=== pixel_writer_flat ===
$ cat config.mk
export PLATFORM = sky130hd
export DESIGN_NAME = pixel_writer_flat
export DESIGN_NICKNAME = d
export VERILOG_FILES = /design/src/rtl/pixel_writer_if.sv /design/src/rtl/pixel_writer.sv /design/src/flat_wrapper.sv
export SDC_FILE = /design/constraint.sdc
export NUM_CORES = 1
export LEC_CHECK = 0
export CAP_MARGIN = 10
export CORE_ASPECT_RATIO = 2
export CORE_MARGIN = 3
export CORE_UTILIZATION = 43
export CTS_CLUSTER_DIAMETER = 150
export DETAILED_ROUTE_END_ITERATION = 10
export SLEW_MARGIN = 0
export SYNTH_ARGS = -nofsm -noshare
export SYNTH_HDL_FRONTEND = slang
export SYNTH_SLANG_ARGS = --single-unit
$ cat constraint.sdc
create_clock -name clk -period 3.6 [get_ports clk]
set_input_delay 0.54 -clock clk [delete_from_list [all_inputs] [get_ports clk]]
set_output_delay 0.54 -clock clk [all_outputs]
set_load 0.005 [all_outputs]
$ cat src/rtl/pixel_writer_if.sv
// Pixel stream and framebuffer write port of the pixel writer.
// The slave modport is the pixel writer. The master modport is its environment,
// which is the line drawer on the pixel side and the memory on the fb side.
interface pixel_writer_if #(
    parameter int COLOR_W = 3,
    parameter int ADDR_W  = 15
);
    logic               pix_valid;
    logic               pix_ready;
    logic [8:0]         pix_x;
    logic [8:0]         pix_y;
    logic [COLOR_W-1:0] pix_color;
    logic               fb_we;
    logic [ADDR_W-1:0]  fb_addr;
    logic [COLOR_W-1:0] fb_data;
    logic               fb_ready;

    modport slave (
        input  pix_valid, pix_x, pix_y, pix_color, fb_ready,
        output pix_ready, fb_we, fb_addr, fb_data
    );

    modport master (
        output pix_valid, pix_x, pix_y, pix_color, fb_ready,
        input  pix_ready, fb_we, fb_addr, fb_data
    );
endinterface

$ cat src/rtl/pixel_writer.sv
// Pixel writer: clips off-screen pixels and drops consecutive duplicates.
// Surviving pixels are buffered in a small FIFO and issued as framebuffer
// write requests through a registered output stage.
module pixel_writer #(
    parameter int H_RES   = 160,
    parameter int V_RES   = 120,
    parameter int DEPTH   = 8,
    parameter int COLOR_W = 3,
    parameter int ADDR_W  = 15
) (
    input  logic          clk,
    input  logic          reset,
    input  logic          start,
    input  logic          line_done,
    pixel_writer_if.slave bus,
    output logic [15:0]   clipped_cnt,
    output logic          busy,
    output logic          done
);
    localparam int PTR_W   = $clog2(DEPTH);
    localparam int ENTRY_W = ADDR_W + COLOR_W;

    // FIFO storage; the output register acts as its registered read port
    logic [ENTRY_W-1:0] fifo_mem [DEPTH];
    logic [PTR_W:0]     wr_ptr_reg;
    logic [PTR_W:0]     rd_ptr_reg;

    logic               hist_valid_reg;
    logic [8:0]         hist_x_reg;
    logic [8:0]         hist_y_reg;
    logic [15:0]        clipped_cnt_reg;
    logic               line_seen_reg;
    logic               fb_we_reg;
    logic [ADDR_W-1:0]  fb_addr_reg;
    logic [COLOR_W-1:0] fb_data_reg;

    logic               fifo_empty;
    logic               fifo_full;
    logic               accept;
    logic               off_screen;
    logic               hist_hit;
    logic               push;
    logic               pop;
    logic [ADDR_W-1:0]  addr_wr;

    // Handshake, clip, dedup and pop decisions for the current cycle
    always_comb begin
        fifo_empty = (wr_ptr_reg == rd_ptr_reg);
        // Full comes only from the registered pointers, so a pop in this
        // cycle does not free a slot for this cycle's pixel.
        fifo_full  = (wr_ptr_reg[PTR_W-1:0] == rd_ptr_reg[PTR_W-1:0]) &&
                     (wr_ptr_reg[PTR_W] != rd_ptr_reg[PTR_W]);
        accept     = bus.pix_valid && !fifo_full;
        off_screen = (32'(bus.pix_x) >= 32'(H_RES)) || (32'(bus.pix_y) >= 32'(V_RES));
        // A start in this cycle already invalidates the history for this pixel
        hist_hit   = hist_valid_reg && !start &&
                     (bus.pix_x == hist_x_reg) && (bus.pix_y == hist_y_reg);
        push       = accept && !off_screen && !hist_hit;
        pop        = !fifo_empty && (!fb_we_reg || bus.fb_ready);
        // The product is truncated to ADDR_W. This matches the low bits of the full product.
        addr_wr    = ADDR_W'(bus.pix_y) * ADDR_W'(H_RES) + ADDR_W'(bus.pix_x);
    end

    // FIFO data write. This block has no reset, so the array can map onto block RAM.
    always_ff @(posedge clk) begin
        if (push) begin
            fifo_mem[wr_ptr_reg[PTR_W-1:0]] <= {addr_wr, bus.pix_color};
        end
    end

    // FIFO pointers. A reset empties the buffer immediately.
    always_ff @(posedge clk or negedge reset) begin
        if (!reset) begin
            wr_ptr_reg <= '0;
            rd_ptr_reg <= '0;
        end else begin
            if (push) wr_ptr_reg <= wr_ptr_reg + 1'b1;
            if (pop)  rd_ptr_reg <= rd_ptr_reg + 1'b1;
        end
    end

    // Dedup history. It records the last pushed coordinate and is cleared by start.
    always_ff @(posedge clk or negedge reset) begin
        if (!reset) begin
            hist_valid_reg <= 1'b0;
            hist_x_reg     <= '0;
            hist_y_reg     <= '0;
        end else if (push) begin
            hist_valid_reg <= 1'b1;
            hist_x_reg     <= bus.pix_x;
            hist_y_reg     <= bus.pix_y;
        end else if (start) begin
            hist_valid_reg <= 1'b0;
        end
    end

    // Saturating clip counter. A clip in the same cycle as start counts as one.
    always_ff @(posedge clk or negedge reset) begin
        if (!reset) begin
            clipped_cnt_reg <= '0;
        end else if (start) begin
            clipped_cnt_reg <= (accept && off_screen) ? 16'd1 : 16'd0;
        end else if (accept && off_screen && (clipped_cnt_reg != 16'hFFFF)) begin
            clipped_cnt_reg <= clipped_cnt_reg + 16'd1;
        end
    end

    // Line-end flag. It latches line_done until the next start, and start has priority.
    always_ff @(posedge clk or negedge reset) begin
        if (!reset) begin
            line_seen_reg <= 1'b0;
        end else if (start) begin
            line_seen_reg <= 1'b0;
        end else if (line_done) begin
            line_seen_reg <= 1'b1;
        end
    end

    // Output request register. It reloads when idle or when the current write is
    // accepted, and it holds addr and data while the memory stalls.
    always_ff @(posedge clk or negedge reset) begin
        if (!reset) begin
            fb_we_reg   <= 1'b0;
            fb_addr_reg <= '0;
            fb_data_reg <= '0;
        end else if (pop) begin
            fb_we_reg                  <= 1'b1;
            {fb_addr_reg, fb_data_reg} <= fifo_mem[rd_ptr_reg[PTR_W-1:0]];
        end else if (bus.fb_ready) begin
            fb_we_reg <= 1'b0;
        end
    end

    assign bus.pix_ready = !fifo_full;
    assign bus.fb_we     = fb_we_reg;
    assign bus.fb_addr   = fb_addr_reg;
    assign bus.fb_data   = fb_data_reg;
    assign clipped_cnt   = clipped_cnt_reg;
    assign busy          = !fifo_empty || fb_we_reg;
    assign done          = line_seen_reg && fifo_empty && !fb_we_reg;
endmodule

$ cat src/flat_wrapper.sv
// flat-port wrapper written by rule: the top's interface ports become plain ports
module pixel_writer_flat 
#(
    parameter int H_RES   = 160,
    parameter int V_RES   = 120,
    parameter int DEPTH   = 8,
    parameter int COLOR_W = 3,
    parameter int ADDR_W  = 15
)
  (clk, reset, start, line_done, clipped_cnt, busy, done, bus_pix_valid, bus_pix_x, bus_pix_y, bus_pix_color, bus_fb_ready, bus_pix_ready, bus_fb_we, bus_fb_addr, bus_fb_data);
  pixel_writer_if #(.COLOR_W(COLOR_W), .ADDR_W(ADDR_W)) bus_i ();
  input  logic clk;
  input  logic reset;
  input  logic start;
  input  logic line_done;
  output logic [15:0] clipped_cnt;
  output logic busy;
  output logic done;
  input wire logic [$bits(bus_i.pix_valid)-1:0] bus_pix_valid;
  input wire logic [$bits(bus_i.pix_x)-1:0] bus_pix_x;
  input wire logic [$bits(bus_i.pix_y)-1:0] bus_pix_y;
  input wire logic [$bits(bus_i.pix_color)-1:0] bus_pix_color;
  input wire logic [$bits(bus_i.fb_ready)-1:0] bus_fb_ready;
  output wire logic [$bits(bus_i.pix_ready)-1:0] bus_pix_ready;
  output wire logic [$bits(bus_i.fb_we)-1:0] bus_fb_we;
  output wire logic [$bits(bus_i.fb_addr)-1:0] bus_fb_addr;
  output wire logic [$bits(bus_i.fb_data)-1:0] bus_fb_data;
  assign bus_i.pix_valid = bus_pix_valid;
  assign bus_i.pix_x = bus_pix_x;
  assign bus_i.pix_y = bus_pix_y;
  assign bus_i.pix_color = bus_pix_color;
  assign bus_i.fb_ready = bus_fb_ready;
  assign bus_pix_ready = bus_i.pix_ready;
  assign bus_fb_we = bus_i.fb_we;
  assign bus_fb_addr = bus_i.fb_addr;
  assign bus_fb_data = bus_i.fb_data;
  pixel_writer #(.H_RES(H_RES), .V_RES(V_RES), .DEPTH(DEPTH), .COLOR_W(COLOR_W), .ADDR_W(ADDR_W)) u_core (.clk(clk), .reset(reset), .start(start), .line_done(line_done), .bus(bus_i), .clipped_cnt(clipped_cnt), .busy(busy), .done(done));
endmodule
=== memory_address_register ===
==> src/rtl/memory_address_register.sv <==
// 4-bit memory address register for the small CPU datapath.
// Captures in_address when i_debug is high; synchronous reset clears it.
module memory_address_register (
  input  logic       enable_in,
  input  logic       reset,
  input  logic       i_debug,
  input  logic [3:0] in_address,
  output logic [3:0] out_address
);

  logic [3:0] addr_q;

  // Address register: reset beats load, load beats hold.
  always_ff @(posedge enable_in) begin
    if (reset) begin
      addr_q <= 4'b0000;
    end else if (i_debug) begin
      addr_q <= in_address;
    end
  end

  assign out_address = addr_q;

endmodule

==> config.mk <==
export PLATFORM = sky130hd
export DESIGN_NAME = memory_address_register
export DESIGN_NICKNAME = d
export VERILOG_FILES = /design/src/rtl/memory_address_register.sv
export SDC_FILE = /design/constraint.sdc
export NUM_CORES = 1
export LEC_CHECK = 0
export CORE_AREA = 2 2 39 41
export CTS_CLUSTER_DIAMETER = 40
export DETAILED_ROUTE_END_ITERATION = 8
export DIE_AREA = 0 0 41 43
export HOLD_SLACK_MARGIN = 0.12
export PLACE_DENSITY_LB_ADDON = 0.2
export SLEW_MARGIN = 20
export SYNTH_ARGS = -nofsm -noshare
export SYNTH_HDL_FRONTEND = slang
export SYNTH_SLANG_ARGS = --single-unit
==> constraint.sdc <==
create_clock -name enable_in -period 1 [get_ports enable_in]
set_clock_uncertainty 0.15 [all_clocks]
set_input_delay 0.2 -clock enable_in [delete_from_list [all_inputs] [get_ports enable_in]]
set_output_delay 0.2 -clock enable_in [all_outputs]
set_load 0.01 [all_outputs]
=== ifetch_queue ===
**src/rtl/ifq_pkg.sv**
```systemverilog
// Shared types and defaults for the instruction fetch queue.
package ifq_pkg;

  typedef struct packed {
    logic [31:0] pc;
    logic [31:0] instr;
    logic        err;
  } ifq_entry_t;

  localparam int unsigned IFQ_DEPTH_DEF      = 4;
  localparam logic [31:0] IFQ_RESET_ADDR_DEF = 32'h0000_0000;

endpackage

```
**src/rtl/ifq_fifo.sv**
```systemverilog
// Synchronous entry FIFO with flush, occupancy count and same-cycle push/pop (also when full).
module ifq_fifo
  import ifq_pkg::*;
#(
  parameter int unsigned DEPTH     = IFQ_DEPTH_DEF,
  parameter ifq_entry_t  RST_ENTRY = '0
) (
  input  logic                     clk_i,
  input  logic                     resetb_i,
  input  logic                     flush_i,
  input  logic                     push_i,
  input  ifq_entry_t               data_i,
  input  logic                     pop_i,
  output ifq_entry_t               head_o,
  output logic                     empty_o,
  output logic [$clog2(DEPTH):0]   count_o
);

  localparam int unsigned AW       = $clog2(DEPTH);
  localparam logic [AW:0] FULL_CNT = (AW+1)'(DEPTH);

  ifq_entry_t    mem_q [DEPTH];
  logic [AW-1:0] wr_q, rd_q;
  logic [AW:0]   cnt_q;
  logic          do_push, do_pop;

  assign do_pop  = pop_i && (cnt_q != '0);
  assign do_push = push_i && ((cnt_q != FULL_CNT) || do_pop);

  always_ff @(posedge clk_i or negedge resetb_i) begin
    if (!resetb_i) begin
      wr_q  <= '0;
      rd_q  <= '0;
      cnt_q <= '0;
      for (int unsigned i = 0; i < DEPTH; i++) mem_q[i] <= RST_ENTRY;
    end else if (flush_i) begin
      wr_q  <= '0;
      rd_q  <= '0;
      cnt_q <= '0;
    end else begin
      if (do_push) begin
        mem_q[wr_q] <= data_i;
        wr_q        <= wr_q + AW'(1);
      end
      if (do_pop) rd_q <= rd_q + AW'(1);
      case ({do_push, do_pop})
        2'b10:   cnt_q <= cnt_q + (AW+1)'(1);
        2'b01:   cnt_q <= cnt_q - (AW+1)'(1);
        default: cnt_q <= cnt_q;
      endcase
    end
  end

  assign head_o  = mem_q[rd_q];
  assign empty_o = (cnt_q == '0);
  assign count_o = cnt_q;

endmodule

```
**src/rtl/ifetch_queue.sv**
```systemverilog
// Instruction fetch front end: credit-limited request issue, response tagging with PC,
// stale-response dropping after redirects, and a registered instruction queue.
module ifetch_queue
  import ifq_pkg::*;
#(
  parameter int unsigned DEPTH      = IFQ_DEPTH_DEF,
  parameter logic [31:0] RESET_ADDR = IFQ_RESET_ADDR_DEF
) (
  input  logic        clk,
  input  logic        resetb,
  input  logic        jump_valid,
  input  logic [31:0] jump_addr,
  input  logic [1:0]  priv,
  input  logic        treqready,
  output logic        treqvalid,
  output logic [1:0]  treqpriv,
  output logic [31:0] treqaddr,
  output logic        trspready,
  input  logic        trspvalid,
  input  logic        trsprerr,
  input  logic [31:0] trspdata,
  output logic        ivalid,
  input  logic        iready,
  output logic [31:0] ipc,
  output logic [31:0] iinstr,
  output logic        ierr
);

  localparam int unsigned CW        = $clog2(DEPTH) + 1;
  localparam logic [CW:0] DEPTH_LIM = (CW+1)'(DEPTH);
  localparam logic [31:0] RST_PC    = RESET_ADDR & ~32'h3;
  localparam ifq_entry_t  RST_ENTRY = '{pc: RST_PC, instr: '0, err: 1'b0};

  logic [31:0]   fetch_pc_q, fetch_pc_d, rsp_pc_q, rsp_pc_d, jump_tgt;
  logic [CW-1:0] out_q, out_d, drop_q, drop_d, fifo_count;
  logic          req_xfer, rsp_take, rsp_keep, fifo_empty, deq;
  ifq_entry_t    push_entry, head;

  assign jump_tgt  = jump_addr & ~32'h3;
  assign treqvalid = resetb && !jump_valid &&
                     (({1'b0, out_q} + {1'b0, fifo_count}) < DEPTH_LIM);
  assign treqaddr  = fetch_pc_q;
  assign treqpriv  = priv;
  assign trspready = resetb;

  assign req_xfer = treqvalid && treqready;
  // Responses with nothing outstanding are leftovers from before a reset.
  assign rsp_take = trspvalid && (out_q != '0);
  assign rsp_keep = rsp_take && (drop_q == '0) && !jump_valid;
  assign deq      = ivalid && iready && !jump_valid;

  assign push_entry = '{pc: rsp_pc_q, instr: trspdata, err: trsprerr};

  always_comb begin
    out_d      = out_q;
    drop_d     = drop_q;
    fetch_pc_d = fetch_pc_q;
    rsp_pc_d   = rsp_pc_q;

    case ({req_xfer, rsp_take})
      2'b10:   out_d = out_q + CW'(1);
      2'b01:   out_d = out_q - CW'(1);
      default: out_d = out_q;
    endcase

    if (jump_valid) begin
      drop_d     = out_q - CW'(rsp_take);
      fetch_pc_d = jump_tgt;
      rsp_pc_d   = jump_tgt;
    end else begin
      if (rsp_take && (drop_q != '0)) drop_d = drop_q - CW'(1);
      if (req_xfer) fetch_pc_d = fetch_pc_q + 32'd4;
      if (rsp_keep) rsp_pc_d   = rsp_pc_q + 32'd4;
    end
  end

  always_ff @(posedge clk or negedge resetb) begin
    if (!resetb) begin
      out_q      <= '0;
      drop_q     <= '0;
      fetch_pc_q <= RST_PC;
      rsp_pc_q   <= RST_PC;
    end else begin
      out_q      <= out_d;
      drop_q     <= drop_d;
      fetch_pc_q <= fetch_pc_d;
      rsp_pc_q   <= rsp_pc_d;
    end
  end

  ifq_fifo #(
    .DEPTH     (DEPTH),
    .RST_ENTRY (RST_ENTRY)
  ) u_fifo (
    .clk_i    (clk),
    .resetb_i (resetb),
    .flush_i  (jump_valid),
    .push_i   (rsp_keep),
    .data_i   (push_entry),
    .pop_i    (deq),
    .head_o   (head),
    .empty_o  (fifo_empty),
    .count_o  (fifo_count)
  );

  assign ivalid = !fifo_empty;
  assign ipc    = head.pc;
  assign iinstr = head.instr;
  assign ierr   = head.err;

endmodule

```
**config.mk**
```make
export PLATFORM = sky130hd
export DESIGN_NAME = ifetch_queue
export DESIGN_NICKNAME = d
export VERILOG_FILES = /design/src/rtl/ifq_pkg.sv /design/src/rtl/ifq_fifo.sv /design/src/rtl/ifetch_queue.sv
export SDC_FILE = /design/constraint.sdc
export NUM_CORES = 1
export LEC_CHECK = 0
export CAP_MARGIN = 20
export CORE_ASPECT_RATIO = 1.4
export CORE_MARGIN = 4
export CORE_UTILIZATION = 57
export DETAILED_ROUTE_END_ITERATION = 10
export PLACE_DENSITY = 0.81
export SLEW_MARGIN = 5
export SYNTH_ARGS = -nofsm -noshare
export SYNTH_HDL_FRONTEND = slang
export SYNTH_SLANG_ARGS = --single-unit
```
**constraint.sdc**
```tcl
create_clock -name clk -period 3.1 [get_ports clk]
set_input_delay 0.31 -clock clk [delete_from_list [all_inputs] [get_ports clk]]
set_output_delay 0.31 -clock clk [all_outputs]
set_load 0.03 [all_outputs]
```
Fig. 1: pixel_writer_flat, wires at chosen ports, followed through buffers
Bar = 20 um.
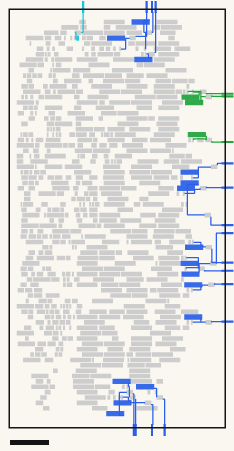
port	colour	bits	direction	edge	end cells	buffers	wire
bus_fb_data	green	3	output	right	3	3	49.5 um
done	cyan	1	output	top	1	1	16.8 um
bus_fb_addr	blue	15	output	8 right, 4 bottom, 3 top	15	15	373 um

==> Slide: Implementation Results, pixel_writer_flat <==
Physical Implementation Snapshot

Placed design
  • Cells after DPL: 891
  • Setup Slack @ Placement: -75.8 ps
  • Post-place instance area: 0.0101 mm^2
  • Placer Congestion: 0.823

Logic synthesis
  • Synth Seq Share: 65.0%
  • Mapped Cells: 561
  • Post-synth EDFFs: 144
  • XOR Share, Synth: 3.85%
  • Post-synth net total: 610
  • Mux area share: 13.3%
  • Post-synth ARST share: 30.4%

Cells and area
  • Layout area overhead: 19.2%
  • Final instance area: 0.0108 mm^2
  • Number of antenna diodes: 0
  • Seq/total area: 54.6%
  • Non-filler cells in the finished layout: 926
  • Fin util: 52.6%
  • Comb area share: 27.8%

Drt
  • Metal2 WL: 10.7 mm
  • Total number of vias: 5104

Global routing
  • Vias in the first global route: 5639
  • Global-route met3 utilization: 2.38%
  • GRT busiest layer: met2
  • Initial antenna violation count: 0

Power
  • PwrDens: 660 mW/mm^2
  • Internal power: 5.15 mW
  • Clock power share: 30.3%
  • Pwr Total: 7.13 mW
  • Combinational fraction of design power: 26.7%
  • LEAKAGE: 3.93 nW

Timing
  • Final worst setup slack: 390 ps
  • Layout Skew: 13.5 ps
  • Final tally of setup violations: 0
  • Max-slew violations: 0
  • Unrepaired setup endpoints after global routing: no

Setup path
  • Levels on crit path: 5
  • R2R setup slack: 930 ps
  • Startpoint types: register
  • Crit path max-delay cell type: nor4b_1

Floorplanning
  • Placeable Area: 0.0206 mm^2
  • Chip area: 0.0230 mm^2

Run status
  • Status: complete, no violations

Clock tree
  • Maximum clock path buffer count: 3
  • CTS tree: yes
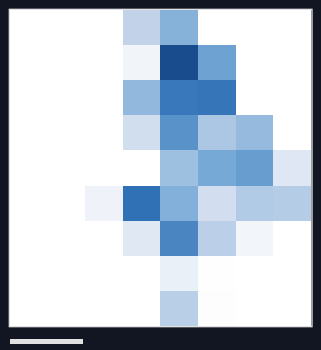
Fig. 2. Local utilization (memory_address_register).
Bar = 10 um. The die is cut into 8 by 9 equal tiles; white is low, dark blue is high, 0 to 100% covered.
fullest tile	89%
nearly empty tiles	61%
mean over tiles	15%
tiles over 75% full	1.4%

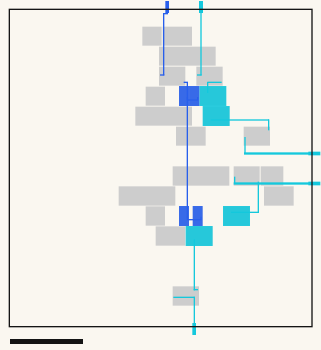
Fig. 3. Wires at chosen ports, followed through buffers (memory_address_register).
Bar = 10 um.
port	colour	bits	direction	edge	end cells	buffers	wire
reset	blue	1	input	top	4	1	32.9 um
in_address	cyan	4	input	2 right, 1 top, 1 bottom	4	4	64.5 um

==> Slide: Implementation Results, memory_address_register <==
Physical Implementation Snapshot

Timing
  • Crit path time final: 1010 ps
  • Final tally of setup violations: 4
  • Actual slew at the worst max-slew pin: 227 ps
  • Final worst setup slack: -5.02 ps

Logic synthesis
  • Compound-Gate Fraction of Synth Area: 0%
  • Number of cells in Yosys stat: 13

Setup path
  • Kind of critical path: register to output port
  • R2R setup slack: 250 ps
  • Crit-path max FO: 2
  • Top delay family on crit path: flip-flops

Drt
  • DRT iter0 DRCs: 0
  • Total number of vias: 135
  • DRT Wirelength: 332 um

Run status
  • Failing checks: setup timing
  • Status: finished with violations

Global routing
  • First-pass GRT wire length: 420 um

Cells and area
  • MI comb cells: 8
  • Number of antenna diodes: 0

Clock tree
  • Clock Sinks: 4
  • Cts hold-fix bufs: 0
  • Clk Latency, worst-skew pair: 230 ps
  • Reg clk slew, reported paths: 30 ps
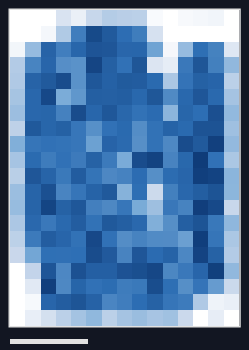
Fig. 4. Local utilization (ifetch_queue).
Bar = 50 um. The die is cut into 15 by 20 equal tiles; white is low, dark blue is high, 0 to 100% covered.
mean over tiles	60%
emptiest ninth of the die	upper right
nearly empty tiles	6.0%
fullest tile	95%

==> Slide: Implementation Results, ifetch_queue <==
Physical Implementation Snapshot

Logic synthesis
  • Post-synth ARST share: 100%
  • XOR Share, Synth: 2.96%
  • Main logic family: multiplexers
  • Largest area contributor in the netlist: dfrtp_1
  • Mapped Avg Cell Area: 14.0 um^2
  • Adder-cell area share of the yosys netlist: 1.32%

Global routing
  • GRT Overall Usage: 22.0%
  • Pin count of the biggest net entering global routing: 83

Cells and area
  • Registers: 325

Drt
  • Met3 Wirelength: 1.37 mm
  • Detail Route Antenna Nets: 0
  • DRC: 0
  • M1 WL: 14.0 mm
  • DR WL/cell: 20.0 um

Clock tree
  • Clk Latency, worst-skew pair: 550 ps
  • Reg clk slew, reported paths: 60 ps
  • CTS tree: yes
  • Postcts setup bufs: 0

Setup path
  • RR Endpoint: out_q[2]
  • Reg2reg path depth: 10
  • Levels on crit path: 3
  • R2R setup slack: 460 ps
  • Crit path max-delay cell type: clkdlybuf4s50_1

Placed design
  • Cells after DPL: 1577
  • DP Wirelength: 21.7 mm

Floorplanning
  • # IOs: 175
  • Chip area: 0.0298 mm^2

Timing
  • Actual slew at the worst max-slew pin: 956 ps
  • Final worst setup slack: 195 ps
  • Layout Skew: 14.9 ps
  • Fmax: 0.344 GHz
  • Setup TNS: 0 ps

Power
  • Sequential power: 5.79 mW
  • Internal power: 9.57 mW
  • Clk. pwr: 3.46 mW

Run status
  • Status: complete, no violations

=== tpu_job_sched ===
$ cat src/rtl/tpu_job_sched.sv
// Two-requester TPU job scheduler: round-robin grant, start pulse, done/response handshake.
// Optional watchdog enabled by defining TPU_SCHED_WATCHDOG_EN.
module tpu_job_sched #(
    parameter int TIMEOUT_CYCLES = 4096,
    parameter int CNT_WIDTH      = 8
) (
    input  logic                 clk,
    input  logic                 srstn,
    input  logic                 req0_valid,
    input  logic                 req1_valid,
    output logic                 req0_ready,
    output logic                 req1_ready,
    output logic                 tpu_start,
    input  logic                 tpu_done,
    output logic                 rsp_valid,
    input  logic                 rsp_ready,
    output logic                 rsp_id,
    output logic                 rsp_err,
    output logic                 busy,
    output logic [CNT_WIDTH-1:0] job_cnt
);

    typedef enum logic [1:0] {
        IDLE  = 2'd0,
        START = 2'd1,
        RUN   = 2'd2,
        RESP  = 2'd3
    } state_t;

    if (TIMEOUT_CYCLES < 2 || TIMEOUT_CYCLES > 65535) begin : g_bad_timeout
        $error("TIMEOUT_CYCLES out of range 2..65535");
    end

    state_t                 state_q, state_d;
    logic                   last_grant_q, last_grant_d;
    logic                   owner_q, owner_d;
    logic                   err_q, err_d;
    logic [CNT_WIDTH-1:0]   cnt_q, cnt_d;
    logic                   grant_s;
    logic                   accept_s;
    logic                   timeout_s;

`ifdef TPU_SCHED_WATCHDOG_EN
    localparam logic [15:0] WDOG_LAST = 16'(TIMEOUT_CYCLES - 1);
    logic [15:0] wdog_q, wdog_d;

    // Watchdog counts cycles spent in RUN; it is zero on the first RUN cycle.
    always_comb begin
        if (state_q == RUN) begin
            wdog_d = wdog_q + 16'd1;
        end else begin
            wdog_d = 16'd0;
        end
    end

    // Watchdog register.
    always_ff @(posedge clk) begin
        if (!srstn) begin
            wdog_q <= 16'd0;
        end else begin
            wdog_q <= wdog_d;
        end
    end

    assign timeout_s = (wdog_q == WDOG_LAST);
`else
    assign timeout_s = 1'b0;
`endif

    // Grant selection: lone requester wins, ties (and idle) favour the one not served last.
    always_comb begin
        case ({req1_valid, req0_valid})
            2'b01:   grant_s = 1'b0;
            2'b10:   grant_s = 1'b1;
            default: grant_s = ~last_grant_q;
        endcase
    end

    assign accept_s = (req0_valid && req0_ready) || (req1_valid && req1_ready);

    // State and datapath registers.
    always_ff @(posedge clk) begin
        if (!srstn) begin
            state_q      <= IDLE;
            last_grant_q <= 1'b1;
            owner_q      <= 1'b0;
            err_q        <= 1'b0;
            cnt_q        <= '0;
        end else begin
            state_q      <= state_d;
            last_grant_q <= last_grant_d;
            owner_q      <= owner_d;
            err_q        <= err_d;
            cnt_q        <= cnt_d;
        end
    end

    // Next-state logic; done takes priority over a same-cycle watchdog expiry.
    always_comb begin
        state_d      = state_q;
        last_grant_d = last_grant_q;
        owner_d      = owner_q;
        err_d        = err_q;
        cnt_d        = cnt_q;
        case (state_q)
            IDLE: begin
                if (accept_s) begin
                    state_d      = START;
                    owner_d      = grant_s;
                    last_grant_d = grant_s;
                end else begin
                    state_d = IDLE;
                end
            end
            START: begin
                state_d = RUN;
            end
            RUN: begin
                if (tpu_done) begin
                    state_d = RESP;
                    err_d   = 1'b0;
                end else if (timeout_s) begin
                    state_d = RESP;
                    err_d   = 1'b1;
                end else begin
                    state_d = RUN;
                end
            end
            RESP: begin
                if (rsp_ready) begin
                    state_d = IDLE;
                    cnt_d   = cnt_q + CNT_WIDTH'(1);
                end else begin
                    state_d = RESP;
                end
            end
            default: begin
                state_d = IDLE;
            end
        endcase
    end

    // Outputs decoded from the registered state.
    always_comb begin
        req0_ready = (state_q == IDLE) && (grant_s == 1'b0);
        req1_ready = (state_q == IDLE) && (grant_s == 1'b1);
        tpu_start  = (state_q == START);
        rsp_valid  = (state_q == RESP);
        rsp_id     = owner_q;
        rsp_err    = err_q;
        busy       = (state_q != IDLE);
        job_cnt    = cnt_q;
    end

endmodule

$ cat config.mk
export PLATFORM = sky130hd
export DESIGN_NAME = tpu_job_sched
export DESIGN_NICKNAME = d
export VERILOG_FILES = /design/src/rtl/tpu_job_sched.sv
export SDC_FILE = /design/constraint.sdc
export NUM_CORES = 1
export LEC_CHECK = 0
export ABC_AREA = 1
export CAP_MARGIN = 5
export CORE_MARGIN = 2
export CORE_UTILIZATION = 25
export CTS_CLUSTER_SIZE = 25
export DETAILED_ROUTE_END_ITERATION = 6
export GPL_ROUTABILITY_DRIVEN = 0
export PLACE_DENSITY = 0.59
export SYNTH_ARGS = -nofsm -noshare
export SYNTH_HDL_FRONTEND = slang
export SYNTH_SLANG_ARGS = --single-unit
$ cat constraint.sdc
create_clock -name clk -period 2.5 [get_ports clk]
set_input_delay 0.5 -clock clk [delete_from_list [all_inputs] [get_ports clk]]
set_output_delay 0.5 -clock clk [all_outputs]
set_load 0.02 [all_outputs]
=== bitcell_array ===
$ cat src/rtl/bitcell_pkg.sv
// bitcell_pkg: shared definitions for the bitcell storage array.
//   state_e  - controller states (IDLE, RESP, CLEAR)
//   RW_READ / RW_WRITE - request opcode values on req_rw
package bitcell_pkg;

   typedef enum logic [1:0] {
      IDLE,
      RESP,
      CLEAR
   } state_e;

   localparam logic RW_READ  = 1'b0;
   localparam logic RW_WRITE = 1'b1;

endpackage

$ cat src/rtl/bitcell_word.sv
// bitcell_word: one WIDTH-bit storage row.
//   clk     - rising-edge clock
//   rst     - asynchronous active-high reset, row goes to 0
//   clr_i   - synchronous clear of the whole row (has priority over write)
//   we_i    - write enable
//   wmask_i - per-bit write enable, 1 = bit written
//   wdata_i - write data
//   rdata_o - stored row value
module bitcell_word #(
   parameter int WIDTH = 8
) (
   input  logic             clk,
   input  logic             rst,
   input  logic             clr_i,
   input  logic             we_i,
   input  logic [WIDTH-1:0] wmask_i,
   input  logic [WIDTH-1:0] wdata_i,
   output logic [WIDTH-1:0] rdata_o
);

   logic [WIDTH-1:0] row_q;
   logic [WIDTH-1:0] row_d;

   always_comb begin
      row_d = row_q;
      if (clr_i) begin
         row_d = '0;
      end else if (we_i) begin
         // masked-off bits keep their stored value
         row_d = (row_q & ~wmask_i) | (wdata_i & wmask_i);
      end
   end

   always_ff @(posedge clk or posedge rst) begin
      if (rst) begin
         row_q <= '0;
      end else begin
         row_q <= row_d;
      end
   end

   assign rdata_o = row_q;

endmodule

$ cat src/rtl/bitcell_array.sv
// bitcell_array: DEPTH x WIDTH word-addressable storage with a valid/ready
// request port, registered read response, per-bit write mask and a
// sequenced clear sweep.
//   clk, rst              - clock, asynchronous active-high reset
//   req_valid/req_ready   - request handshake
//   req_rw                - 1 = write, 0 = read
//   req_addr              - word address (out-of-range: write dropped, read 0)
//   req_wdata/req_wmask   - write data and per-bit write enable
//   clr_start             - pulse to clear every word, one word per cycle
//   rsp_valid/rsp_ready   - read response handshake
//   rsp_rdata             - read data, held stable while rsp_valid
//   busy                  - clear sweep in progress
module bitcell_array
   import bitcell_pkg::*;
#(
   parameter int WIDTH  = 8,
   parameter int DEPTH  = 16,
   parameter int ADDR_W = $clog2(DEPTH)
) (
   input  logic              clk,
   input  logic              rst,
   input  logic              req_valid,
   output logic              req_ready,
   input  logic              req_rw,
   input  logic [ADDR_W-1:0] req_addr,
   input  logic [WIDTH-1:0]  req_wdata,
   input  logic [WIDTH-1:0]  req_wmask,
   input  logic              clr_start,
   output logic              rsp_valid,
   input  logic              rsp_ready,
   output logic [WIDTH-1:0]  rsp_rdata,
   output logic              busy
);

   localparam logic [ADDR_W-1:0] LAST_ADDR = ADDR_W'(DEPTH - 1);

   state_e            state_q, state_d;
   logic              clr_pend_q, clr_pend_d;
   logic [ADDR_W-1:0] cnt_q, cnt_d;
   logic [WIDTH-1:0]  rdata_q, rdata_d;

   logic              accept;
   logic              wr_acc;
   logic              rd_acc;
   logic              sweep_last;
   logic [WIDTH-1:0]  rd_mux;
   logic [WIDTH-1:0]  row_data [DEPTH];

   assign accept     = req_valid & req_ready;
   assign wr_acc     = accept & (req_rw == RW_WRITE);
   assign rd_acc     = accept & (req_rw == RW_READ);
   assign sweep_last = (cnt_q == LAST_ADDR);

   // Storage rows; an address >= DEPTH matches no row, so writes there are
   // dropped without an explicit range check.
   for (genvar g = 0; g < DEPTH; g++) begin : g_row
      bitcell_word #(
         .WIDTH (WIDTH)
      ) u_word (
         .clk     (clk),
         .rst     (rst),
         .clr_i   (busy && (cnt_q == ADDR_W'(g))),
         .we_i    (wr_acc && (req_addr == ADDR_W'(g))),
         .wmask_i (req_wmask),
         .wdata_i (req_wdata),
         .rdata_o (row_data[g])
      );
   end

   // Read mux; out-of-range addresses fall through to zero.
   always_comb begin
      rd_mux = '0;
      for (int unsigned i = 0; i < DEPTH; i++) begin
         if (req_addr == ADDR_W'(i)) begin
            rd_mux = row_data[i];
         end
      end
   end

   // State register
   always_ff @(posedge clk or posedge rst) begin
      if (rst) begin
         state_q    <= IDLE;
         clr_pend_q <= 1'b0;
         cnt_q      <= '0;
         rdata_q    <= '0;
      end else begin
         state_q    <= state_d;
         clr_pend_q <= clr_pend_d;
         cnt_q      <= cnt_d;
         rdata_q    <= rdata_d;
      end
   end

   // Next-state logic
   always_comb begin
      state_d    = state_q;
      clr_pend_d = clr_pend_q;
      cnt_d      = '0;
      rdata_d    = rdata_q;
      unique case (state_q)
         IDLE: begin
            if (clr_start) begin
               state_d = CLEAR;
            end else if (rd_acc) begin
               state_d = RESP;
               rdata_d = rd_mux;
            end
         end
         RESP: begin
            // a clear requested during the response waits until it is taken
            if (rsp_ready) begin
               state_d    = (clr_pend_q || clr_start) ? CLEAR : IDLE;
               clr_pend_d = 1'b0;
            end else if (clr_start) begin
               clr_pend_d = 1'b1;
            end
         end
         CLEAR: begin
            if (sweep_last) begin
               state_d = IDLE;
            end else begin
               cnt_d = cnt_q + 1'b1;
            end
         end
         default: begin
            state_d = IDLE;
         end
      endcase
   end

   // Outputs; clr_start in IDLE beats a concurrent request.
   always_comb begin
      req_ready = (state_q == IDLE) && !clr_start;
      rsp_valid = (state_q == RESP);
      busy      = (state_q == CLEAR);
      rsp_rdata = rdata_q;
   end

endmodule

$ cat config.mk
export PLATFORM = sky130hd
export DESIGN_NAME = bitcell_array
export DESIGN_NICKNAME = d
export VERILOG_FILES = /design/src/rtl/bitcell_pkg.sv /design/src/rtl/bitcell_word.sv /design/src/rtl/bitcell_array.sv
export SDC_FILE = /design/constraint.sdc
export NUM_CORES = 1
export LEC_CHECK = 0
export CELL_PAD_IN_SITES_DETAIL_PLACEMENT = 0
export CELL_PAD_IN_SITES_GLOBAL_PLACEMENT = 1
export CORE_ASPECT_RATIO = 1.25
export CORE_MARGIN = 3
export CORE_UTILIZATION = 40
export DETAILED_ROUTE_END_ITERATION = 7
export GPL_TIMING_DRIVEN = 1
export PLACE_DENSITY = 0.77
export SLEW_MARGIN = 20
export SYNTH_ARGS = -nofsm -noshare
export SYNTH_HDL_FRONTEND = slang
export SYNTH_HIERARCHICAL = 1
export SYNTH_SLANG_ARGS = --single-unit
$ cat constraint.sdc
create_clock -name clk -period 2.3 [get_ports clk]
set_input_delay 0.23 -clock clk [delete_from_list [all_inputs] [get_ports clk]]
set_output_delay 0.23 -clock clk [all_outputs]
set_load 0.005 [all_outputs]
=== vga_frame_scheduler ===
File: src/rtl/vga_frame_scheduler.sv
// VGA timing generator that also grants game logic one tear-free update window per vblank.
// Optional macro VGA_FRAME_CNT_EN adds a 16-bit frame_count output used as a scroll time base.
module vga_frame_scheduler #(
  parameter int H_VISIBLE = 640,
  parameter int H_FRONT   = 16,
  parameter int H_SYNC    = 96,
  parameter int H_BACK    = 48,
  parameter int V_VISIBLE = 480,
  parameter int V_FRONT   = 10,
  parameter int V_SYNC    = 2,
  parameter int V_BACK    = 33,
  parameter int SYNC_POL  = 0
) (
  input  logic        clock,
  input  logic        reset,
  output logic        hsync,
  output logic        vsync,
  output logic        blank,
  output logic [9:0]  x,
  output logic [9:0]  y,
  output logic        frame_start,
  output logic        vblank_start,
  input  logic        upd_req,
  output logic        upd_grant,
  output logic        overrun,
  input  logic        overrun_clr
`ifdef VGA_FRAME_CNT_EN
  ,
  output logic [15:0] frame_count
`endif
);

  localparam int HTotal = H_VISIBLE + H_FRONT + H_SYNC + H_BACK;
  localparam int VTotal = V_VISIBLE + V_FRONT + V_SYNC + V_BACK;

  localparam logic [9:0] HLast     = 10'(HTotal - 1);
  localparam logic [9:0] VLast     = 10'(VTotal - 1);
  localparam logic [9:0] HVis      = 10'(H_VISIBLE);
  localparam logic [9:0] VVis      = 10'(V_VISIBLE);
  localparam logic [9:0] HSyncBeg  = 10'(H_VISIBLE + H_FRONT);
  localparam logic [9:0] HSyncEnd  = 10'(H_VISIBLE + H_FRONT + H_SYNC);
  localparam logic [9:0] VSyncBeg  = 10'(V_VISIBLE + V_FRONT);
  localparam logic [9:0] VSyncEnd  = 10'(V_VISIBLE + V_FRONT + V_SYNC);
  localparam logic       SyncLvl   = (SYNC_POL != 0);

  typedef enum logic [1:0] {
    ST_ACTIVE,
    ST_OPEN,
    ST_GRANTED,
    ST_CLOSED
  } arbState_t;

  logic [9:0] posX_q, posY_q;
  logic [9:0] posX_d, posY_d;
  logic       startNext;
  logic       vblankNext;
  logic       lastLineStart;

  logic [9:0] x_q, y_q;
  logic       hsync_q, vsync_q, blank_q;
  logic       frameStart_q, vblankStart_q;
  logic       grant_q, overrun_q;
  arbState_t  state_q;

  // The position register leads the outputs by nothing after the first edge; it resets to the
  // last pixel of the frame so the first clock presents (0,0) with frame_start.
  always_comb begin
    posX_d = posX_q + 10'd1;
    posY_d = posY_q;
    if (posX_q == HLast) begin
      posX_d = 10'd0;
      posY_d = (posY_q == VLast) ? 10'd0 : posY_q + 10'd1;
    end
  end

  assign startNext     = (posX_d == 10'd0) && (posY_d == 10'd0);
  assign vblankNext    = (posX_d == 10'd0) && (posY_d == VVis);
  assign lastLineStart = (posX_q == 10'd0) && (posY_q == VLast);

  always_ff @(posedge clock or posedge reset) begin
    if (reset) begin
      posX_q        <= HLast;
      posY_q        <= VLast;
      x_q           <= 10'd0;
      y_q           <= 10'd0;
      hsync_q       <= ~SyncLvl;
      vsync_q       <= ~SyncLvl;
      blank_q       <= 1'b1;
      frameStart_q  <= 1'b0;
      vblankStart_q <= 1'b0;
    end else begin
      posX_q        <= posX_d;
      posY_q        <= posY_d;
      x_q           <= posX_d;
      y_q           <= posY_d;
      hsync_q       <= (posX_d >= HSyncBeg && posX_d < HSyncEnd) ? SyncLvl : ~SyncLvl;
      vsync_q       <= (posY_d >= VSyncBeg && posY_d < VSyncEnd) ? SyncLvl : ~SyncLvl;
      blank_q       <= (posX_d >= HVis) || (posY_d >= VVis);
      frameStart_q  <= startNext;
      vblankStart_q <= vblankNext;
    end
  end

  // One grant per frame; the window is forcibly closed at the start of the last line so the
  // renderer always gets the final line to settle before the next frame.
  // A forced close is placed after the clear so a coincident clear cannot hide a new overrun.
  always_ff @(posedge clock or posedge reset) begin
    if (reset) begin
      state_q   <= ST_ACTIVE;
      grant_q   <= 1'b0;
      overrun_q <= 1'b0;
    end else begin
      if (overrun_clr) begin
        overrun_q <= 1'b0;
      end
      if (startNext) begin
        state_q <= ST_ACTIVE;
        grant_q <= 1'b0;
      end else begin
        case (state_q)
          ST_ACTIVE: begin
            if (vblankNext) begin
              state_q <= ST_OPEN;
            end
          end
          ST_OPEN: begin
            if (lastLineStart) begin
              state_q <= ST_CLOSED;
            end else if (upd_req && (posY_q < VLast)) begin
              state_q <= ST_GRANTED;
              grant_q <= 1'b1;
            end
          end
          ST_GRANTED: begin
            if (!upd_req) begin
              state_q <= ST_CLOSED;
              grant_q <= 1'b0;
            end else if (lastLineStart) begin
              state_q   <= ST_CLOSED;
              grant_q   <= 1'b0;
              overrun_q <= 1'b1;
            end
          end
          default: begin
            state_q <= ST_CLOSED;
          end
        endcase
      end
    end
  end

`ifdef VGA_FRAME_CNT_EN
  logic [15:0] frameCnt_q;

  always_ff @(posedge clock or posedge reset) begin
    if (reset) begin
      frameCnt_q <= 16'd0;
    end else if (startNext) begin
      frameCnt_q <= frameCnt_q + 16'd1;
    end
  end

  assign frame_count = frameCnt_q;
`endif

  assign x            = x_q;
  assign y            = y_q;
  assign hsync        = hsync_q;
  assign vsync        = vsync_q;
  assign blank        = blank_q;
  assign frame_start  = frameStart_q;
  assign vblank_start = vblankStart_q;
  assign upd_grant    = grant_q;
  assign overrun      = overrun_q;

endmodule

File: config.mk
export PLATFORM = sky130hd
export DESIGN_NAME = vga_frame_scheduler
export DESIGN_NICKNAME = d
export VERILOG_FILES = /design/src/rtl/vga_frame_scheduler.sv
export SDC_FILE = /design/constraint.sdc
export NUM_CORES = 1
export LEC_CHECK = 0
export CAP_MARGIN = 40
export CORE_ASPECT_RATIO = 2
export CORE_MARGIN = 1
export CORE_UTILIZATION = 30
export CTS_BUF_LIST = sky130_fd_sc_hd__clkbuf_16
export CTS_CLUSTER_DIAMETER = 120
export CTS_CLUSTER_SIZE = 30
export DETAILED_ROUTE_END_ITERATION = 10
export GPL_ROUTABILITY_DRIVEN = 0
export PLACE_DENSITY = 0.58
export SYNTH_ARGS = -nofsm -noshare
export SYNTH_HDL_FRONTEND = slang
export SYNTH_SLANG_ARGS = --single-unit
File: constraint.sdc
create_clock -name clock -period 7.71 [get_ports clock]
set_clock_uncertainty 0.05 [all_clocks]
set_input_delay 1.9275 -clock clock [delete_from_list [all_inputs] [get_ports clock]]
set_output_delay 1.9275 -clock clock [all_outputs]
set_load 0.1 [all_outputs]
=== slc3_mem_seq ===
<file path="config.mk">
export PLATFORM = sky130hd
export DESIGN_NAME = slc3_mem_seq
export DESIGN_NICKNAME = d
export VERILOG_FILES = /design/src/rtl/slc3_mem_seq_pkg.sv /design/src/rtl/slc3_mem_seq_wait_timer.sv /design/src/rtl/slc3_mem_seq.sv
export SDC_FILE = /design/constraint.sdc
export NUM_CORES = 1
export LEC_CHECK = 0
export ABC_AREA = 1
export CELL_PAD_IN_SITES_DETAIL_PLACEMENT = 1
export CELL_PAD_IN_SITES_GLOBAL_PLACEMENT = 1
export CORE_ASPECT_RATIO = 0.8
export CORE_MARGIN = 4
export CORE_UTILIZATION = 34
export DETAILED_ROUTE_END_ITERATION = 12
export PLACE_DENSITY = 0.79
export RECOVER_POWER = 50
export SLEW_MARGIN = 40
export SYNTH_ARGS = -nofsm -noshare
export SYNTH_HDL_FRONTEND = slang
export SYNTH_SLANG_ARGS = --single-unit
</file>
<file path="constraint.sdc">
create_clock -name clk -period 1.6 [get_ports clk]
set_input_delay 0.32 -clock clk [delete_from_list [all_inputs] [get_ports clk]]
set_output_delay 0.32 -clock clk [all_outputs]
set_load 0.01 [all_outputs]
</file>
<file path="src/rtl/slc3_mem_seq_pkg.sv">
// Shared types and defaults for the SLC-3 memory-access sequencer.
//   mem_seq_state_t : sequencer state encoding (IDLE, ACCESS, DONE, PAUSE1, PAUSE2)
//   RD_WAIT_DEF     : default read wait (sync BRAM plus output register = 3 cycles)
//   WR_WAIT_DEF     : default write wait
//   max_int         : helper used to size the shared wait counter
package slc3_pkg;

  typedef enum logic [2:0] {
    IDLE   = 3'd0,
    ACCESS = 3'd1,
    DONE   = 3'd2,
    PAUSE1 = 3'd3,
    PAUSE2 = 3'd4
  } mem_seq_state_t;

  localparam int RD_WAIT_DEF = 3;
  localparam int WR_WAIT_DEF = 1;

  function automatic int max_int(input int a, input int b);
    return (a > b) ? a : b;
  endfunction

endpackage

</file>
<file path="src/rtl/slc3_mem_seq_wait_timer.sv">
// Wait-state timer for the memory sequencer.
//   clk, reset : system clock, synchronous active-high reset (count -> 0)
//   load       : restart the count at 0 (first ACCESS cycle follows)
//   enable     : advance the count by one
//   last       : terminal value (wait length minus one)
//   tc         : high while the count equals last
module slc3_wait_timer #(
  parameter int W = 2
) (
  input  logic         clk,
  input  logic         reset,
  input  logic         load,
  input  logic         enable,
  input  logic [W-1:0] last,
  output logic         tc
);

  logic [W-1:0] cnt;

  always_ff @(posedge clk) begin
    if (reset) begin
      cnt <= '0;
    end else if (load) begin
      cnt <= '0;
    end else if (enable) begin
      cnt <= cnt + W'(1);
    end
  end

  assign tc = (cnt == last);

endmodule

</file>
<file path="src/rtl/slc3_mem_seq.sv">
// Memory-access sequencer for the SLC-3 ISDU. One shared timed sequence
// replaces the per-state BRAM wait chains.
//   clk, reset   : system clock, synchronous active-high reset
//   req_i, we_i  : start an access (write when we_i=1); sampled in IDLE, or in
//                  DONE when no pause is pending
//   pause_i      : stop in the debug pause after this access (PAUSE_EN=1 only)
//   continue_i   : debug continue button level (press, then release)
//   busy_o       : high in every state except IDLE
//   done_o       : one-cycle pulse when an access completes
//   mem_mem_ena  : memory enable, mem_wr_ena : memory write enable
//   ld_mdr       : load MDR from memory output (reads only)
//   ld_led       : load LED register during the pause
//   acc_cnt_o    : completed-access count, wraps at 2^CNT_W
//   state_o      : current sequencer state, for debug
// Handshake: req_i is a level the ISDU holds until it sees the sequencer
// accept it; acceptance happens only on an edge where the sequencer is in IDLE
// or in a non-pausing DONE. Nothing is queued while busy.
module slc3_mem_seq
  import slc3_pkg::*;
#(
  parameter int RD_WAIT  = RD_WAIT_DEF,
  parameter int WR_WAIT  = WR_WAIT_DEF,
  parameter int PAUSE_EN = 1,
  parameter int CNT_W    = 16
) (
  input  logic             clk,
  input  logic             reset,
  input  logic             req_i,
  input  logic             we_i,
  input  logic             pause_i,
  input  logic             continue_i,
  output logic             busy_o,
  output logic             done_o,
  output logic             mem_mem_ena,
  output logic             mem_wr_ena,
  output logic             ld_mdr,
  output logic             ld_led,
  output logic [CNT_W-1:0] acc_cnt_o,
  output logic [2:0]       state_o
);

  if (RD_WAIT < 1) begin : g_bad_rd
    $error("slc3_mem_seq: RD_WAIT must be >= 1");
  end
  if (WR_WAIT < 1) begin : g_bad_wr
    $error("slc3_mem_seq: WR_WAIT must be >= 1");
  end
  if (CNT_W < 1) begin : g_bad_cnt
    $error("slc3_mem_seq: CNT_W must be >= 1");
  end

  // Counter wide enough to hold the longest wait, so N-1 never truncates.
  localparam int WCNT_W = $clog2(max_int(RD_WAIT, WR_WAIT) + 1);
  localparam logic [WCNT_W-1:0] RD_LAST = WCNT_W'(RD_WAIT - 1);
  localparam logic [WCNT_W-1:0] WR_LAST = WCNT_W'(WR_WAIT - 1);
  localparam logic PAUSE_ALLOWED = (PAUSE_EN != 0);

  mem_seq_state_t state_q, state_d;
  logic           we_q, pause_q;
  logic           start;
  logic           tc;

  slc3_wait_timer #(.W(WCNT_W)) u_timer (
    .clk    (clk),
    .reset  (reset),
    .load   (start),
    .enable (state_q == ACCESS),
    .last   (we_q ? WR_LAST : RD_LAST),
    .tc     (tc)
  );

  // State register plus the access attributes latched at acceptance.
  always_ff @(posedge clk) begin
    if (reset) begin
      state_q   <= IDLE;
      we_q      <= 1'b0;
      pause_q   <= 1'b0;
      acc_cnt_o <= '0;
    end else begin
      state_q <= state_d;
      if (start) begin
        we_q    <= we_i;
        pause_q <= pause_i & PAUSE_ALLOWED;
      end
      // Count on entry to DONE so the new value is visible with done_o.
      if (state_q == ACCESS && tc) begin
        acc_cnt_o <= acc_cnt_o + CNT_W'(1);
      end
    end
  end

  // Next state; start marks an accepted request (IDLE or back-to-back DONE).
  always_comb begin
    state_d = state_q;
    start   = 1'b0;
    unique case (state_q)
      IDLE: begin
        if (req_i) begin
          state_d = ACCESS;
          start   = 1'b1;
        end
      end
      ACCESS: begin
        if (tc) state_d = DONE;
      end
      DONE: begin
        if (pause_q) begin
          state_d = PAUSE1;
        end else if (req_i) begin
          state_d = ACCESS;
          start   = 1'b1;
        end else begin
          state_d = IDLE;
        end
      end
      PAUSE1: begin
        if (continue_i) state_d = PAUSE2;
      end
      PAUSE2: begin
        if (!continue_i) state_d = IDLE;
      end
      default: state_d = IDLE;
    endcase
  end

  // Moore outputs.
  always_comb begin
    busy_o      = 1'b1;
    done_o      = 1'b0;
    mem_mem_ena = 1'b0;
    mem_wr_ena  = 1'b0;
    ld_mdr      = 1'b0;
    ld_led      = 1'b0;
    unique case (state_q)
      IDLE:   busy_o = 1'b0;
      ACCESS: begin
        mem_mem_ena = 1'b1;
        mem_wr_ena  = we_q;
        ld_mdr      = ~we_q;
      end
      DONE:   done_o = 1'b1;
      PAUSE1: ld_led = 1'b1;
      PAUSE2: ld_led = 1'b1;
      default: busy_o = 1'b0;
    endcase
  end

  assign state_o = state_q;

endmodule

</file>

==> layout pictures side by side <==
Placement view.
shot_01.png
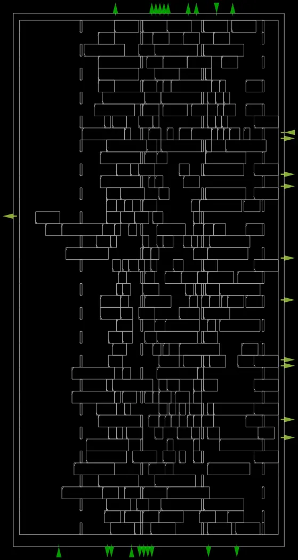
shot_02.png
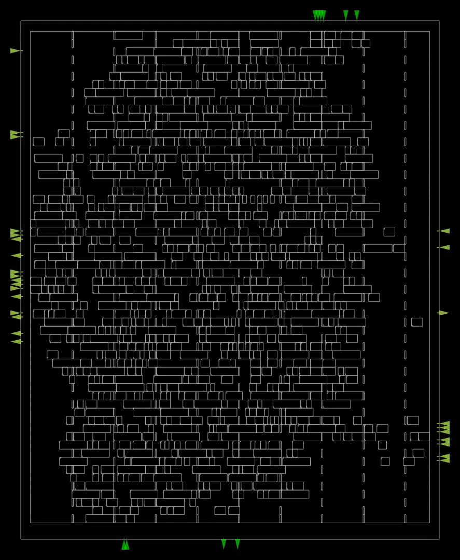
shot_03.png
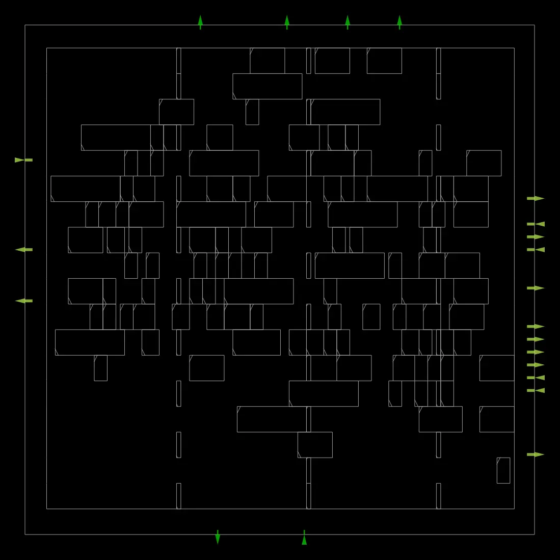
shot_04.png
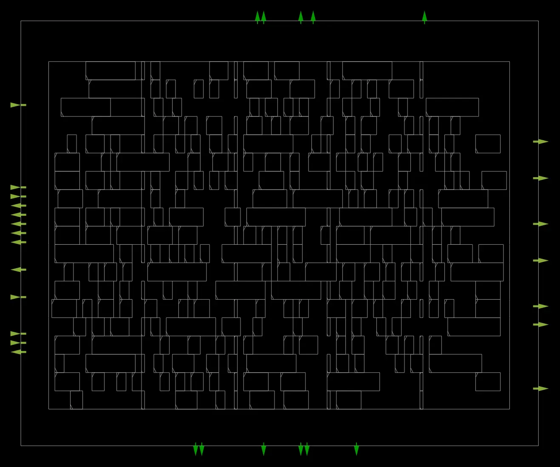
- vga_frame_scheduler = shot_01.png
- slc3_mem_seq = shot_04.png
- bitcell_array = shot_02.png
- tpu_job_sched = shot_03.png

Fig. 5: slc3_mem_seq, power grid
Bar = 20 um. Pins as bars on the die edge. Tap cells in grey.
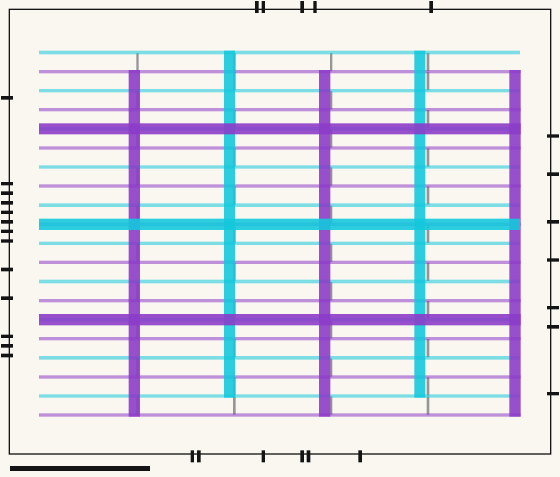
net	colour
VDD	cyan
VSS	purple
tap cells	42
met5 straps	3

==> Slide: Implementation Results, slc3_mem_seq <==
Physical Implementation Snapshot

Cells and area
  • Dominant logic cell types in the final layout: 51 x nand2_1, 32 x inv_1, 28 x nor2_1, 21 x clkdlybuf4s50_1, 18 x nand3_1
  • Non-filler cells in the finished layout: 282
  • Registers: 23
  • Final instance area: 0.00179 mm^2

Power
  • LEAKAGE: 0.801 nW

Logic synthesis
  • Post-synthesis cell area: 0.00129 mm^2
  • Simple Share, Synth: 43.5%
  • Post-synth EDFFs: 0
  • Mux area share: 0%
  • Main logic family: simple AND/OR/NAND/NOR gates

Floorplanning
  • Die height: 63.2 um

Timing
  • Setup TNS: 0 ps
  • Actual slew at the worst max-slew pin: 407 ps
  • Hold WS: 480 ps
  • Period utilization: 97.0%
  • Final worst setup slack: 48.7 ps

Setup path
  • Levels on crit path: 1
  • Critical Path End Type: output port
  • Crit. Startpoint: state_o[1]
  • Crit path cell chain: clkdlybuf4s50_1
  • Startpoint types: register
  • Reg2reg path depth: 9

Placed design
  • DP Wirelength: 2.64 mm
  • Post-place instance area: 0.00172 mm^2

Global routing
  • Global-route met3 utilization: 3.99%

Clock tree
  • Maximum clock path buffer count: 2
  • Clock Sinks: 23

Drt
  • DRT Wirelength: 3.37 mm

Run status
  • Status: complete, no violations
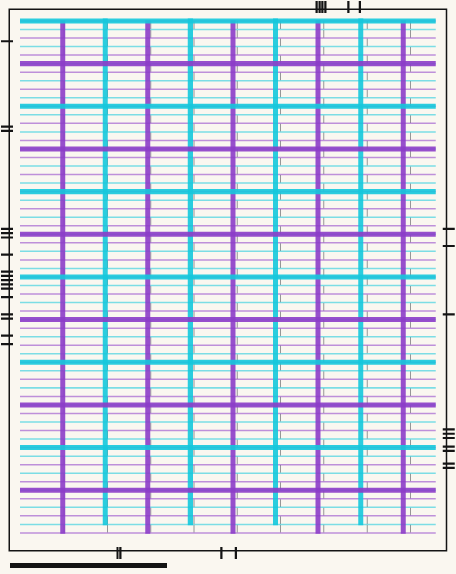
Fig. 6. Power grid (bitcell_array).
Bar = 50 um. Pins as bars on the die edge. Tap cells in grey.
net	colour
VSS	purple
VDD	cyan
signal pins	37
met4 straps	9
tap cells	279
met1 rails	61

==> Slide: Implementation Results, bitcell_array <==
Physical Implementation Snapshot

Setup path
  • Arr. time, crit path: 1810 ps
  • Crit. Startpoint: state_q[0]
  • Startpoint types: register
  • CP Data Required Time: 2070 ps
  • R2R setup slack: 340 ps

Timing
  • Final worst setup slack: 264 ps
  • Final tally of setup violations: 0
  • Fmax: 0.491 GHz
  • Setup TNS: 0 ps
  • Crit path time final: 2040 ps

Floorplanning
  • Fp util: 40.9%
  • Row count: 60
  • Tap cell count: 279

Placed design
  • Placer Congestion: 0.915
  • PortBufs: 36

Logic synthesis
  • Area share, top type: 40.5%
  • Biggest area cells: dfrtp_1 41%, a21bo_2 11%, a21oi_1 7.4%
  • Post-synth ARST share: 100%
  • XOR Share, Synth: 0.0992%
  • Yosys warns: 6
  • Post-synthesis cell area: 0.00883 mm^2

Run status
  • Status: complete, no violations

Cells and area
  • Final instance area: 0.00992 mm^2
  • Comb area share: 46.3%
  • Dominant logic cell types in the final layout: 143 x dfrtp_1, 130 x a21oi_1, 130 x nand3_1, 96 x a21bo_2, 45 x buf_4
  • Gate Area: 0.00459 mm^2
  • Final net count: 968
  • Largest class: logic gates
  • Non-filler cells in the finished layout: 1229
  • Layout area overhead: 12.3%

Clock tree
  • Post-CTS sizing: 0
  • Clock Sinks: 143
  • Root buf cell: clkbuf_16
  • H-tree Lvls: 4
  • Cts hold-fix bufs: 0

Drt
  • Metal2 WL: 13.5 mm
  • DR WL/cell: 22.6 um

Worst hold path
  • Hold Path Class: input port to register

Flow run
  • Max_cap viols: 0
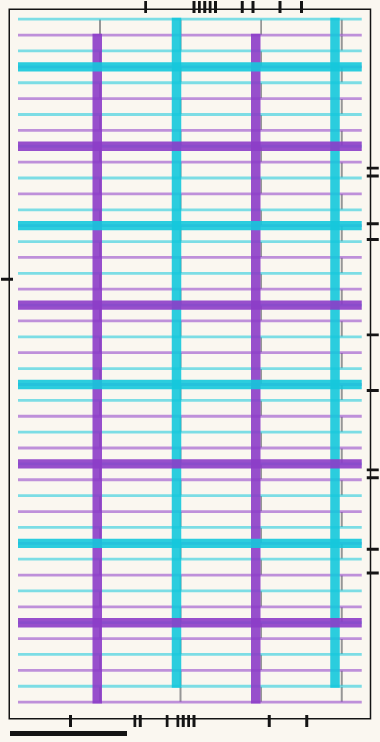
Fig. 7. Power grid (vga_frame_scheduler).
Bar = 20 um. Pins as bars on the die edge. Tap cells in grey.
net	colour
VSS	purple
VDD	cyan
met4 straps	4
signal pins	31
met1 rails	44

==> Slide: Implementation Results, vga_frame_scheduler <==
Physical Implementation Snapshot

Global routing
  • Vias in the first global route: 1778
  • GRT Overall Usage: 15.2%

Worst hold path
  • Hold Crit Start: overrun

Clock tree
  • H-tree Lvls: 2
  • CTS buffer count: 5
  • Postcts setup bufs: 0
  • Maximum clock path buffer count: 2

Timing
  • Max-slew violations: 0
  • Actual slew at the worst max-slew pin: 690 ps
  • Setup TNS: 0 ps
  • Hold WS: 487 ps

Setup path
  • RR Startpoint: posX_q[0]
  • Top delay family on crit path: buffers and inverters
  • Kind of critical path: register to output port
  • Crit. Startpoint: x[6]
  • Reg2reg path depth: 8
  • Arr. time, crit path: 1770 ps

Logic synthesis
  • Post-synth regs: 39
  • Post-synth ARST share: 100%
  • Mapped Avg Cell Area: 10.1 um^2
  • YS chip area: 0.00213 mm^2
  • Biggest area cells: dfrtp_1 30%, dfstp_2 16%, buf_4 4.6%
  • Compound-Gate Fraction of Synth Area: 12.2%

Cells and area
  • Most frequent logic cell in the layout: clkdlybuf4s50_1
  • Non-clk invs: 10
  • Flop area: 992 um^2
  • Seq/total area: 33.3%

Placed design
  • Post-place instance area: 0.00284 mm^2

Floorplanning
  • Chip area: 0.00747 mm^2
  • Die Width: 61.6 um
  • Placeable Area: 0.00689 mm^2

Drt
  • DRC: 0
  • DRT Wirelength: 4.99 mm
  • M1 WL: 1.66 mm
  • Met3 Wirelength: 122 um
  • Total number of vias: 1771
  • Vias per Instance: 5.07

Power
  • Pwr Total: 437 uW
  • Internal power: 338 uW
  • Seq pwr share: 48.3%

Run status
  • Status: complete, no violations

Flow run
  • OpenROAD warning count: 29
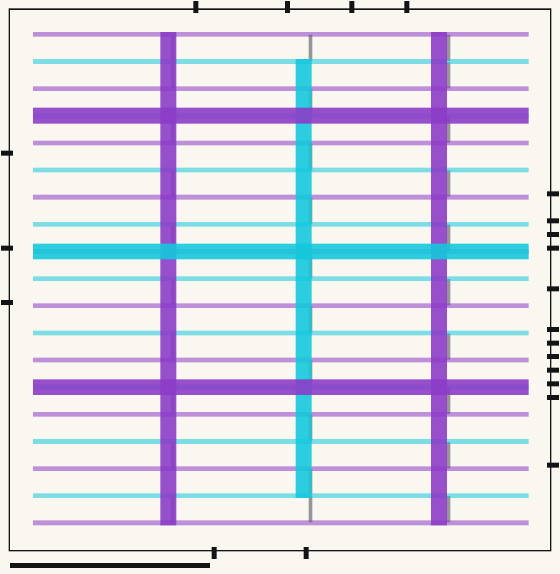
Fig. 8. Power grid (tpu_job_sched).
Bar = 20 um. Pins as bars on the die edge. Tap cells in grey.
net	colour
VDD	cyan
VSS	purple
rows	18
met5 straps	3

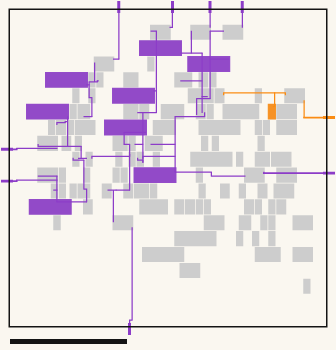
Fig. 9. Wires at chosen ports, followed through buffers (tpu_job_sched).
Bar = 20 um.
port	colour	bits	direction	edge	end cells	buffers	wire
job_cnt	purple	8	output	4 top, 2 left, 1 right, 1 bottom	8	8	258 um
rsp_valid	orange	1	output	right	1	1	20.2 um

==> Slide: Implementation Results, tpu_job_sched <==
Physical Implementation Snapshot

Power
  • Combinational fraction of design power: 22.3%
  • Top power group: registers
  • Internal power: 333 uW
  • LEAKAGE: 0.399 nW
  • PwrDens: 534 mW/mm^2
  • Clk. pwr: 153 uW

Setup path
  • Kind of critical path: input port to output port
  • Reg2reg path depth: 6
  • Crit path cell chain: clkdlybuf4s50_1 > inv_1 > ha_1 > inv_1 > nand2_1 > a21oi_1 > clkdlybuf4s15_1
  • CP most frequent cell: inv_1
  • Crit path max-delay cell type: clkdlybuf4s50_1
  • Crit-path max cell delay: 480 ps

Drt
  • Total number of vias: 602

Timing
  • Hold Fails Final Rpt: 0
  • Final tally of setup violations: 0
  • Setup TNS: 0 ps

Logic synthesis
  • Post-synth regs: 12
  • Post-synth EDFFs: 0
  • Simple Share, Synth: 35.3%
  • Area share, top type: 38.2%
  • Biggest area cells: dfxtp_1 38%, nand2_1 12%, inv_1 10%
  • Mux area share: 0%

Cells and area
  • Fill cells: 277
  • Flop area: 240 um^2
  • Non-clk invs: 17
  • Largest register FFs: 8
  • Final net count: 119
  • MI comb cells: 58
  • Registers: 12

Run status
  • Status: complete, no violations

Clock tree
  • Maximum clock path buffer count: 2
  • Clock Sinks: 12

Placed design
  • Setup Slack @ Placement: -193 ps

Global routing
  • First-pass GRT wire length: 2.13 mm

=== alu_seq_ctrl_flat ===
[src/rtl/alu_seq_ctrl_pkg.sv]
// Shared types and constants for the ALU-stage sequencer: FSM state encoding
// and the opcode set understood by the downstream multi-cycle ALU stage.
package alu_seq_pkg;

    typedef enum logic [2:0] {
        S_IDLE = 3'd0,
        S_LA   = 3'd1,
        S_WB   = 3'd2,
        S_LB   = 3'd3,
        S_EXEC = 3'd4,
        S_FIRE = 3'd5,
        S_CAP  = 3'd6,
        S_RESP = 3'd7
    } state_e;

    localparam int OPW_DEF = 4;

    localparam logic [3:0] OP_ADD   = 4'd0;
    localparam logic [3:0] OP_SUB   = 4'd1;
    localparam logic [3:0] OP_AND   = 4'd2;
    localparam logic [3:0] OP_OR    = 4'd3;
    localparam logic [3:0] OP_XOR   = 4'd4;
    localparam logic [3:0] OP_SHL   = 4'd5;
    localparam logic [3:0] OP_SHR   = 4'd6;
    localparam logic [3:0] OP_PASSA = 4'd7;
    localparam logic [3:0] OP_PASSB = 4'd8;

    // Opcodes above this value are rejected without touching the ALU.
    localparam int OP_MAX_DEF = 8;

endpackage

[src/rtl/alu_seq_ctrl_if.sv]
// Bundle of the sequencer's operand channel, ALU-stage drive/return and
// response channel; "slave" is the sequencer's view, "master" its environment's.
interface alu_seq_ctrl_if #(
    parameter int WIDTH = 32,
    parameter int OPW   = 4,
    parameter int CNT_W = 16
) ();
    // valid/ready: a word moves on a rising clk edge where valid and ready are
    // both high; valid without ready is simply ignored, payload need not be held.
    logic             in_valid;
    logic             in_ready;
    logic [WIDTH-1:0] in_data;
    logic [OPW-1:0]   in_op;

    logic             ld_a;
    logic             ld_b;
    logic             ld_f;
    logic [WIDTH-1:0] alu_a;
    logic [WIDTH-1:0] alu_b;
    logic [OPW-1:0]   alu_op;
    logic [WIDTH-1:0] alu_f;

    logic             res_valid;
    logic             res_ready;
    logic [WIDTH-1:0] res_data;
    logic [OPW-1:0]   res_op;
    logic             res_err;

    logic             busy;
    logic [CNT_W-1:0] done_cnt;

    modport slave (
        input  in_valid, in_data, in_op, alu_f, res_ready,
        output in_ready, ld_a, ld_b, ld_f, alu_a, alu_b, alu_op,
               res_valid, res_data, res_op, res_err, busy, done_cnt
    );

    modport master (
        output in_valid, in_data, in_op, alu_f, res_ready,
        input  in_ready, ld_a, ld_b, ld_f, alu_a, alu_b, alu_op,
               res_valid, res_data, res_op, res_err, busy, done_cnt
    );

endinterface

[src/rtl/alu_seq_ctrl.sv]
// Moore sequencer feeding the multi-cycle ALU stage: loads A then B, waits the
// execute time, fires F, captures the result and holds it for the consumer.
module alu_seq_ctrl
    import alu_seq_pkg::*;
#(
    parameter int WIDTH     = 32,
    parameter int OPW       = OPW_DEF,
    parameter int EXEC_WAIT = 1,
    parameter int OP_MAX    = OP_MAX_DEF,
    parameter int CNT_W     = 16
) (
    input  logic           clk,
    input  logic           rst,
    alu_seq_ctrl_if.slave  bus,
    output logic [2:0]     o_state
);

    localparam logic [2:0] ST_IDLE = S_IDLE;
    localparam logic [2:0] ST_LA   = S_LA;
    localparam logic [2:0] ST_WB   = S_WB;
    localparam logic [2:0] ST_LB   = S_LB;
    localparam logic [2:0] ST_EXEC = S_EXEC;
    localparam logic [2:0] ST_FIRE = S_FIRE;
    localparam logic [2:0] ST_CAP  = S_CAP;
    localparam logic [2:0] ST_RESP = S_RESP;

    localparam int              WAIT_W    = (EXEC_WAIT < 1) ? 1 : $clog2(EXEC_WAIT + 1);
    localparam logic [WAIT_W-1:0] WAIT_INIT = WAIT_W'(EXEC_WAIT);
    localparam logic [OPW-1:0]  OP_MAX_V  = OPW'(OP_MAX);

    logic [2:0]        r_state;
    logic [WIDTH-1:0]  r_alu_a;
    logic [WIDTH-1:0]  r_alu_b;
    logic [OPW-1:0]    r_alu_op;
    logic [WIDTH-1:0]  r_res_data;
    logic [OPW-1:0]    r_res_op;
    logic              r_res_err;
    logic [WAIT_W-1:0] r_wait;
    logic [CNT_W-1:0]  r_done_cnt;

    logic w_in_ready;
    logic w_in_fire;
    logic w_res_valid;
    logic w_op_illegal;

    assign w_in_ready   = (r_state == ST_IDLE) || (r_state == ST_WB);
    assign w_in_fire    = bus.in_valid && w_in_ready;
    assign w_res_valid  = (r_state == ST_RESP);
    assign w_op_illegal = (r_alu_op > OP_MAX_V);

    always_ff @(posedge clk or posedge rst) begin
        if (rst) begin
            r_state    <= ST_IDLE;
            r_alu_a    <= '0;
            r_alu_b    <= '0;
            r_alu_op   <= '0;
            r_res_data <= '0;
            r_res_op   <= '0;
            r_res_err  <= 1'b0;
            r_wait     <= '0;
            r_done_cnt <= '0;
        end else begin
            case (r_state)
                ST_IDLE: begin
                    if (w_in_fire) begin
                        r_alu_a <= bus.in_data;
                        r_state <= ST_LA;
                    end
                end
                ST_LA: r_state <= ST_WB;
                ST_WB: begin
                    if (w_in_fire) begin
                        r_alu_b  <= bus.in_data;
                        r_alu_op <= bus.in_op;
                        r_state  <= ST_LB;
                    end
                end
                ST_LB: begin
                    // An illegal opcode skips FIRE entirely so the ALU F register is untouched.
                    if (w_op_illegal) begin
                        r_res_err  <= 1'b1;
                        r_res_data <= '0;
                        r_res_op   <= r_alu_op;
                        r_state    <= ST_RESP;
                    end else begin
                        r_wait    <= WAIT_INIT;
                        r_res_err <= 1'b0;
                        r_state   <= ST_EXEC;
                    end
                end
                ST_EXEC: begin
                    if (r_wait == '0) begin
                        r_state <= ST_FIRE;
                    end else begin
                        r_wait <= r_wait - WAIT_W'(1);
                    end
                end
                ST_FIRE: r_state <= ST_CAP;
                ST_CAP: begin
                    r_res_data <= bus.alu_f;
                    r_res_op   <= r_alu_op;
                    r_state    <= ST_RESP;
                end
                ST_RESP: begin
                    if (bus.res_ready) begin
                        r_done_cnt <= r_done_cnt + CNT_W'(1);
                        r_state    <= ST_IDLE;
                    end
                end
                default: r_state <= ST_IDLE;
            endcase
        end
    end

    assign bus.in_ready  = w_in_ready;
    assign bus.ld_a      = (r_state == ST_LA);
    assign bus.ld_b      = (r_state == ST_LB);
    assign bus.ld_f      = (r_state == ST_FIRE);
    assign bus.alu_a     = r_alu_a;
    assign bus.alu_b     = r_alu_b;
    assign bus.alu_op    = r_alu_op;
    assign bus.res_valid = w_res_valid;
    assign bus.res_data  = r_res_data;
    assign bus.res_op    = r_res_op;
    assign bus.res_err   = r_res_err;
    assign bus.busy      = (r_state != ST_IDLE);
    assign bus.done_cnt  = r_done_cnt;
    assign o_state       = r_state;

endmodule

[src/flat_wrapper.sv]
// flat-port wrapper written by rule: the top's interface ports become plain ports
module alu_seq_ctrl_flat import alu_seq_pkg::*;
#(
    parameter int WIDTH     = 32,
    parameter int OPW       = OPW_DEF,
    parameter int EXEC_WAIT = 1,
    parameter int OP_MAX    = OP_MAX_DEF,
    parameter int CNT_W     = 16
)
  (clk, rst, o_state, bus_in_valid, bus_in_data, bus_in_op, bus_alu_f, bus_res_ready, bus_in_ready, bus_ld_a, bus_ld_b, bus_ld_f, bus_alu_a, bus_alu_b, bus_alu_op, bus_res_valid, bus_res_data, bus_res_op, bus_res_err, bus_busy, bus_done_cnt);
  alu_seq_ctrl_if #(.WIDTH(WIDTH), .OPW(OPW), .CNT_W(CNT_W)) bus_i ();
  input  logic clk;
  input  logic rst;
  output logic [2:0] o_state;
  input wire logic [$bits(bus_i.in_valid)-1:0] bus_in_valid;
  input wire logic [$bits(bus_i.in_data)-1:0] bus_in_data;
  input wire logic [$bits(bus_i.in_op)-1:0] bus_in_op;
  input wire logic [$bits(bus_i.alu_f)-1:0] bus_alu_f;
  input wire logic [$bits(bus_i.res_ready)-1:0] bus_res_ready;
  output wire logic [$bits(bus_i.in_ready)-1:0] bus_in_ready;
  output wire logic [$bits(bus_i.ld_a)-1:0] bus_ld_a;
  output wire logic [$bits(bus_i.ld_b)-1:0] bus_ld_b;
  output wire logic [$bits(bus_i.ld_f)-1:0] bus_ld_f;
  output wire logic [$bits(bus_i.alu_a)-1:0] bus_alu_a;
  output wire logic [$bits(bus_i.alu_b)-1:0] bus_alu_b;
  output wire logic [$bits(bus_i.alu_op)-1:0] bus_alu_op;
  output wire logic [$bits(bus_i.res_valid)-1:0] bus_res_valid;
  output wire logic [$bits(bus_i.res_data)-1:0] bus_res_data;
  output wire logic [$bits(bus_i.res_op)-1:0] bus_res_op;
  output wire logic [$bits(bus_i.res_err)-1:0] bus_res_err;
  output wire logic [$bits(bus_i.busy)-1:0] bus_busy;
  output wire logic [$bits(bus_i.done_cnt)-1:0] bus_done_cnt;
  assign bus_i.in_valid = bus_in_valid;
  assign bus_i.in_data = bus_in_data;
  assign bus_i.in_op = bus_in_op;
  assign bus_i.alu_f = bus_alu_f;
  assign bus_i.res_ready = bus_res_ready;
  assign bus_in_ready = bus_i.in_ready;
  assign bus_ld_a = bus_i.ld_a;
  assign bus_ld_b = bus_i.ld_b;
  assign bus_ld_f = bus_i.ld_f;
  assign bus_alu_a = bus_i.alu_a;
  assign bus_alu_b = bus_i.alu_b;
  assign bus_alu_op = bus_i.alu_op;
  assign bus_res_valid = bus_i.res_valid;
  assign bus_res_data = bus_i.res_data;
  assign bus_res_op = bus_i.res_op;
  assign bus_res_err = bus_i.res_err;
  assign bus_busy = bus_i.busy;
  assign bus_done_cnt = bus_i.done_cnt;
  alu_seq_ctrl #(.WIDTH(WIDTH), .OPW(OPW), .EXEC_WAIT(EXEC_WAIT), .OP_MAX(OP_MAX), .CNT_W(CNT_W)) u_core (.clk(clk), .rst(rst), .bus(bus_i), .o_state(o_state));
endmodule
[config.mk]
export PLATFORM = sky130hd
export DESIGN_NAME = alu_seq_ctrl_flat
export DESIGN_NICKNAME = d
export VERILOG_FILES = /design/src/rtl/alu_seq_ctrl_pkg.sv /design/src/rtl/alu_seq_ctrl_if.sv /design/src/rtl/alu_seq_ctrl.sv /design/src/flat_wrapper.sv
export SDC_FILE = /design/constraint.sdc
export NUM_CORES = 1
export LEC_CHECK = 0
export CAP_MARGIN = 30
export CORE_ASPECT_RATIO = 1.2
export CORE_UTILIZATION = 39
export CTS_CLUSTER_SIZE = 10
export DETAILED_ROUTE_END_ITERATION = 8
export GPL_TIMING_DRIVEN = 0
export PLACE_DENSITY = 0.87
export SYNTH_ARGS = -nofsm -noshare
export SYNTH_HDL_FRONTEND = slang
export SYNTH_SLANG_ARGS = --single-unit
[constraint.sdc]
create_clock -name clk -period 5.13 [get_ports clk]
set_input_delay 1.539 -clock clk [delete_from_list [all_inputs] [get_ports clk]]
set_output_delay 1.539 -clock clk [all_outputs]
set_load 0.005 [all_outputs]
=== occupancy_map_streamer ===
===== src/rtl/occupancy_map_streamer.sv =====
// Streams occupancy-grid cells (full map or window) in row-major order over valid/ready.
// Reads are issued to a 1-cycle-latency RAM; a 2-entry skid buffer absorbs backpressure.
module occupancy_map_streamer #(
    parameter int MAP_WIDTH  = 256,
    parameter int MAP_HEIGHT = 128,
    parameter int CELL_WIDTH = 8,
    parameter int ADDR_WIDTH = $clog2(MAP_WIDTH*MAP_HEIGHT),
    parameter int X_WIDTH    = $clog2(MAP_WIDTH),
    parameter int Y_WIDTH    = $clog2(MAP_HEIGHT)
) (
    input  logic                  clock,
    input  logic                  reset,
    input  logic                  start,
    input  logic                  full_map,
    input  logic [X_WIDTH-1:0]    win_x0,
    input  logic [X_WIDTH-1:0]    win_x1,
    input  logic [Y_WIDTH-1:0]    win_y0,
    input  logic [Y_WIDTH-1:0]    win_y1,
    output logic                  busy,
    output logic                  done,
    output logic                  error,
    output logic                  mem_rd_en,
    output logic [ADDR_WIDTH-1:0] mem_addr,
    input  logic [CELL_WIDTH-1:0] mem_rd_data,
    output logic                  out_valid,
    input  logic                  out_ready,
    output logic [CELL_WIDTH-1:0] out_data,
    output logic [X_WIDTH-1:0]    out_x,
    output logic [Y_WIDTH-1:0]    out_y,
    output logic                  out_last
);

    typedef struct packed {
        logic [CELL_WIDTH-1:0] data;
        logic [X_WIDTH-1:0]    x;
        logic [Y_WIDTH-1:0]    y;
        logic                  last;
    } beat_t;

    typedef enum logic [1:0] {IDLE, SCAN, DRAIN, FINISH} state_t;

    state_t                r_state;
    logic [X_WIDTH-1:0]    r_x0, r_x1, r_cx;
    logic [Y_WIDTH-1:0]    r_y1, r_cy;
    logic                  r_busy, r_done, r_error;
    logic                  r_rd;
    logic [ADDR_WIDTH-1:0] r_addr;
    logic [X_WIDTH-1:0]    r_rd_x, r_ret_x;
    logic [Y_WIDTH-1:0]    r_rd_y, r_ret_y;
    logic                  r_rd_last, r_ret_last, r_ret;
    beat_t                 r_buf [2];
    logic [1:0]            r_cnt;

    logic [X_WIDTH-1:0]    w_bx0, w_bx1, w_ix, w_lx0, w_lx1;
    logic [Y_WIDTH-1:0]    w_by0, w_by1, w_iy, w_ly1;
    logic                  w_bad, w_issue, w_ilast, w_head_v, w_pop;
    logic [ADDR_WIDTH-1:0] w_iaddr;
    logic [1:0]            w_cnt_n, w_wr_pos;
    beat_t                 w_ret_beat, w_head;
    beat_t                 w_buf_n [2];

    always_comb begin
        w_bx0 = full_map ? '0 : win_x0;
        w_bx1 = full_map ? X_WIDTH'(MAP_WIDTH-1) : win_x1;
        w_by0 = full_map ? '0 : win_y0;
        w_by1 = full_map ? Y_WIDTH'(MAP_HEIGHT-1) : win_y1;
        w_bad = !full_map && ((win_x0 > win_x1) || (win_y0 > win_y1) ||
                              (int'(win_x1) >= MAP_WIDTH) || (int'(win_y1) >= MAP_HEIGHT));
    end

    // The RAM return acts as the head entry while the buffer is empty, so a
    // beat can be offered in the same cycle its data comes back.
    always_comb begin
        w_ret_beat = {mem_rd_data, r_ret_x, r_ret_y, r_ret_last};
        w_head     = (r_cnt != 2'd0) ? r_buf[0] : w_ret_beat;
        w_head_v   = (r_cnt != 2'd0) || r_ret;
        w_pop      = w_head_v && out_ready;
        w_cnt_n    = r_cnt + {1'b0, r_ret} - {1'b0, w_pop};
        w_wr_pos   = (r_cnt != 2'd0) ? (r_cnt - {1'b0, w_pop}) : 2'd0;
        w_buf_n    = r_buf;
        if (w_pop && (r_cnt != 2'd0))
            w_buf_n[0] = r_buf[1];
        if (r_ret && !(w_pop && (r_cnt == 2'd0)))
            w_buf_n[w_wr_pos[0]] = w_ret_beat;
    end

    always_comb begin
        w_ix    = (r_state == IDLE) ? w_bx0 : r_cx;
        w_iy    = (r_state == IDLE) ? w_by0 : r_cy;
        w_lx0   = (r_state == IDLE) ? w_bx0 : r_x0;
        w_lx1   = (r_state == IDLE) ? w_bx1 : r_x1;
        w_ly1   = (r_state == IDLE) ? w_by1 : r_y1;
        w_ilast = (w_ix == w_lx1) && (w_iy == w_ly1);
        w_iaddr = ADDR_WIDTH'(w_iy) * ADDR_WIDTH'(MAP_WIDTH) + ADDR_WIDTH'(w_ix);
        // Next-cycle occupancy: the read now in flight plus what stays buffered.
        w_issue = ((r_state == IDLE) && start && !w_bad) ||
                  ((r_state == SCAN) && (({2'b0, r_rd} + {1'b0, w_cnt_n}) < 3'd2));
    end

    always_ff @(posedge clock or negedge reset) begin
        if (!reset) begin
            r_state    <= IDLE;
            r_x0       <= '0;
            r_x1       <= '0;
            r_y1       <= '0;
            r_cx       <= '0;
            r_cy       <= '0;
            r_busy     <= 1'b0;
            r_done     <= 1'b0;
            r_error    <= 1'b0;
            r_rd       <= 1'b0;
            r_addr     <= '0;
            r_rd_x     <= '0;
            r_rd_y     <= '0;
            r_rd_last  <= 1'b0;
            r_ret      <= 1'b0;
            r_ret_x    <= '0;
            r_ret_y    <= '0;
            r_ret_last <= 1'b0;
            r_buf      <= '{default: '0};
            r_cnt      <= '0;
        end else begin
            r_done     <= 1'b0;
            r_error    <= 1'b0;
            r_buf      <= w_buf_n;
            r_cnt      <= w_cnt_n;
            r_ret      <= r_rd;
            r_ret_x    <= r_rd_x;
            r_ret_y    <= r_rd_y;
            r_ret_last <= r_rd_last;
            r_rd       <= w_issue;
            if (w_issue) begin
                r_addr    <= w_iaddr;
                r_rd_x    <= w_ix;
                r_rd_y    <= w_iy;
                r_rd_last <= w_ilast;
                r_cx      <= (w_ix == w_lx1) ? w_lx0 : w_ix + 1'b1;
                r_cy      <= (w_ix == w_lx1) ? w_iy + 1'b1 : w_iy;
            end
            case (r_state)
                IDLE: begin
                    if (start) begin
                        if (w_bad) begin
                            r_done  <= 1'b1;
                            r_error <= 1'b1;
                        end else begin
                            r_x0    <= w_bx0;
                            r_x1    <= w_bx1;
                            r_y1    <= w_by1;
                            r_busy  <= 1'b1;
                            r_state <= w_ilast ? DRAIN : SCAN;
                        end
                    end
                end
                SCAN: begin
                    if (w_issue && w_ilast)
                        r_state <= DRAIN;
                end
                DRAIN: begin
                    if (!r_rd && (w_cnt_n == 2'd0)) begin
                        r_busy  <= 1'b0;
                        r_done  <= 1'b1;
                        r_state <= FINISH;
                    end
                end
                FINISH:  r_state <= IDLE;
                default: r_state <= IDLE;
            endcase
        end
    end

    assign busy      = r_busy;
    assign done      = r_done;
    assign error     = r_error;
    assign mem_rd_en = r_rd;
    assign mem_addr  = r_addr;
    assign out_valid = w_head_v;
    assign out_data  = w_head_v ? w_head.data : '0;
    assign out_x     = w_head_v ? w_head.x : '0;
    assign out_y     = w_head_v ? w_head.y : '0;
    assign out_last  = w_head_v && w_head.last;

endmodule

===== config.mk =====
export PLATFORM = sky130hd
export DESIGN_NAME = occupancy_map_streamer
export DESIGN_NICKNAME = d
export VERILOG_FILES = /design/src/rtl/occupancy_map_streamer.sv
export SDC_FILE = /design/constraint.sdc
export NUM_CORES = 1
export LEC_CHECK = 0
export ABC_AREA = 1
export CAP_MARGIN = 20
export CORE_AREA = 2 2 120 122
export DETAILED_ROUTE_END_ITERATION = 8
export DIE_AREA = 0 0 122 124
export HOLD_SLACK_MARGIN = 0.15
export PLACE_DENSITY = 0.79
export RECOVER_POWER = 100
export SLEW_MARGIN = 25
export SYNTH_ARGS = -nofsm -noshare
export SYNTH_HDL_FRONTEND = slang
export SYNTH_SLANG_ARGS = --single-unit

===== constraint.sdc =====
create_clock -name clock -period 2.6 [get_ports clock]
set_input_delay 0.26 -clock clock [delete_from_list [all_inputs] [get_ports clock]]
set_output_delay 0.26 -clock clock [all_outputs]
set_load 0.01 [all_outputs]

=== falafel_req_parser ===
**src/rtl/falafel_pkg.sv**
```systemverilog
// Shared request-format definitions for the falafel request parser and its queues.
// Header fields sit in the low bits of a request beat: {addr, rw, id, opcode}.
package falafel_pkg;

  localparam int unsigned MSG_ID_SIZE   = 8;
  localparam int unsigned REG_ADDR_SIZE = 8;
  localparam int unsigned OPCODE_W      = 4;
  localparam int unsigned ENTRY_DATA_W  = 64;

  typedef enum logic [OPCODE_W-1:0] {
    REQ_ALLOC_MEM       = 4'h1,
    REQ_FREE_MEM        = 4'h2,
    REQ_ACCESS_REGISTER = 4'h3
  } opcode_e;

  typedef struct packed {
    logic [MSG_ID_SIZE-1:0] id;
    logic [OPCODE_W-1:0]    opcode;
  } base_header_t;

  typedef struct packed {
    logic [REG_ADDR_SIZE-1:0] addr;
    logic                     rw;
    base_header_t             base;
  } config_reg_header_t;

  // Queue entry layout; the parser ports carry the same {id, data} packing at any DATA_W.
  typedef struct packed {
    logic [MSG_ID_SIZE-1:0]  id;
    logic [ENTRY_DATA_W-1:0] data;
  } alloc_entry_t;

  localparam int unsigned CFG_HDR_W = $bits(config_reg_header_t);

endpackage

```
**src/rtl/falafel_fifo.sv**
```systemverilog
// Registered-output request queue with synchronous flush and occupancy count.
// No bypass in either direction: a push is visible one cycle later, full blocks pushes.
module falafel_fifo #(
  parameter int unsigned DATA_W      = 72,
  parameter int unsigned NUM_ENTRIES = 4,
  localparam int unsigned PTR_W      = $clog2(NUM_ENTRIES),
  localparam int unsigned CNT_W      = PTR_W + 1
) (
  input  logic              clk_i,
  input  logic              rst_ni,
  input  logic              flush_i,
  input  logic              push_i,
  input  logic [DATA_W-1:0] data_i,
  output logic              full_o,
  input  logic              pop_i,
  output logic [DATA_W-1:0] data_o,
  output logic              empty_o,
  output logic [CNT_W-1:0]  occ_o
);

  logic [DATA_W-1:0] mem_q [NUM_ENTRIES];
  logic [PTR_W-1:0]  wptr_q, rptr_q;
  logic [CNT_W-1:0]  cnt_q;
  logic              do_push, do_pop;

  assign full_o  = (cnt_q == CNT_W'(NUM_ENTRIES));
  assign empty_o = (cnt_q == '0);
  assign occ_o   = cnt_q;
  assign data_o  = mem_q[rptr_q];

  assign do_push = push_i && !full_o;
  assign do_pop  = pop_i && !empty_o;

  always_ff @(posedge clk_i or negedge rst_ni) begin
    if (!rst_ni) begin
      wptr_q <= '0;
      rptr_q <= '0;
      cnt_q  <= '0;
    end else if (flush_i) begin
      wptr_q <= '0;
      rptr_q <= '0;
      cnt_q  <= '0;
    end else begin
      if (do_push) wptr_q <= wptr_q + PTR_W'(1);
      if (do_pop)  rptr_q <= rptr_q + PTR_W'(1);
      case ({do_push, do_pop})
        2'b10:   cnt_q <= cnt_q + CNT_W'(1);
        2'b01:   cnt_q <= cnt_q - CNT_W'(1);
        default: cnt_q <= cnt_q;
      endcase
    end
  end

  // Storage needs no reset; the count alone decides what is valid.
  always_ff @(posedge clk_i) begin
    if (do_push && !flush_i) mem_q[wptr_q] <= data_i;
  end

endmodule

```
**src/rtl/falafel_req_parser.sv**
```systemverilog
// Splits an incoming request stream into alloc/free queues and config strobes.
//   state         | meaning
//   ST_HDR        | expecting a header beat
//   ST_ALLOC_DATA | expecting the data beat of an alloc request
//   ST_FREE_DATA  | expecting the data beat of a free request
//   ST_CFG_DATA   | expecting the write data of a register access
module falafel_req_parser
  import falafel_pkg::*;
#(
  parameter int unsigned DATA_W     = 64,
  parameter int unsigned FIFO_DEPTH = 4,
  parameter int unsigned ERR_CNT_W  = 16,
  localparam int unsigned OCC_W     = $clog2(FIFO_DEPTH) + 1,
  localparam int unsigned ENTRY_W   = MSG_ID_SIZE + DATA_W
) (
  input  logic                 clk_i,
  input  logic                 rst_ni,
  input  logic                 flush_i,
  input  logic                 req_val_i,
  output logic                 req_rdy_o,
  input  logic [DATA_W-1:0]    req_data_i,
  output logic                 alloc_req_val_o,
  input  logic                 alloc_req_rdy_i,
  output logic [ENTRY_W-1:0]   alloc_req_data_o,
  output logic                 free_req_val_o,
  input  logic                 free_req_rdy_i,
  output logic [ENTRY_W-1:0]   free_req_data_o,
  output logic [OCC_W-1:0]     alloc_occ_o,
  output logic [OCC_W-1:0]     free_occ_o,
  output logic                 cfg_wr_o,
  output logic                 cfg_rd_o,
  output logic [DATA_W-1:0]    cfg_addr_o,
  output logic [DATA_W-1:0]    cfg_wdata_o,
  output logic                 err_o,
  output logic [ERR_CNT_W-1:0] err_cnt_o
);

  typedef enum logic [1:0] {
    ST_HDR,
    ST_ALLOC_DATA,
    ST_FREE_DATA,
    ST_CFG_DATA
  } state_e;

  state_e                   state_q, state_d;
  logic [MSG_ID_SIZE-1:0]   id_q, id_d;
  logic [REG_ADDR_SIZE-1:0] addr_q, addr_d;
  logic [ERR_CNT_W-1:0]     err_cnt_q;
  config_reg_header_t       cfg_hdr;

  logic alloc_push, alloc_full, alloc_empty;
  logic free_push, free_full, free_empty;

  assign cfg_hdr = config_reg_header_t'(req_data_i[CFG_HDR_W-1:0]);

  always_ff @(posedge clk_i or negedge rst_ni) begin
    if (!rst_ni) begin
      state_q <= ST_HDR;
      id_q    <= '0;
      addr_q  <= '0;
    end else begin
      state_q <= state_d;
      id_q    <= id_d;
      addr_q  <= addr_d;
    end
  end

  always_comb begin
    state_d     = state_q;
    id_d        = id_q;
    addr_d      = addr_q;
    req_rdy_o   = 1'b0;
    alloc_push  = 1'b0;
    free_push   = 1'b0;
    cfg_wr_o    = 1'b0;
    cfg_rd_o    = 1'b0;
    cfg_addr_o  = '0;
    cfg_wdata_o = '0;
    err_o       = 1'b0;

    if (flush_i) begin
      state_d = ST_HDR;
    end else begin
      unique case (state_q)
        ST_HDR: begin
          req_rdy_o = 1'b1;
          if (req_val_i) begin
            id_d   = cfg_hdr.base.id;
            addr_d = cfg_hdr.addr;
            case (cfg_hdr.base.opcode)
              REQ_ALLOC_MEM: state_d = ST_ALLOC_DATA;
              REQ_FREE_MEM:  state_d = ST_FREE_DATA;
              REQ_ACCESS_REGISTER: begin
                if (cfg_hdr.rw) begin
                  state_d = ST_CFG_DATA;
                end else begin
                  // Reads carry no data beat: strobe straight from the header.
                  cfg_rd_o   = 1'b1;
                  cfg_addr_o = {{(DATA_W-REG_ADDR_SIZE){1'b0}}, cfg_hdr.addr};
                end
              end
              default: err_o = 1'b1;
            endcase
          end
        end
        ST_ALLOC_DATA: begin
          req_rdy_o = !alloc_full;
          if (req_val_i && !alloc_full) begin
            alloc_push = 1'b1;
            state_d    = ST_HDR;
          end
        end
        ST_FREE_DATA: begin
          req_rdy_o = !free_full;
          if (req_val_i && !free_full) begin
            free_push = 1'b1;
            state_d   = ST_HDR;
          end
        end
        ST_CFG_DATA: begin
          req_rdy_o = 1'b1;
          if (req_val_i) begin
            cfg_wr_o    = 1'b1;
            cfg_addr_o  = {{(DATA_W-REG_ADDR_SIZE){1'b0}}, addr_q};
            cfg_wdata_o = req_data_i;
            state_d     = ST_HDR;
          end
        end
        default: state_d = ST_HDR;
      endcase
    end
  end

  always_ff @(posedge clk_i or negedge rst_ni) begin
    if (!rst_ni) begin
      err_cnt_q <= '0;
    end else if (err_o && !(&err_cnt_q)) begin
      err_cnt_q <= err_cnt_q + ERR_CNT_W'(1);
    end
  end

  assign err_cnt_o       = err_cnt_q;
  assign alloc_req_val_o = !alloc_empty;
  assign free_req_val_o  = !free_empty;

  falafel_fifo #(
    .DATA_W      (ENTRY_W),
    .NUM_ENTRIES (FIFO_DEPTH)
  ) u_alloc_fifo (
    .clk_i   (clk_i),
    .rst_ni  (rst_ni),
    .flush_i (flush_i),
    .push_i  (alloc_push),
    .data_i  ({id_q, req_data_i}),
    .full_o  (alloc_full),
    .pop_i   (alloc_req_val_o && alloc_req_rdy_i),
    .data_o  (alloc_req_data_o),
    .empty_o (alloc_empty),
    .occ_o   (alloc_occ_o)
  );

  falafel_fifo #(
    .DATA_W      (ENTRY_W),
    .NUM_ENTRIES (FIFO_DEPTH)
  ) u_free_fifo (
    .clk_i   (clk_i),
    .rst_ni  (rst_ni),
    .flush_i (flush_i),
    .push_i  (free_push),
    .data_i  ({id_q, req_data_i}),
    .full_o  (free_full),
    .pop_i   (free_req_val_o && free_req_rdy_i),
    .data_o  (free_req_data_o),
    .empty_o (free_empty),
    .occ_o   (free_occ_o)
  );

endmodule

```
**config.mk**
```make
export PLATFORM = sky130hd
export DESIGN_NAME = falafel_req_parser
export DESIGN_NICKNAME = d
export VERILOG_FILES = /design/src/rtl/falafel_pkg.sv /design/src/rtl/falafel_fifo.sv /design/src/rtl/falafel_req_parser.sv
export SDC_FILE = /design/constraint.sdc
export NUM_CORES = 1
export LEC_CHECK = 0
export CORE_MARGIN = 2
export CORE_UTILIZATION = 58
export DETAILED_ROUTE_END_ITERATION = 6
export PLACE_DENSITY = 0.81
export SLEW_MARGIN = 30
export SYNTH_ARGS = -nofsm -noshare
export SYNTH_HDL_FRONTEND = slang
export SYNTH_SLANG_ARGS = --single-unit
```
**constraint.sdc**
```tcl
create_clock -name clk_i -period 5.5 [get_ports clk_i]
set_input_delay 0.55 -clock clk_i [delete_from_list [all_inputs] [get_ports clk_i]]
set_output_delay 0.55 -clock clk_i [all_outputs]
set_load 0.005 [all_outputs]
```
=== imem_port_arbiter ===
### src/rtl/imem_port_arbiter.sv
// Two-requester arbiter for the instruction memory read port: fetch normally wins,
// but a debug request denied STARVE_LIMIT cycles in a row is forced through.
module imem_port_arbiter #(
    parameter int unsigned AW           = 11,
    parameter int unsigned DW           = 32,
    parameter int unsigned STARVE_LIMIT = 4
) (
    input  logic          clk,
    input  logic          rst,
    input  logic          if_req,
    input  logic [AW-1:0] if_addr,
    output logic          if_gnt,
    output logic          if_rvalid,
    output logic [DW-1:0] if_rdata,
    input  logic          dbg_req,
    input  logic [AW-1:0] dbg_addr,
    output logic          dbg_gnt,
    output logic          dbg_rvalid,
    output logic [DW-1:0] dbg_rdata,
    output logic [AW-1:0] mem_addr,
    input  logic [DW-1:0] mem_rdata,
    output logic [1:0]    owner
);

    localparam int unsigned CW = $clog2(STARVE_LIMIT + 1);
    localparam logic [CW-1:0] LimitVal = CW'(STARVE_LIMIT);

    typedef enum logic [1:0] {
        StIdle = 2'b00,
        StIf   = 2'b01,
        StDbg  = 2'b10
    } owner_e;

    owner_e        owner_q, owner_d;
    logic [CW-1:0] starve_q, starve_d;
    logic          if_rvalid_q, if_rvalid_d;
    logic          dbg_rvalid_q, dbg_rvalid_d;
    logic [DW-1:0] if_rdata_q, if_rdata_d;
    logic [DW-1:0] dbg_rdata_q, dbg_rdata_d;
    logic          force_dbg;

    assign force_dbg = (starve_q == LimitVal);

    // Grants are suppressed during reset so no read is launched in that cycle.
    always_comb begin
        if_gnt   = 1'b0;
        dbg_gnt  = 1'b0;
        mem_addr = if_addr;
        if (!rst) begin
            if (dbg_req && (force_dbg || !if_req)) begin
                dbg_gnt  = 1'b1;
                mem_addr = dbg_addr;
            end else if (if_req) begin
                if_gnt = 1'b1;
            end
        end
    end

    always_comb begin
        starve_d     = '0;
        owner_d      = StIdle;
        if_rvalid_d  = if_gnt;
        dbg_rvalid_d = dbg_gnt;
        if_rdata_d   = if_rdata_q;
        dbg_rdata_d  = dbg_rdata_q;

        if (dbg_req && !dbg_gnt) begin
            starve_d = force_dbg ? starve_q : starve_q + CW'(1);
        end

        if (dbg_gnt) begin
            owner_d = StDbg;
        end else if (if_gnt) begin
            owner_d = StIf;
        end

        if (if_gnt) begin
            if_rdata_d = mem_rdata;
        end
        if (dbg_gnt) begin
            dbg_rdata_d = mem_rdata;
        end
    end

    always_ff @(posedge clk) begin
        if (rst) begin
            owner_q      <= StIdle;
            starve_q     <= '0;
            if_rvalid_q  <= 1'b0;
            dbg_rvalid_q <= 1'b0;
            if_rdata_q   <= '0;
            dbg_rdata_q  <= '0;
        end else begin
            owner_q      <= owner_d;
            starve_q     <= starve_d;
            if_rvalid_q  <= if_rvalid_d;
            dbg_rvalid_q <= dbg_rvalid_d;
            if_rdata_q   <= if_rdata_d;
            dbg_rdata_q  <= dbg_rdata_d;
        end
    end

    assign if_rvalid  = if_rvalid_q;
    assign dbg_rvalid = dbg_rvalid_q;
    assign if_rdata   = if_rdata_q;
    assign dbg_rdata  = dbg_rdata_q;
    assign owner      = owner_q;

endmodule

### config.mk
export PLATFORM = sky130hd
export DESIGN_NAME = imem_port_arbiter
export DESIGN_NICKNAME = d
export VERILOG_FILES = /design/src/rtl/imem_port_arbiter.sv
export SDC_FILE = /design/constraint.sdc
export NUM_CORES = 1
export LEC_CHECK = 0
export CORE_UTILIZATION = 43
export CTS_CLUSTER_DIAMETER = 150
export CTS_CLUSTER_SIZE = 12
export DETAILED_ROUTE_END_ITERATION = 8
export PLACE_DENSITY = 0.86
export SLEW_MARGIN = 20
export SYNTH_ARGS = -nofsm -noshare
export SYNTH_HDL_FRONTEND = slang
export SYNTH_SLANG_ARGS = --single-unit
### constraint.sdc
create_clock -name clk -period 5.5 [get_ports clk]
set_clock_uncertainty 0.2 [all_clocks]
set_input_delay 1.1 -clock clk [delete_from_list [all_inputs] [get_ports clk]]
set_output_delay 1.1 -clock clk [all_outputs]
set_load 0.005 [all_outputs]
Fig. 10: falafel_req_parser, wires at chosen ports, followed through buffers
Bar = 50 um.
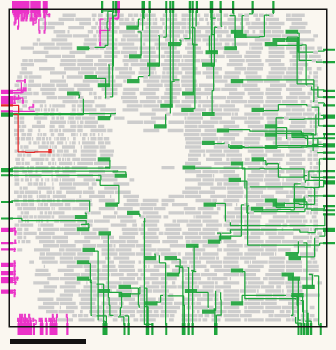
port	colour	bits	direction	edge	end cells	buffers	wire
cfg_addr_o	magenta	64	output	24 top, 20 left, 20 bottom	64	8	418 um
free_req_data_o	green	72	output	25 right, 22 bottom, 18 top, 7 left	72	72	3830 um
cfg_rd_o	red	1	output	left	1	1	60.6 um

==> Slide: Implementation Results, falafel_req_parser <==
Physical Implementation Snapshot

Drt
  • DRT iter0 DRCs: 1079
  • Vias per Instance: 6.04

Timing
  • Period utilization: 73.8%
  • Max-slew violations: 0
  • Hold WS: 56.4 ps

Global routing
  • Global-route met3 utilization: 6.69%
  • Initial antenna violation count: 1

Cells and area
  • Non-clk invs: 10
  • Number of antenna diodes: 0
  • Clock network area share: 6.44%
  • Most frequent logic cell in the layout: edfxtp_1

Run status
  • Status: complete, no violations

Floorplanning
  • Row count: 75
  • Tap cell count: 539

Power
  • Net Sw Frac: 22.9%
  • Top power group: registers

Logic synthesis
  • Post-synth regs: 624
  • Compound-Gate Fraction of Synth Area: 1.04%

Placed design
  • Setup Slack @ Placement: 1530 ps
  • Placer Congestion: 0.790

Flow run
  • OpenROAD warning count: 37
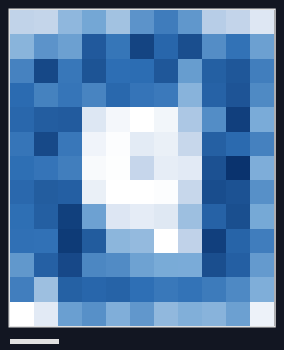
Fig. 11. Local utilization (alu_seq_ctrl_flat).
Bar = 20 um. The die is cut into 11 by 13 equal tiles; white is low, dark blue is high, 0 to 100% covered.
fullest tile	99%
tiles over 75% full	31%
mean over tiles	56%
emptiest ninth of the die	centre
nearly empty tiles	5.6%

==> Slide: Implementation Results, alu_seq_ctrl_flat <==
Physical Implementation Snapshot

Floorplanning
  • Die height: 128 um
  • Row count: 45

Logic synthesis
  • Count leader, synth: dfrtp_1
  • Compound-Gate Fraction of Synth Area: 6.26%
  • Post-synth ARST share: 100%
  • Post-synth regs: 125
  • YS chip area: 0.00516 mm^2

Timing
  • Max-slew headroom: 57.5%

Global routing
  • Initial antenna violation count: 0
  • Pin count of the biggest net entering global routing: 73

Clock tree
  • Postcts setup bufs: 0

Setup path
  • RR Endpoint: u_core.bus.alu_a[14]
  • Crit path max-delay cell type: clkdlybuf4s50_1

Drt
  • DRT iter0 DRCs: 123

Run status
  • Status: complete, no violations

Placed design
  • Setup Slack @ Placement: 2020 ps
  • Cells after DPL: 683

Cells and area
  • Share of post-route cells with drive strength above 1: 21.4%
  • Most frequent logic cell in the layout: clkdlybuf4s50_1
  • Dominant logic cell types in the final layout: 201 x clkdlybuf4s50_1, 125 x dfrtp_1, 60 x mux2_4, 32 x a22o_1, 17 x clkbuf_16

Power
  • Seq pwr share: 35.9%
  • Clk. pwr: 1.03 mW
  • Internal power: 3.46 mW
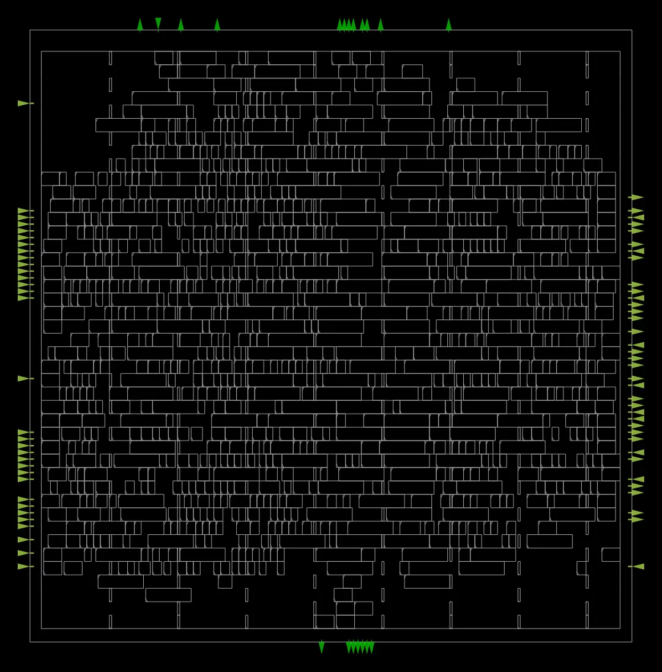
Fig. 12. Placement view (occupancy_map_streamer).
Placeable Area: 0.0137 mm^2
Fill cells: 1138
tap cell count: 180
registers: 127
non-filler cells in the finished layout: 1169

==> Slide: Implementation Results, occupancy_map_streamer <==
Physical Implementation Snapshot

Cells and area
  • Seq/total area: 36.2%
  • Fin util: 64.1%
  • Final net count: 1043
  • Final instance area: 0.00879 mm^2

Logic synthesis
  • Post-synth EDFFs: 0
  • Post-synthesis cell area: 0.00696 mm^2
  • Synth Seq Share: 45.7%
  • Top cells by count, synth: 289 x nand2_1, 127 x dfrtp_1, 67 x inv_1, 67 x nand3_1, 66 x nor2_1
  • Largest area contributor in the netlist: dfrtp_1
  • Simple Share, Synth: 27.8%

Setup path
  • Reg2reg path depth: 15
  • Top delay family on crit path: simple AND/OR/NAND/NOR gates
  • Crit path cell chain: nor2_4 > inv_4 > nor2_4 > nor2_1 > ha_1 > inv_2 > ha_1 > xor2_1 > xor2_1 > buf_4 > nand3_4 > nand2_8 > inv_8 > nand2_1 > o21ai_0

Timing
  • Hold Fails Final Rpt: 0
  • Fmax: 0.402 GHz
  • Final worst setup slack: 113 ps
  • Hold WS: 396 ps
  • Final tally of setup violations: 0

Run status
  • Status: complete, no violations

Drt
  • DRT Wirelength: 16.5 mm
  • Metal2 WL: 8.08 mm

Placed design
  • Setup Slack @ Placement: -48.8 ps

Power
  • Net Sw Frac: 41.0%
  • Comb group: 5.69 mW
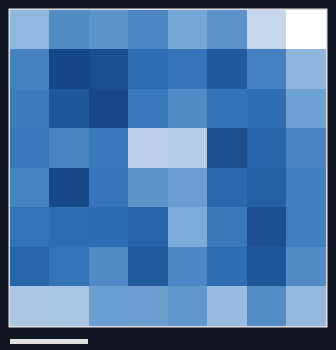
Fig. 13. Local utilization (imem_port_arbiter).
Bar = 20 um. The die is cut into 8 by 8 equal tiles; white is low, dark blue is high, 0 to 100% covered.
emptiest ninth of the die	upper right
nearly empty tiles	1.6%
mean over tiles	65%
fullest tile	91%
tiles over 75% full	28%

==> Slide: Implementation Results, imem_port_arbiter <==
Physical Implementation Snapshot

Worst hold path
  • Hold path endpoint: starve_q[0]

Setup path
  • Startpoint types: input port
  • Crit. Startpoint: dbg_req
  • Capture point of the critical path: dbg_gnt
  • Arr. time, crit path: 3180 ps
  • Critical Path End Type: output port

Clock tree
  • Clk Latency, worst-skew pair: 330 ps
  • Clock Sinks: 70

Power
  • Clock power share: 42.2%

Logic synthesis
  • Post-synth EDFFs: 0
  • Post-synth regs: 70

Cells and area
  • Dominant logic cell types in the final layout: 138 x clkdlybuf4s50_1, 70 x dfxtp_1, 32 x a22o_1, 26 x mux2_2, 24 x nor2b_1
  • Fill cells: 423
  • Non-filler cells in the finished layout: 431

Global routing
  • GRT busiest layer: met2
  • Global-route met3 utilization: 8.44%
  • Vias in the first global route: 2140

Drt
  • Vias per Instance: 5.06
  • Met3 Wirelength: 659 um

Run status
  • Status: complete, no violations

Timing
  • Fmax: 0.223 GHz

## Gallery

Power grid.
image #1
Bar = 20 um. Pins as bars on the die edge. Tap cells in grey.
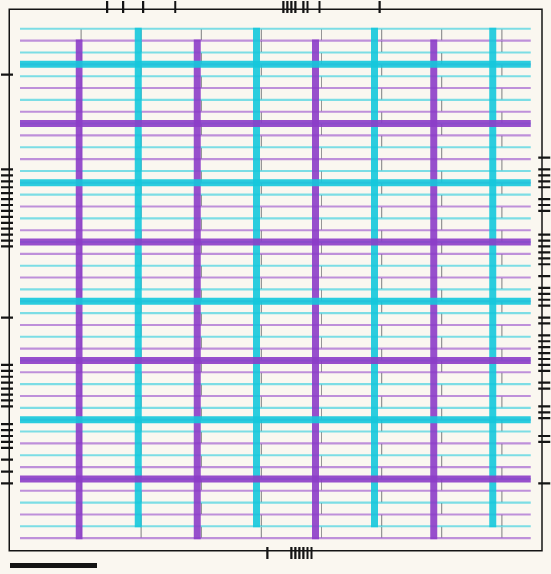
image #2
Bar = 20 um. Pins as bars on the die edge. Tap cells in grey.
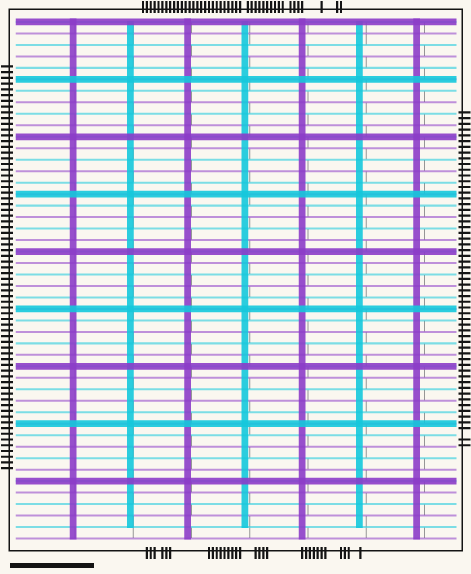
image #3
Bar = 50 um. Pins as bars on the die edge. Tap cells in grey.
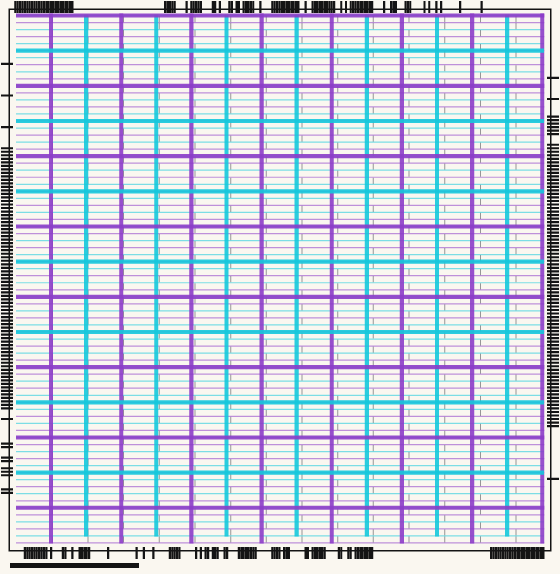
image #4
Bar = 20 um. Pins as bars on the die edge. Tap cells in grey.
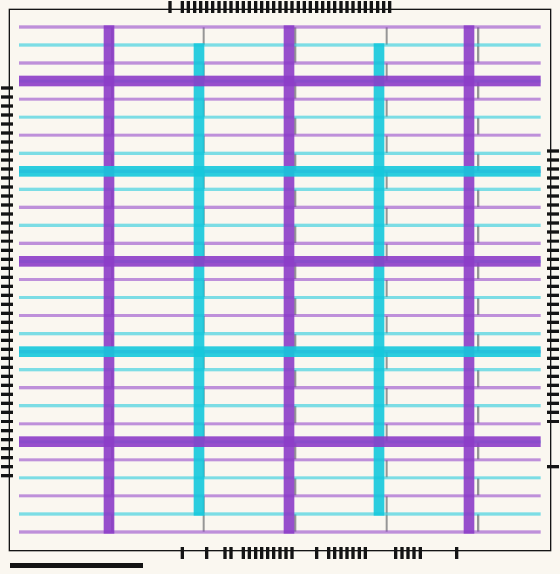
Of these, smallest die: image #4
image #1 -> occupancy_map_streamer
image #4 -> imem_port_arbiter
image #2 -> alu_seq_ctrl_flat
image #3 -> falafel_req_parser

Key to image #1:
net	colour
VSS	purple
VDD	cyan
rows	43
signal pins	87
tap cells	180
met1 rails	44
met5 straps	8



==> screenshots <==
Local utilization.
panel A
Bar = 20 um. The die is cut into 8 by 6 equal tiles; white is low, dark blue is high, 0 to 100% covered.
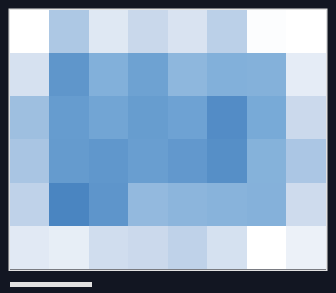
panel B
Bar = 50 um. The die is cut into 21 by 21 equal tiles; white is low, dark blue is high, 0 to 100% covered.
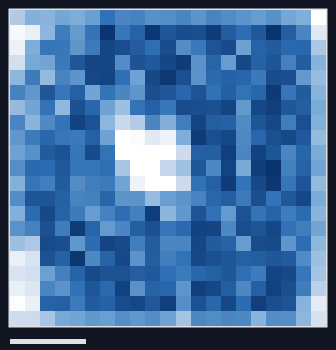
panel C
Bar = 20 um. The die is cut into 11 by 21 equal tiles; white is low, dark blue is high, 0 to 100% covered.
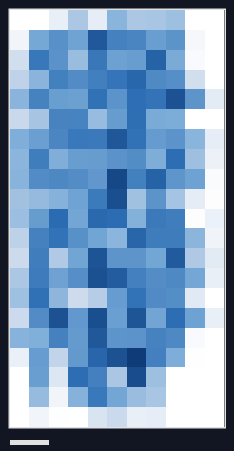
panel D
Bar = 20 um. The die is cut into 11 by 11 equal tiles; white is low, dark blue is high, 0 to 100% covered.
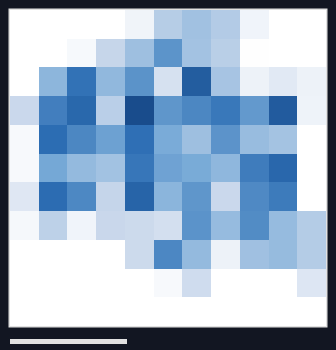
panel E
Bar = 20 um. The die is cut into 6 by 12 equal tiles; white is low, dark blue is high, 0 to 100% covered.
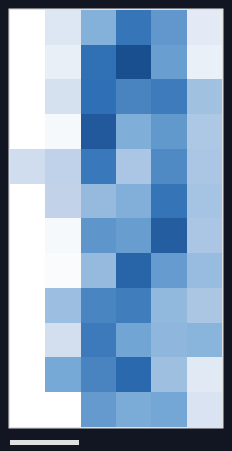
panel F
Bar = 20 um. The die is cut into 12 by 12 equal tiles; white is low, dark blue is high, 0 to 100% covered.
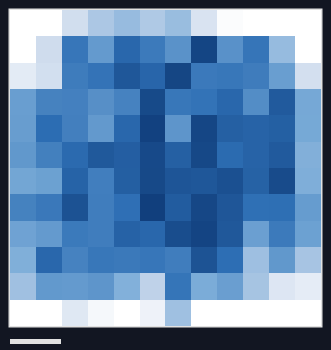
| picture | from |
|---|---|
| panel A | slc3_mem_seq |
| panel E | vga_frame_scheduler |
| panel F | occupancy_map_streamer |
| panel B | falafel_req_parser |
| panel D | tpu_job_sched |
| panel C | pixel_writer_flat |
Of these, smallest die: panel D
Of these, lowest utilization: panel D


==> gallery <==
Wires at chosen ports, followed through buffers.
(a)
Bar = 20 um.
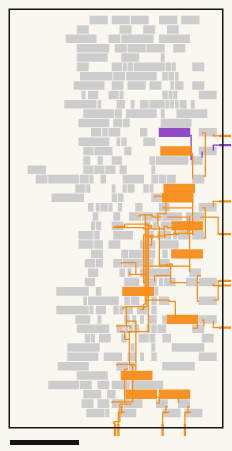
(b)
Bar = 20 um.
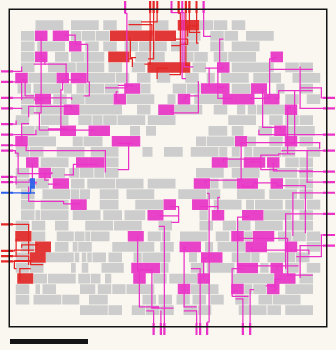
(c)
Bar = 50 um.
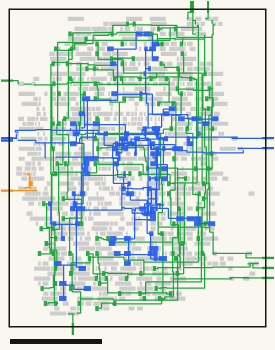
(d)
Bar = 20 um.
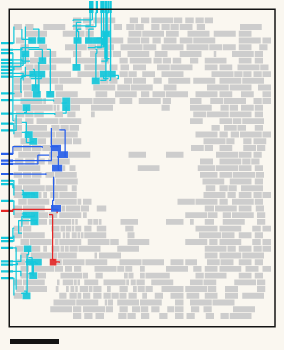
(e)
Bar = 50 um.
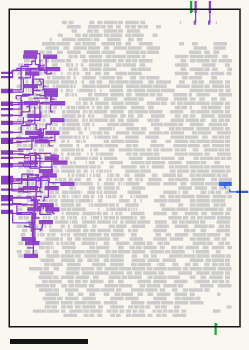
(f)
Bar = 20 um.
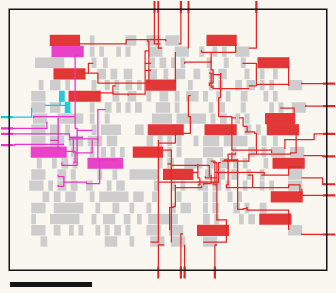
ifetch_queue -> (e)
vga_frame_scheduler -> (a)
bitcell_array -> (c)
alu_seq_ctrl_flat -> (d)
imem_port_arbiter -> (b)
slc3_mem_seq -> (f)

Key to (a):
port	colour	bits	direction	edge	end cells	buffers	wire
y	orange	10	output	6 right, 4 bottom	10	20	550 um
frame_start	purple	1	output	right	1	2	12.9 um

Power and IR drop assume default switching activity.
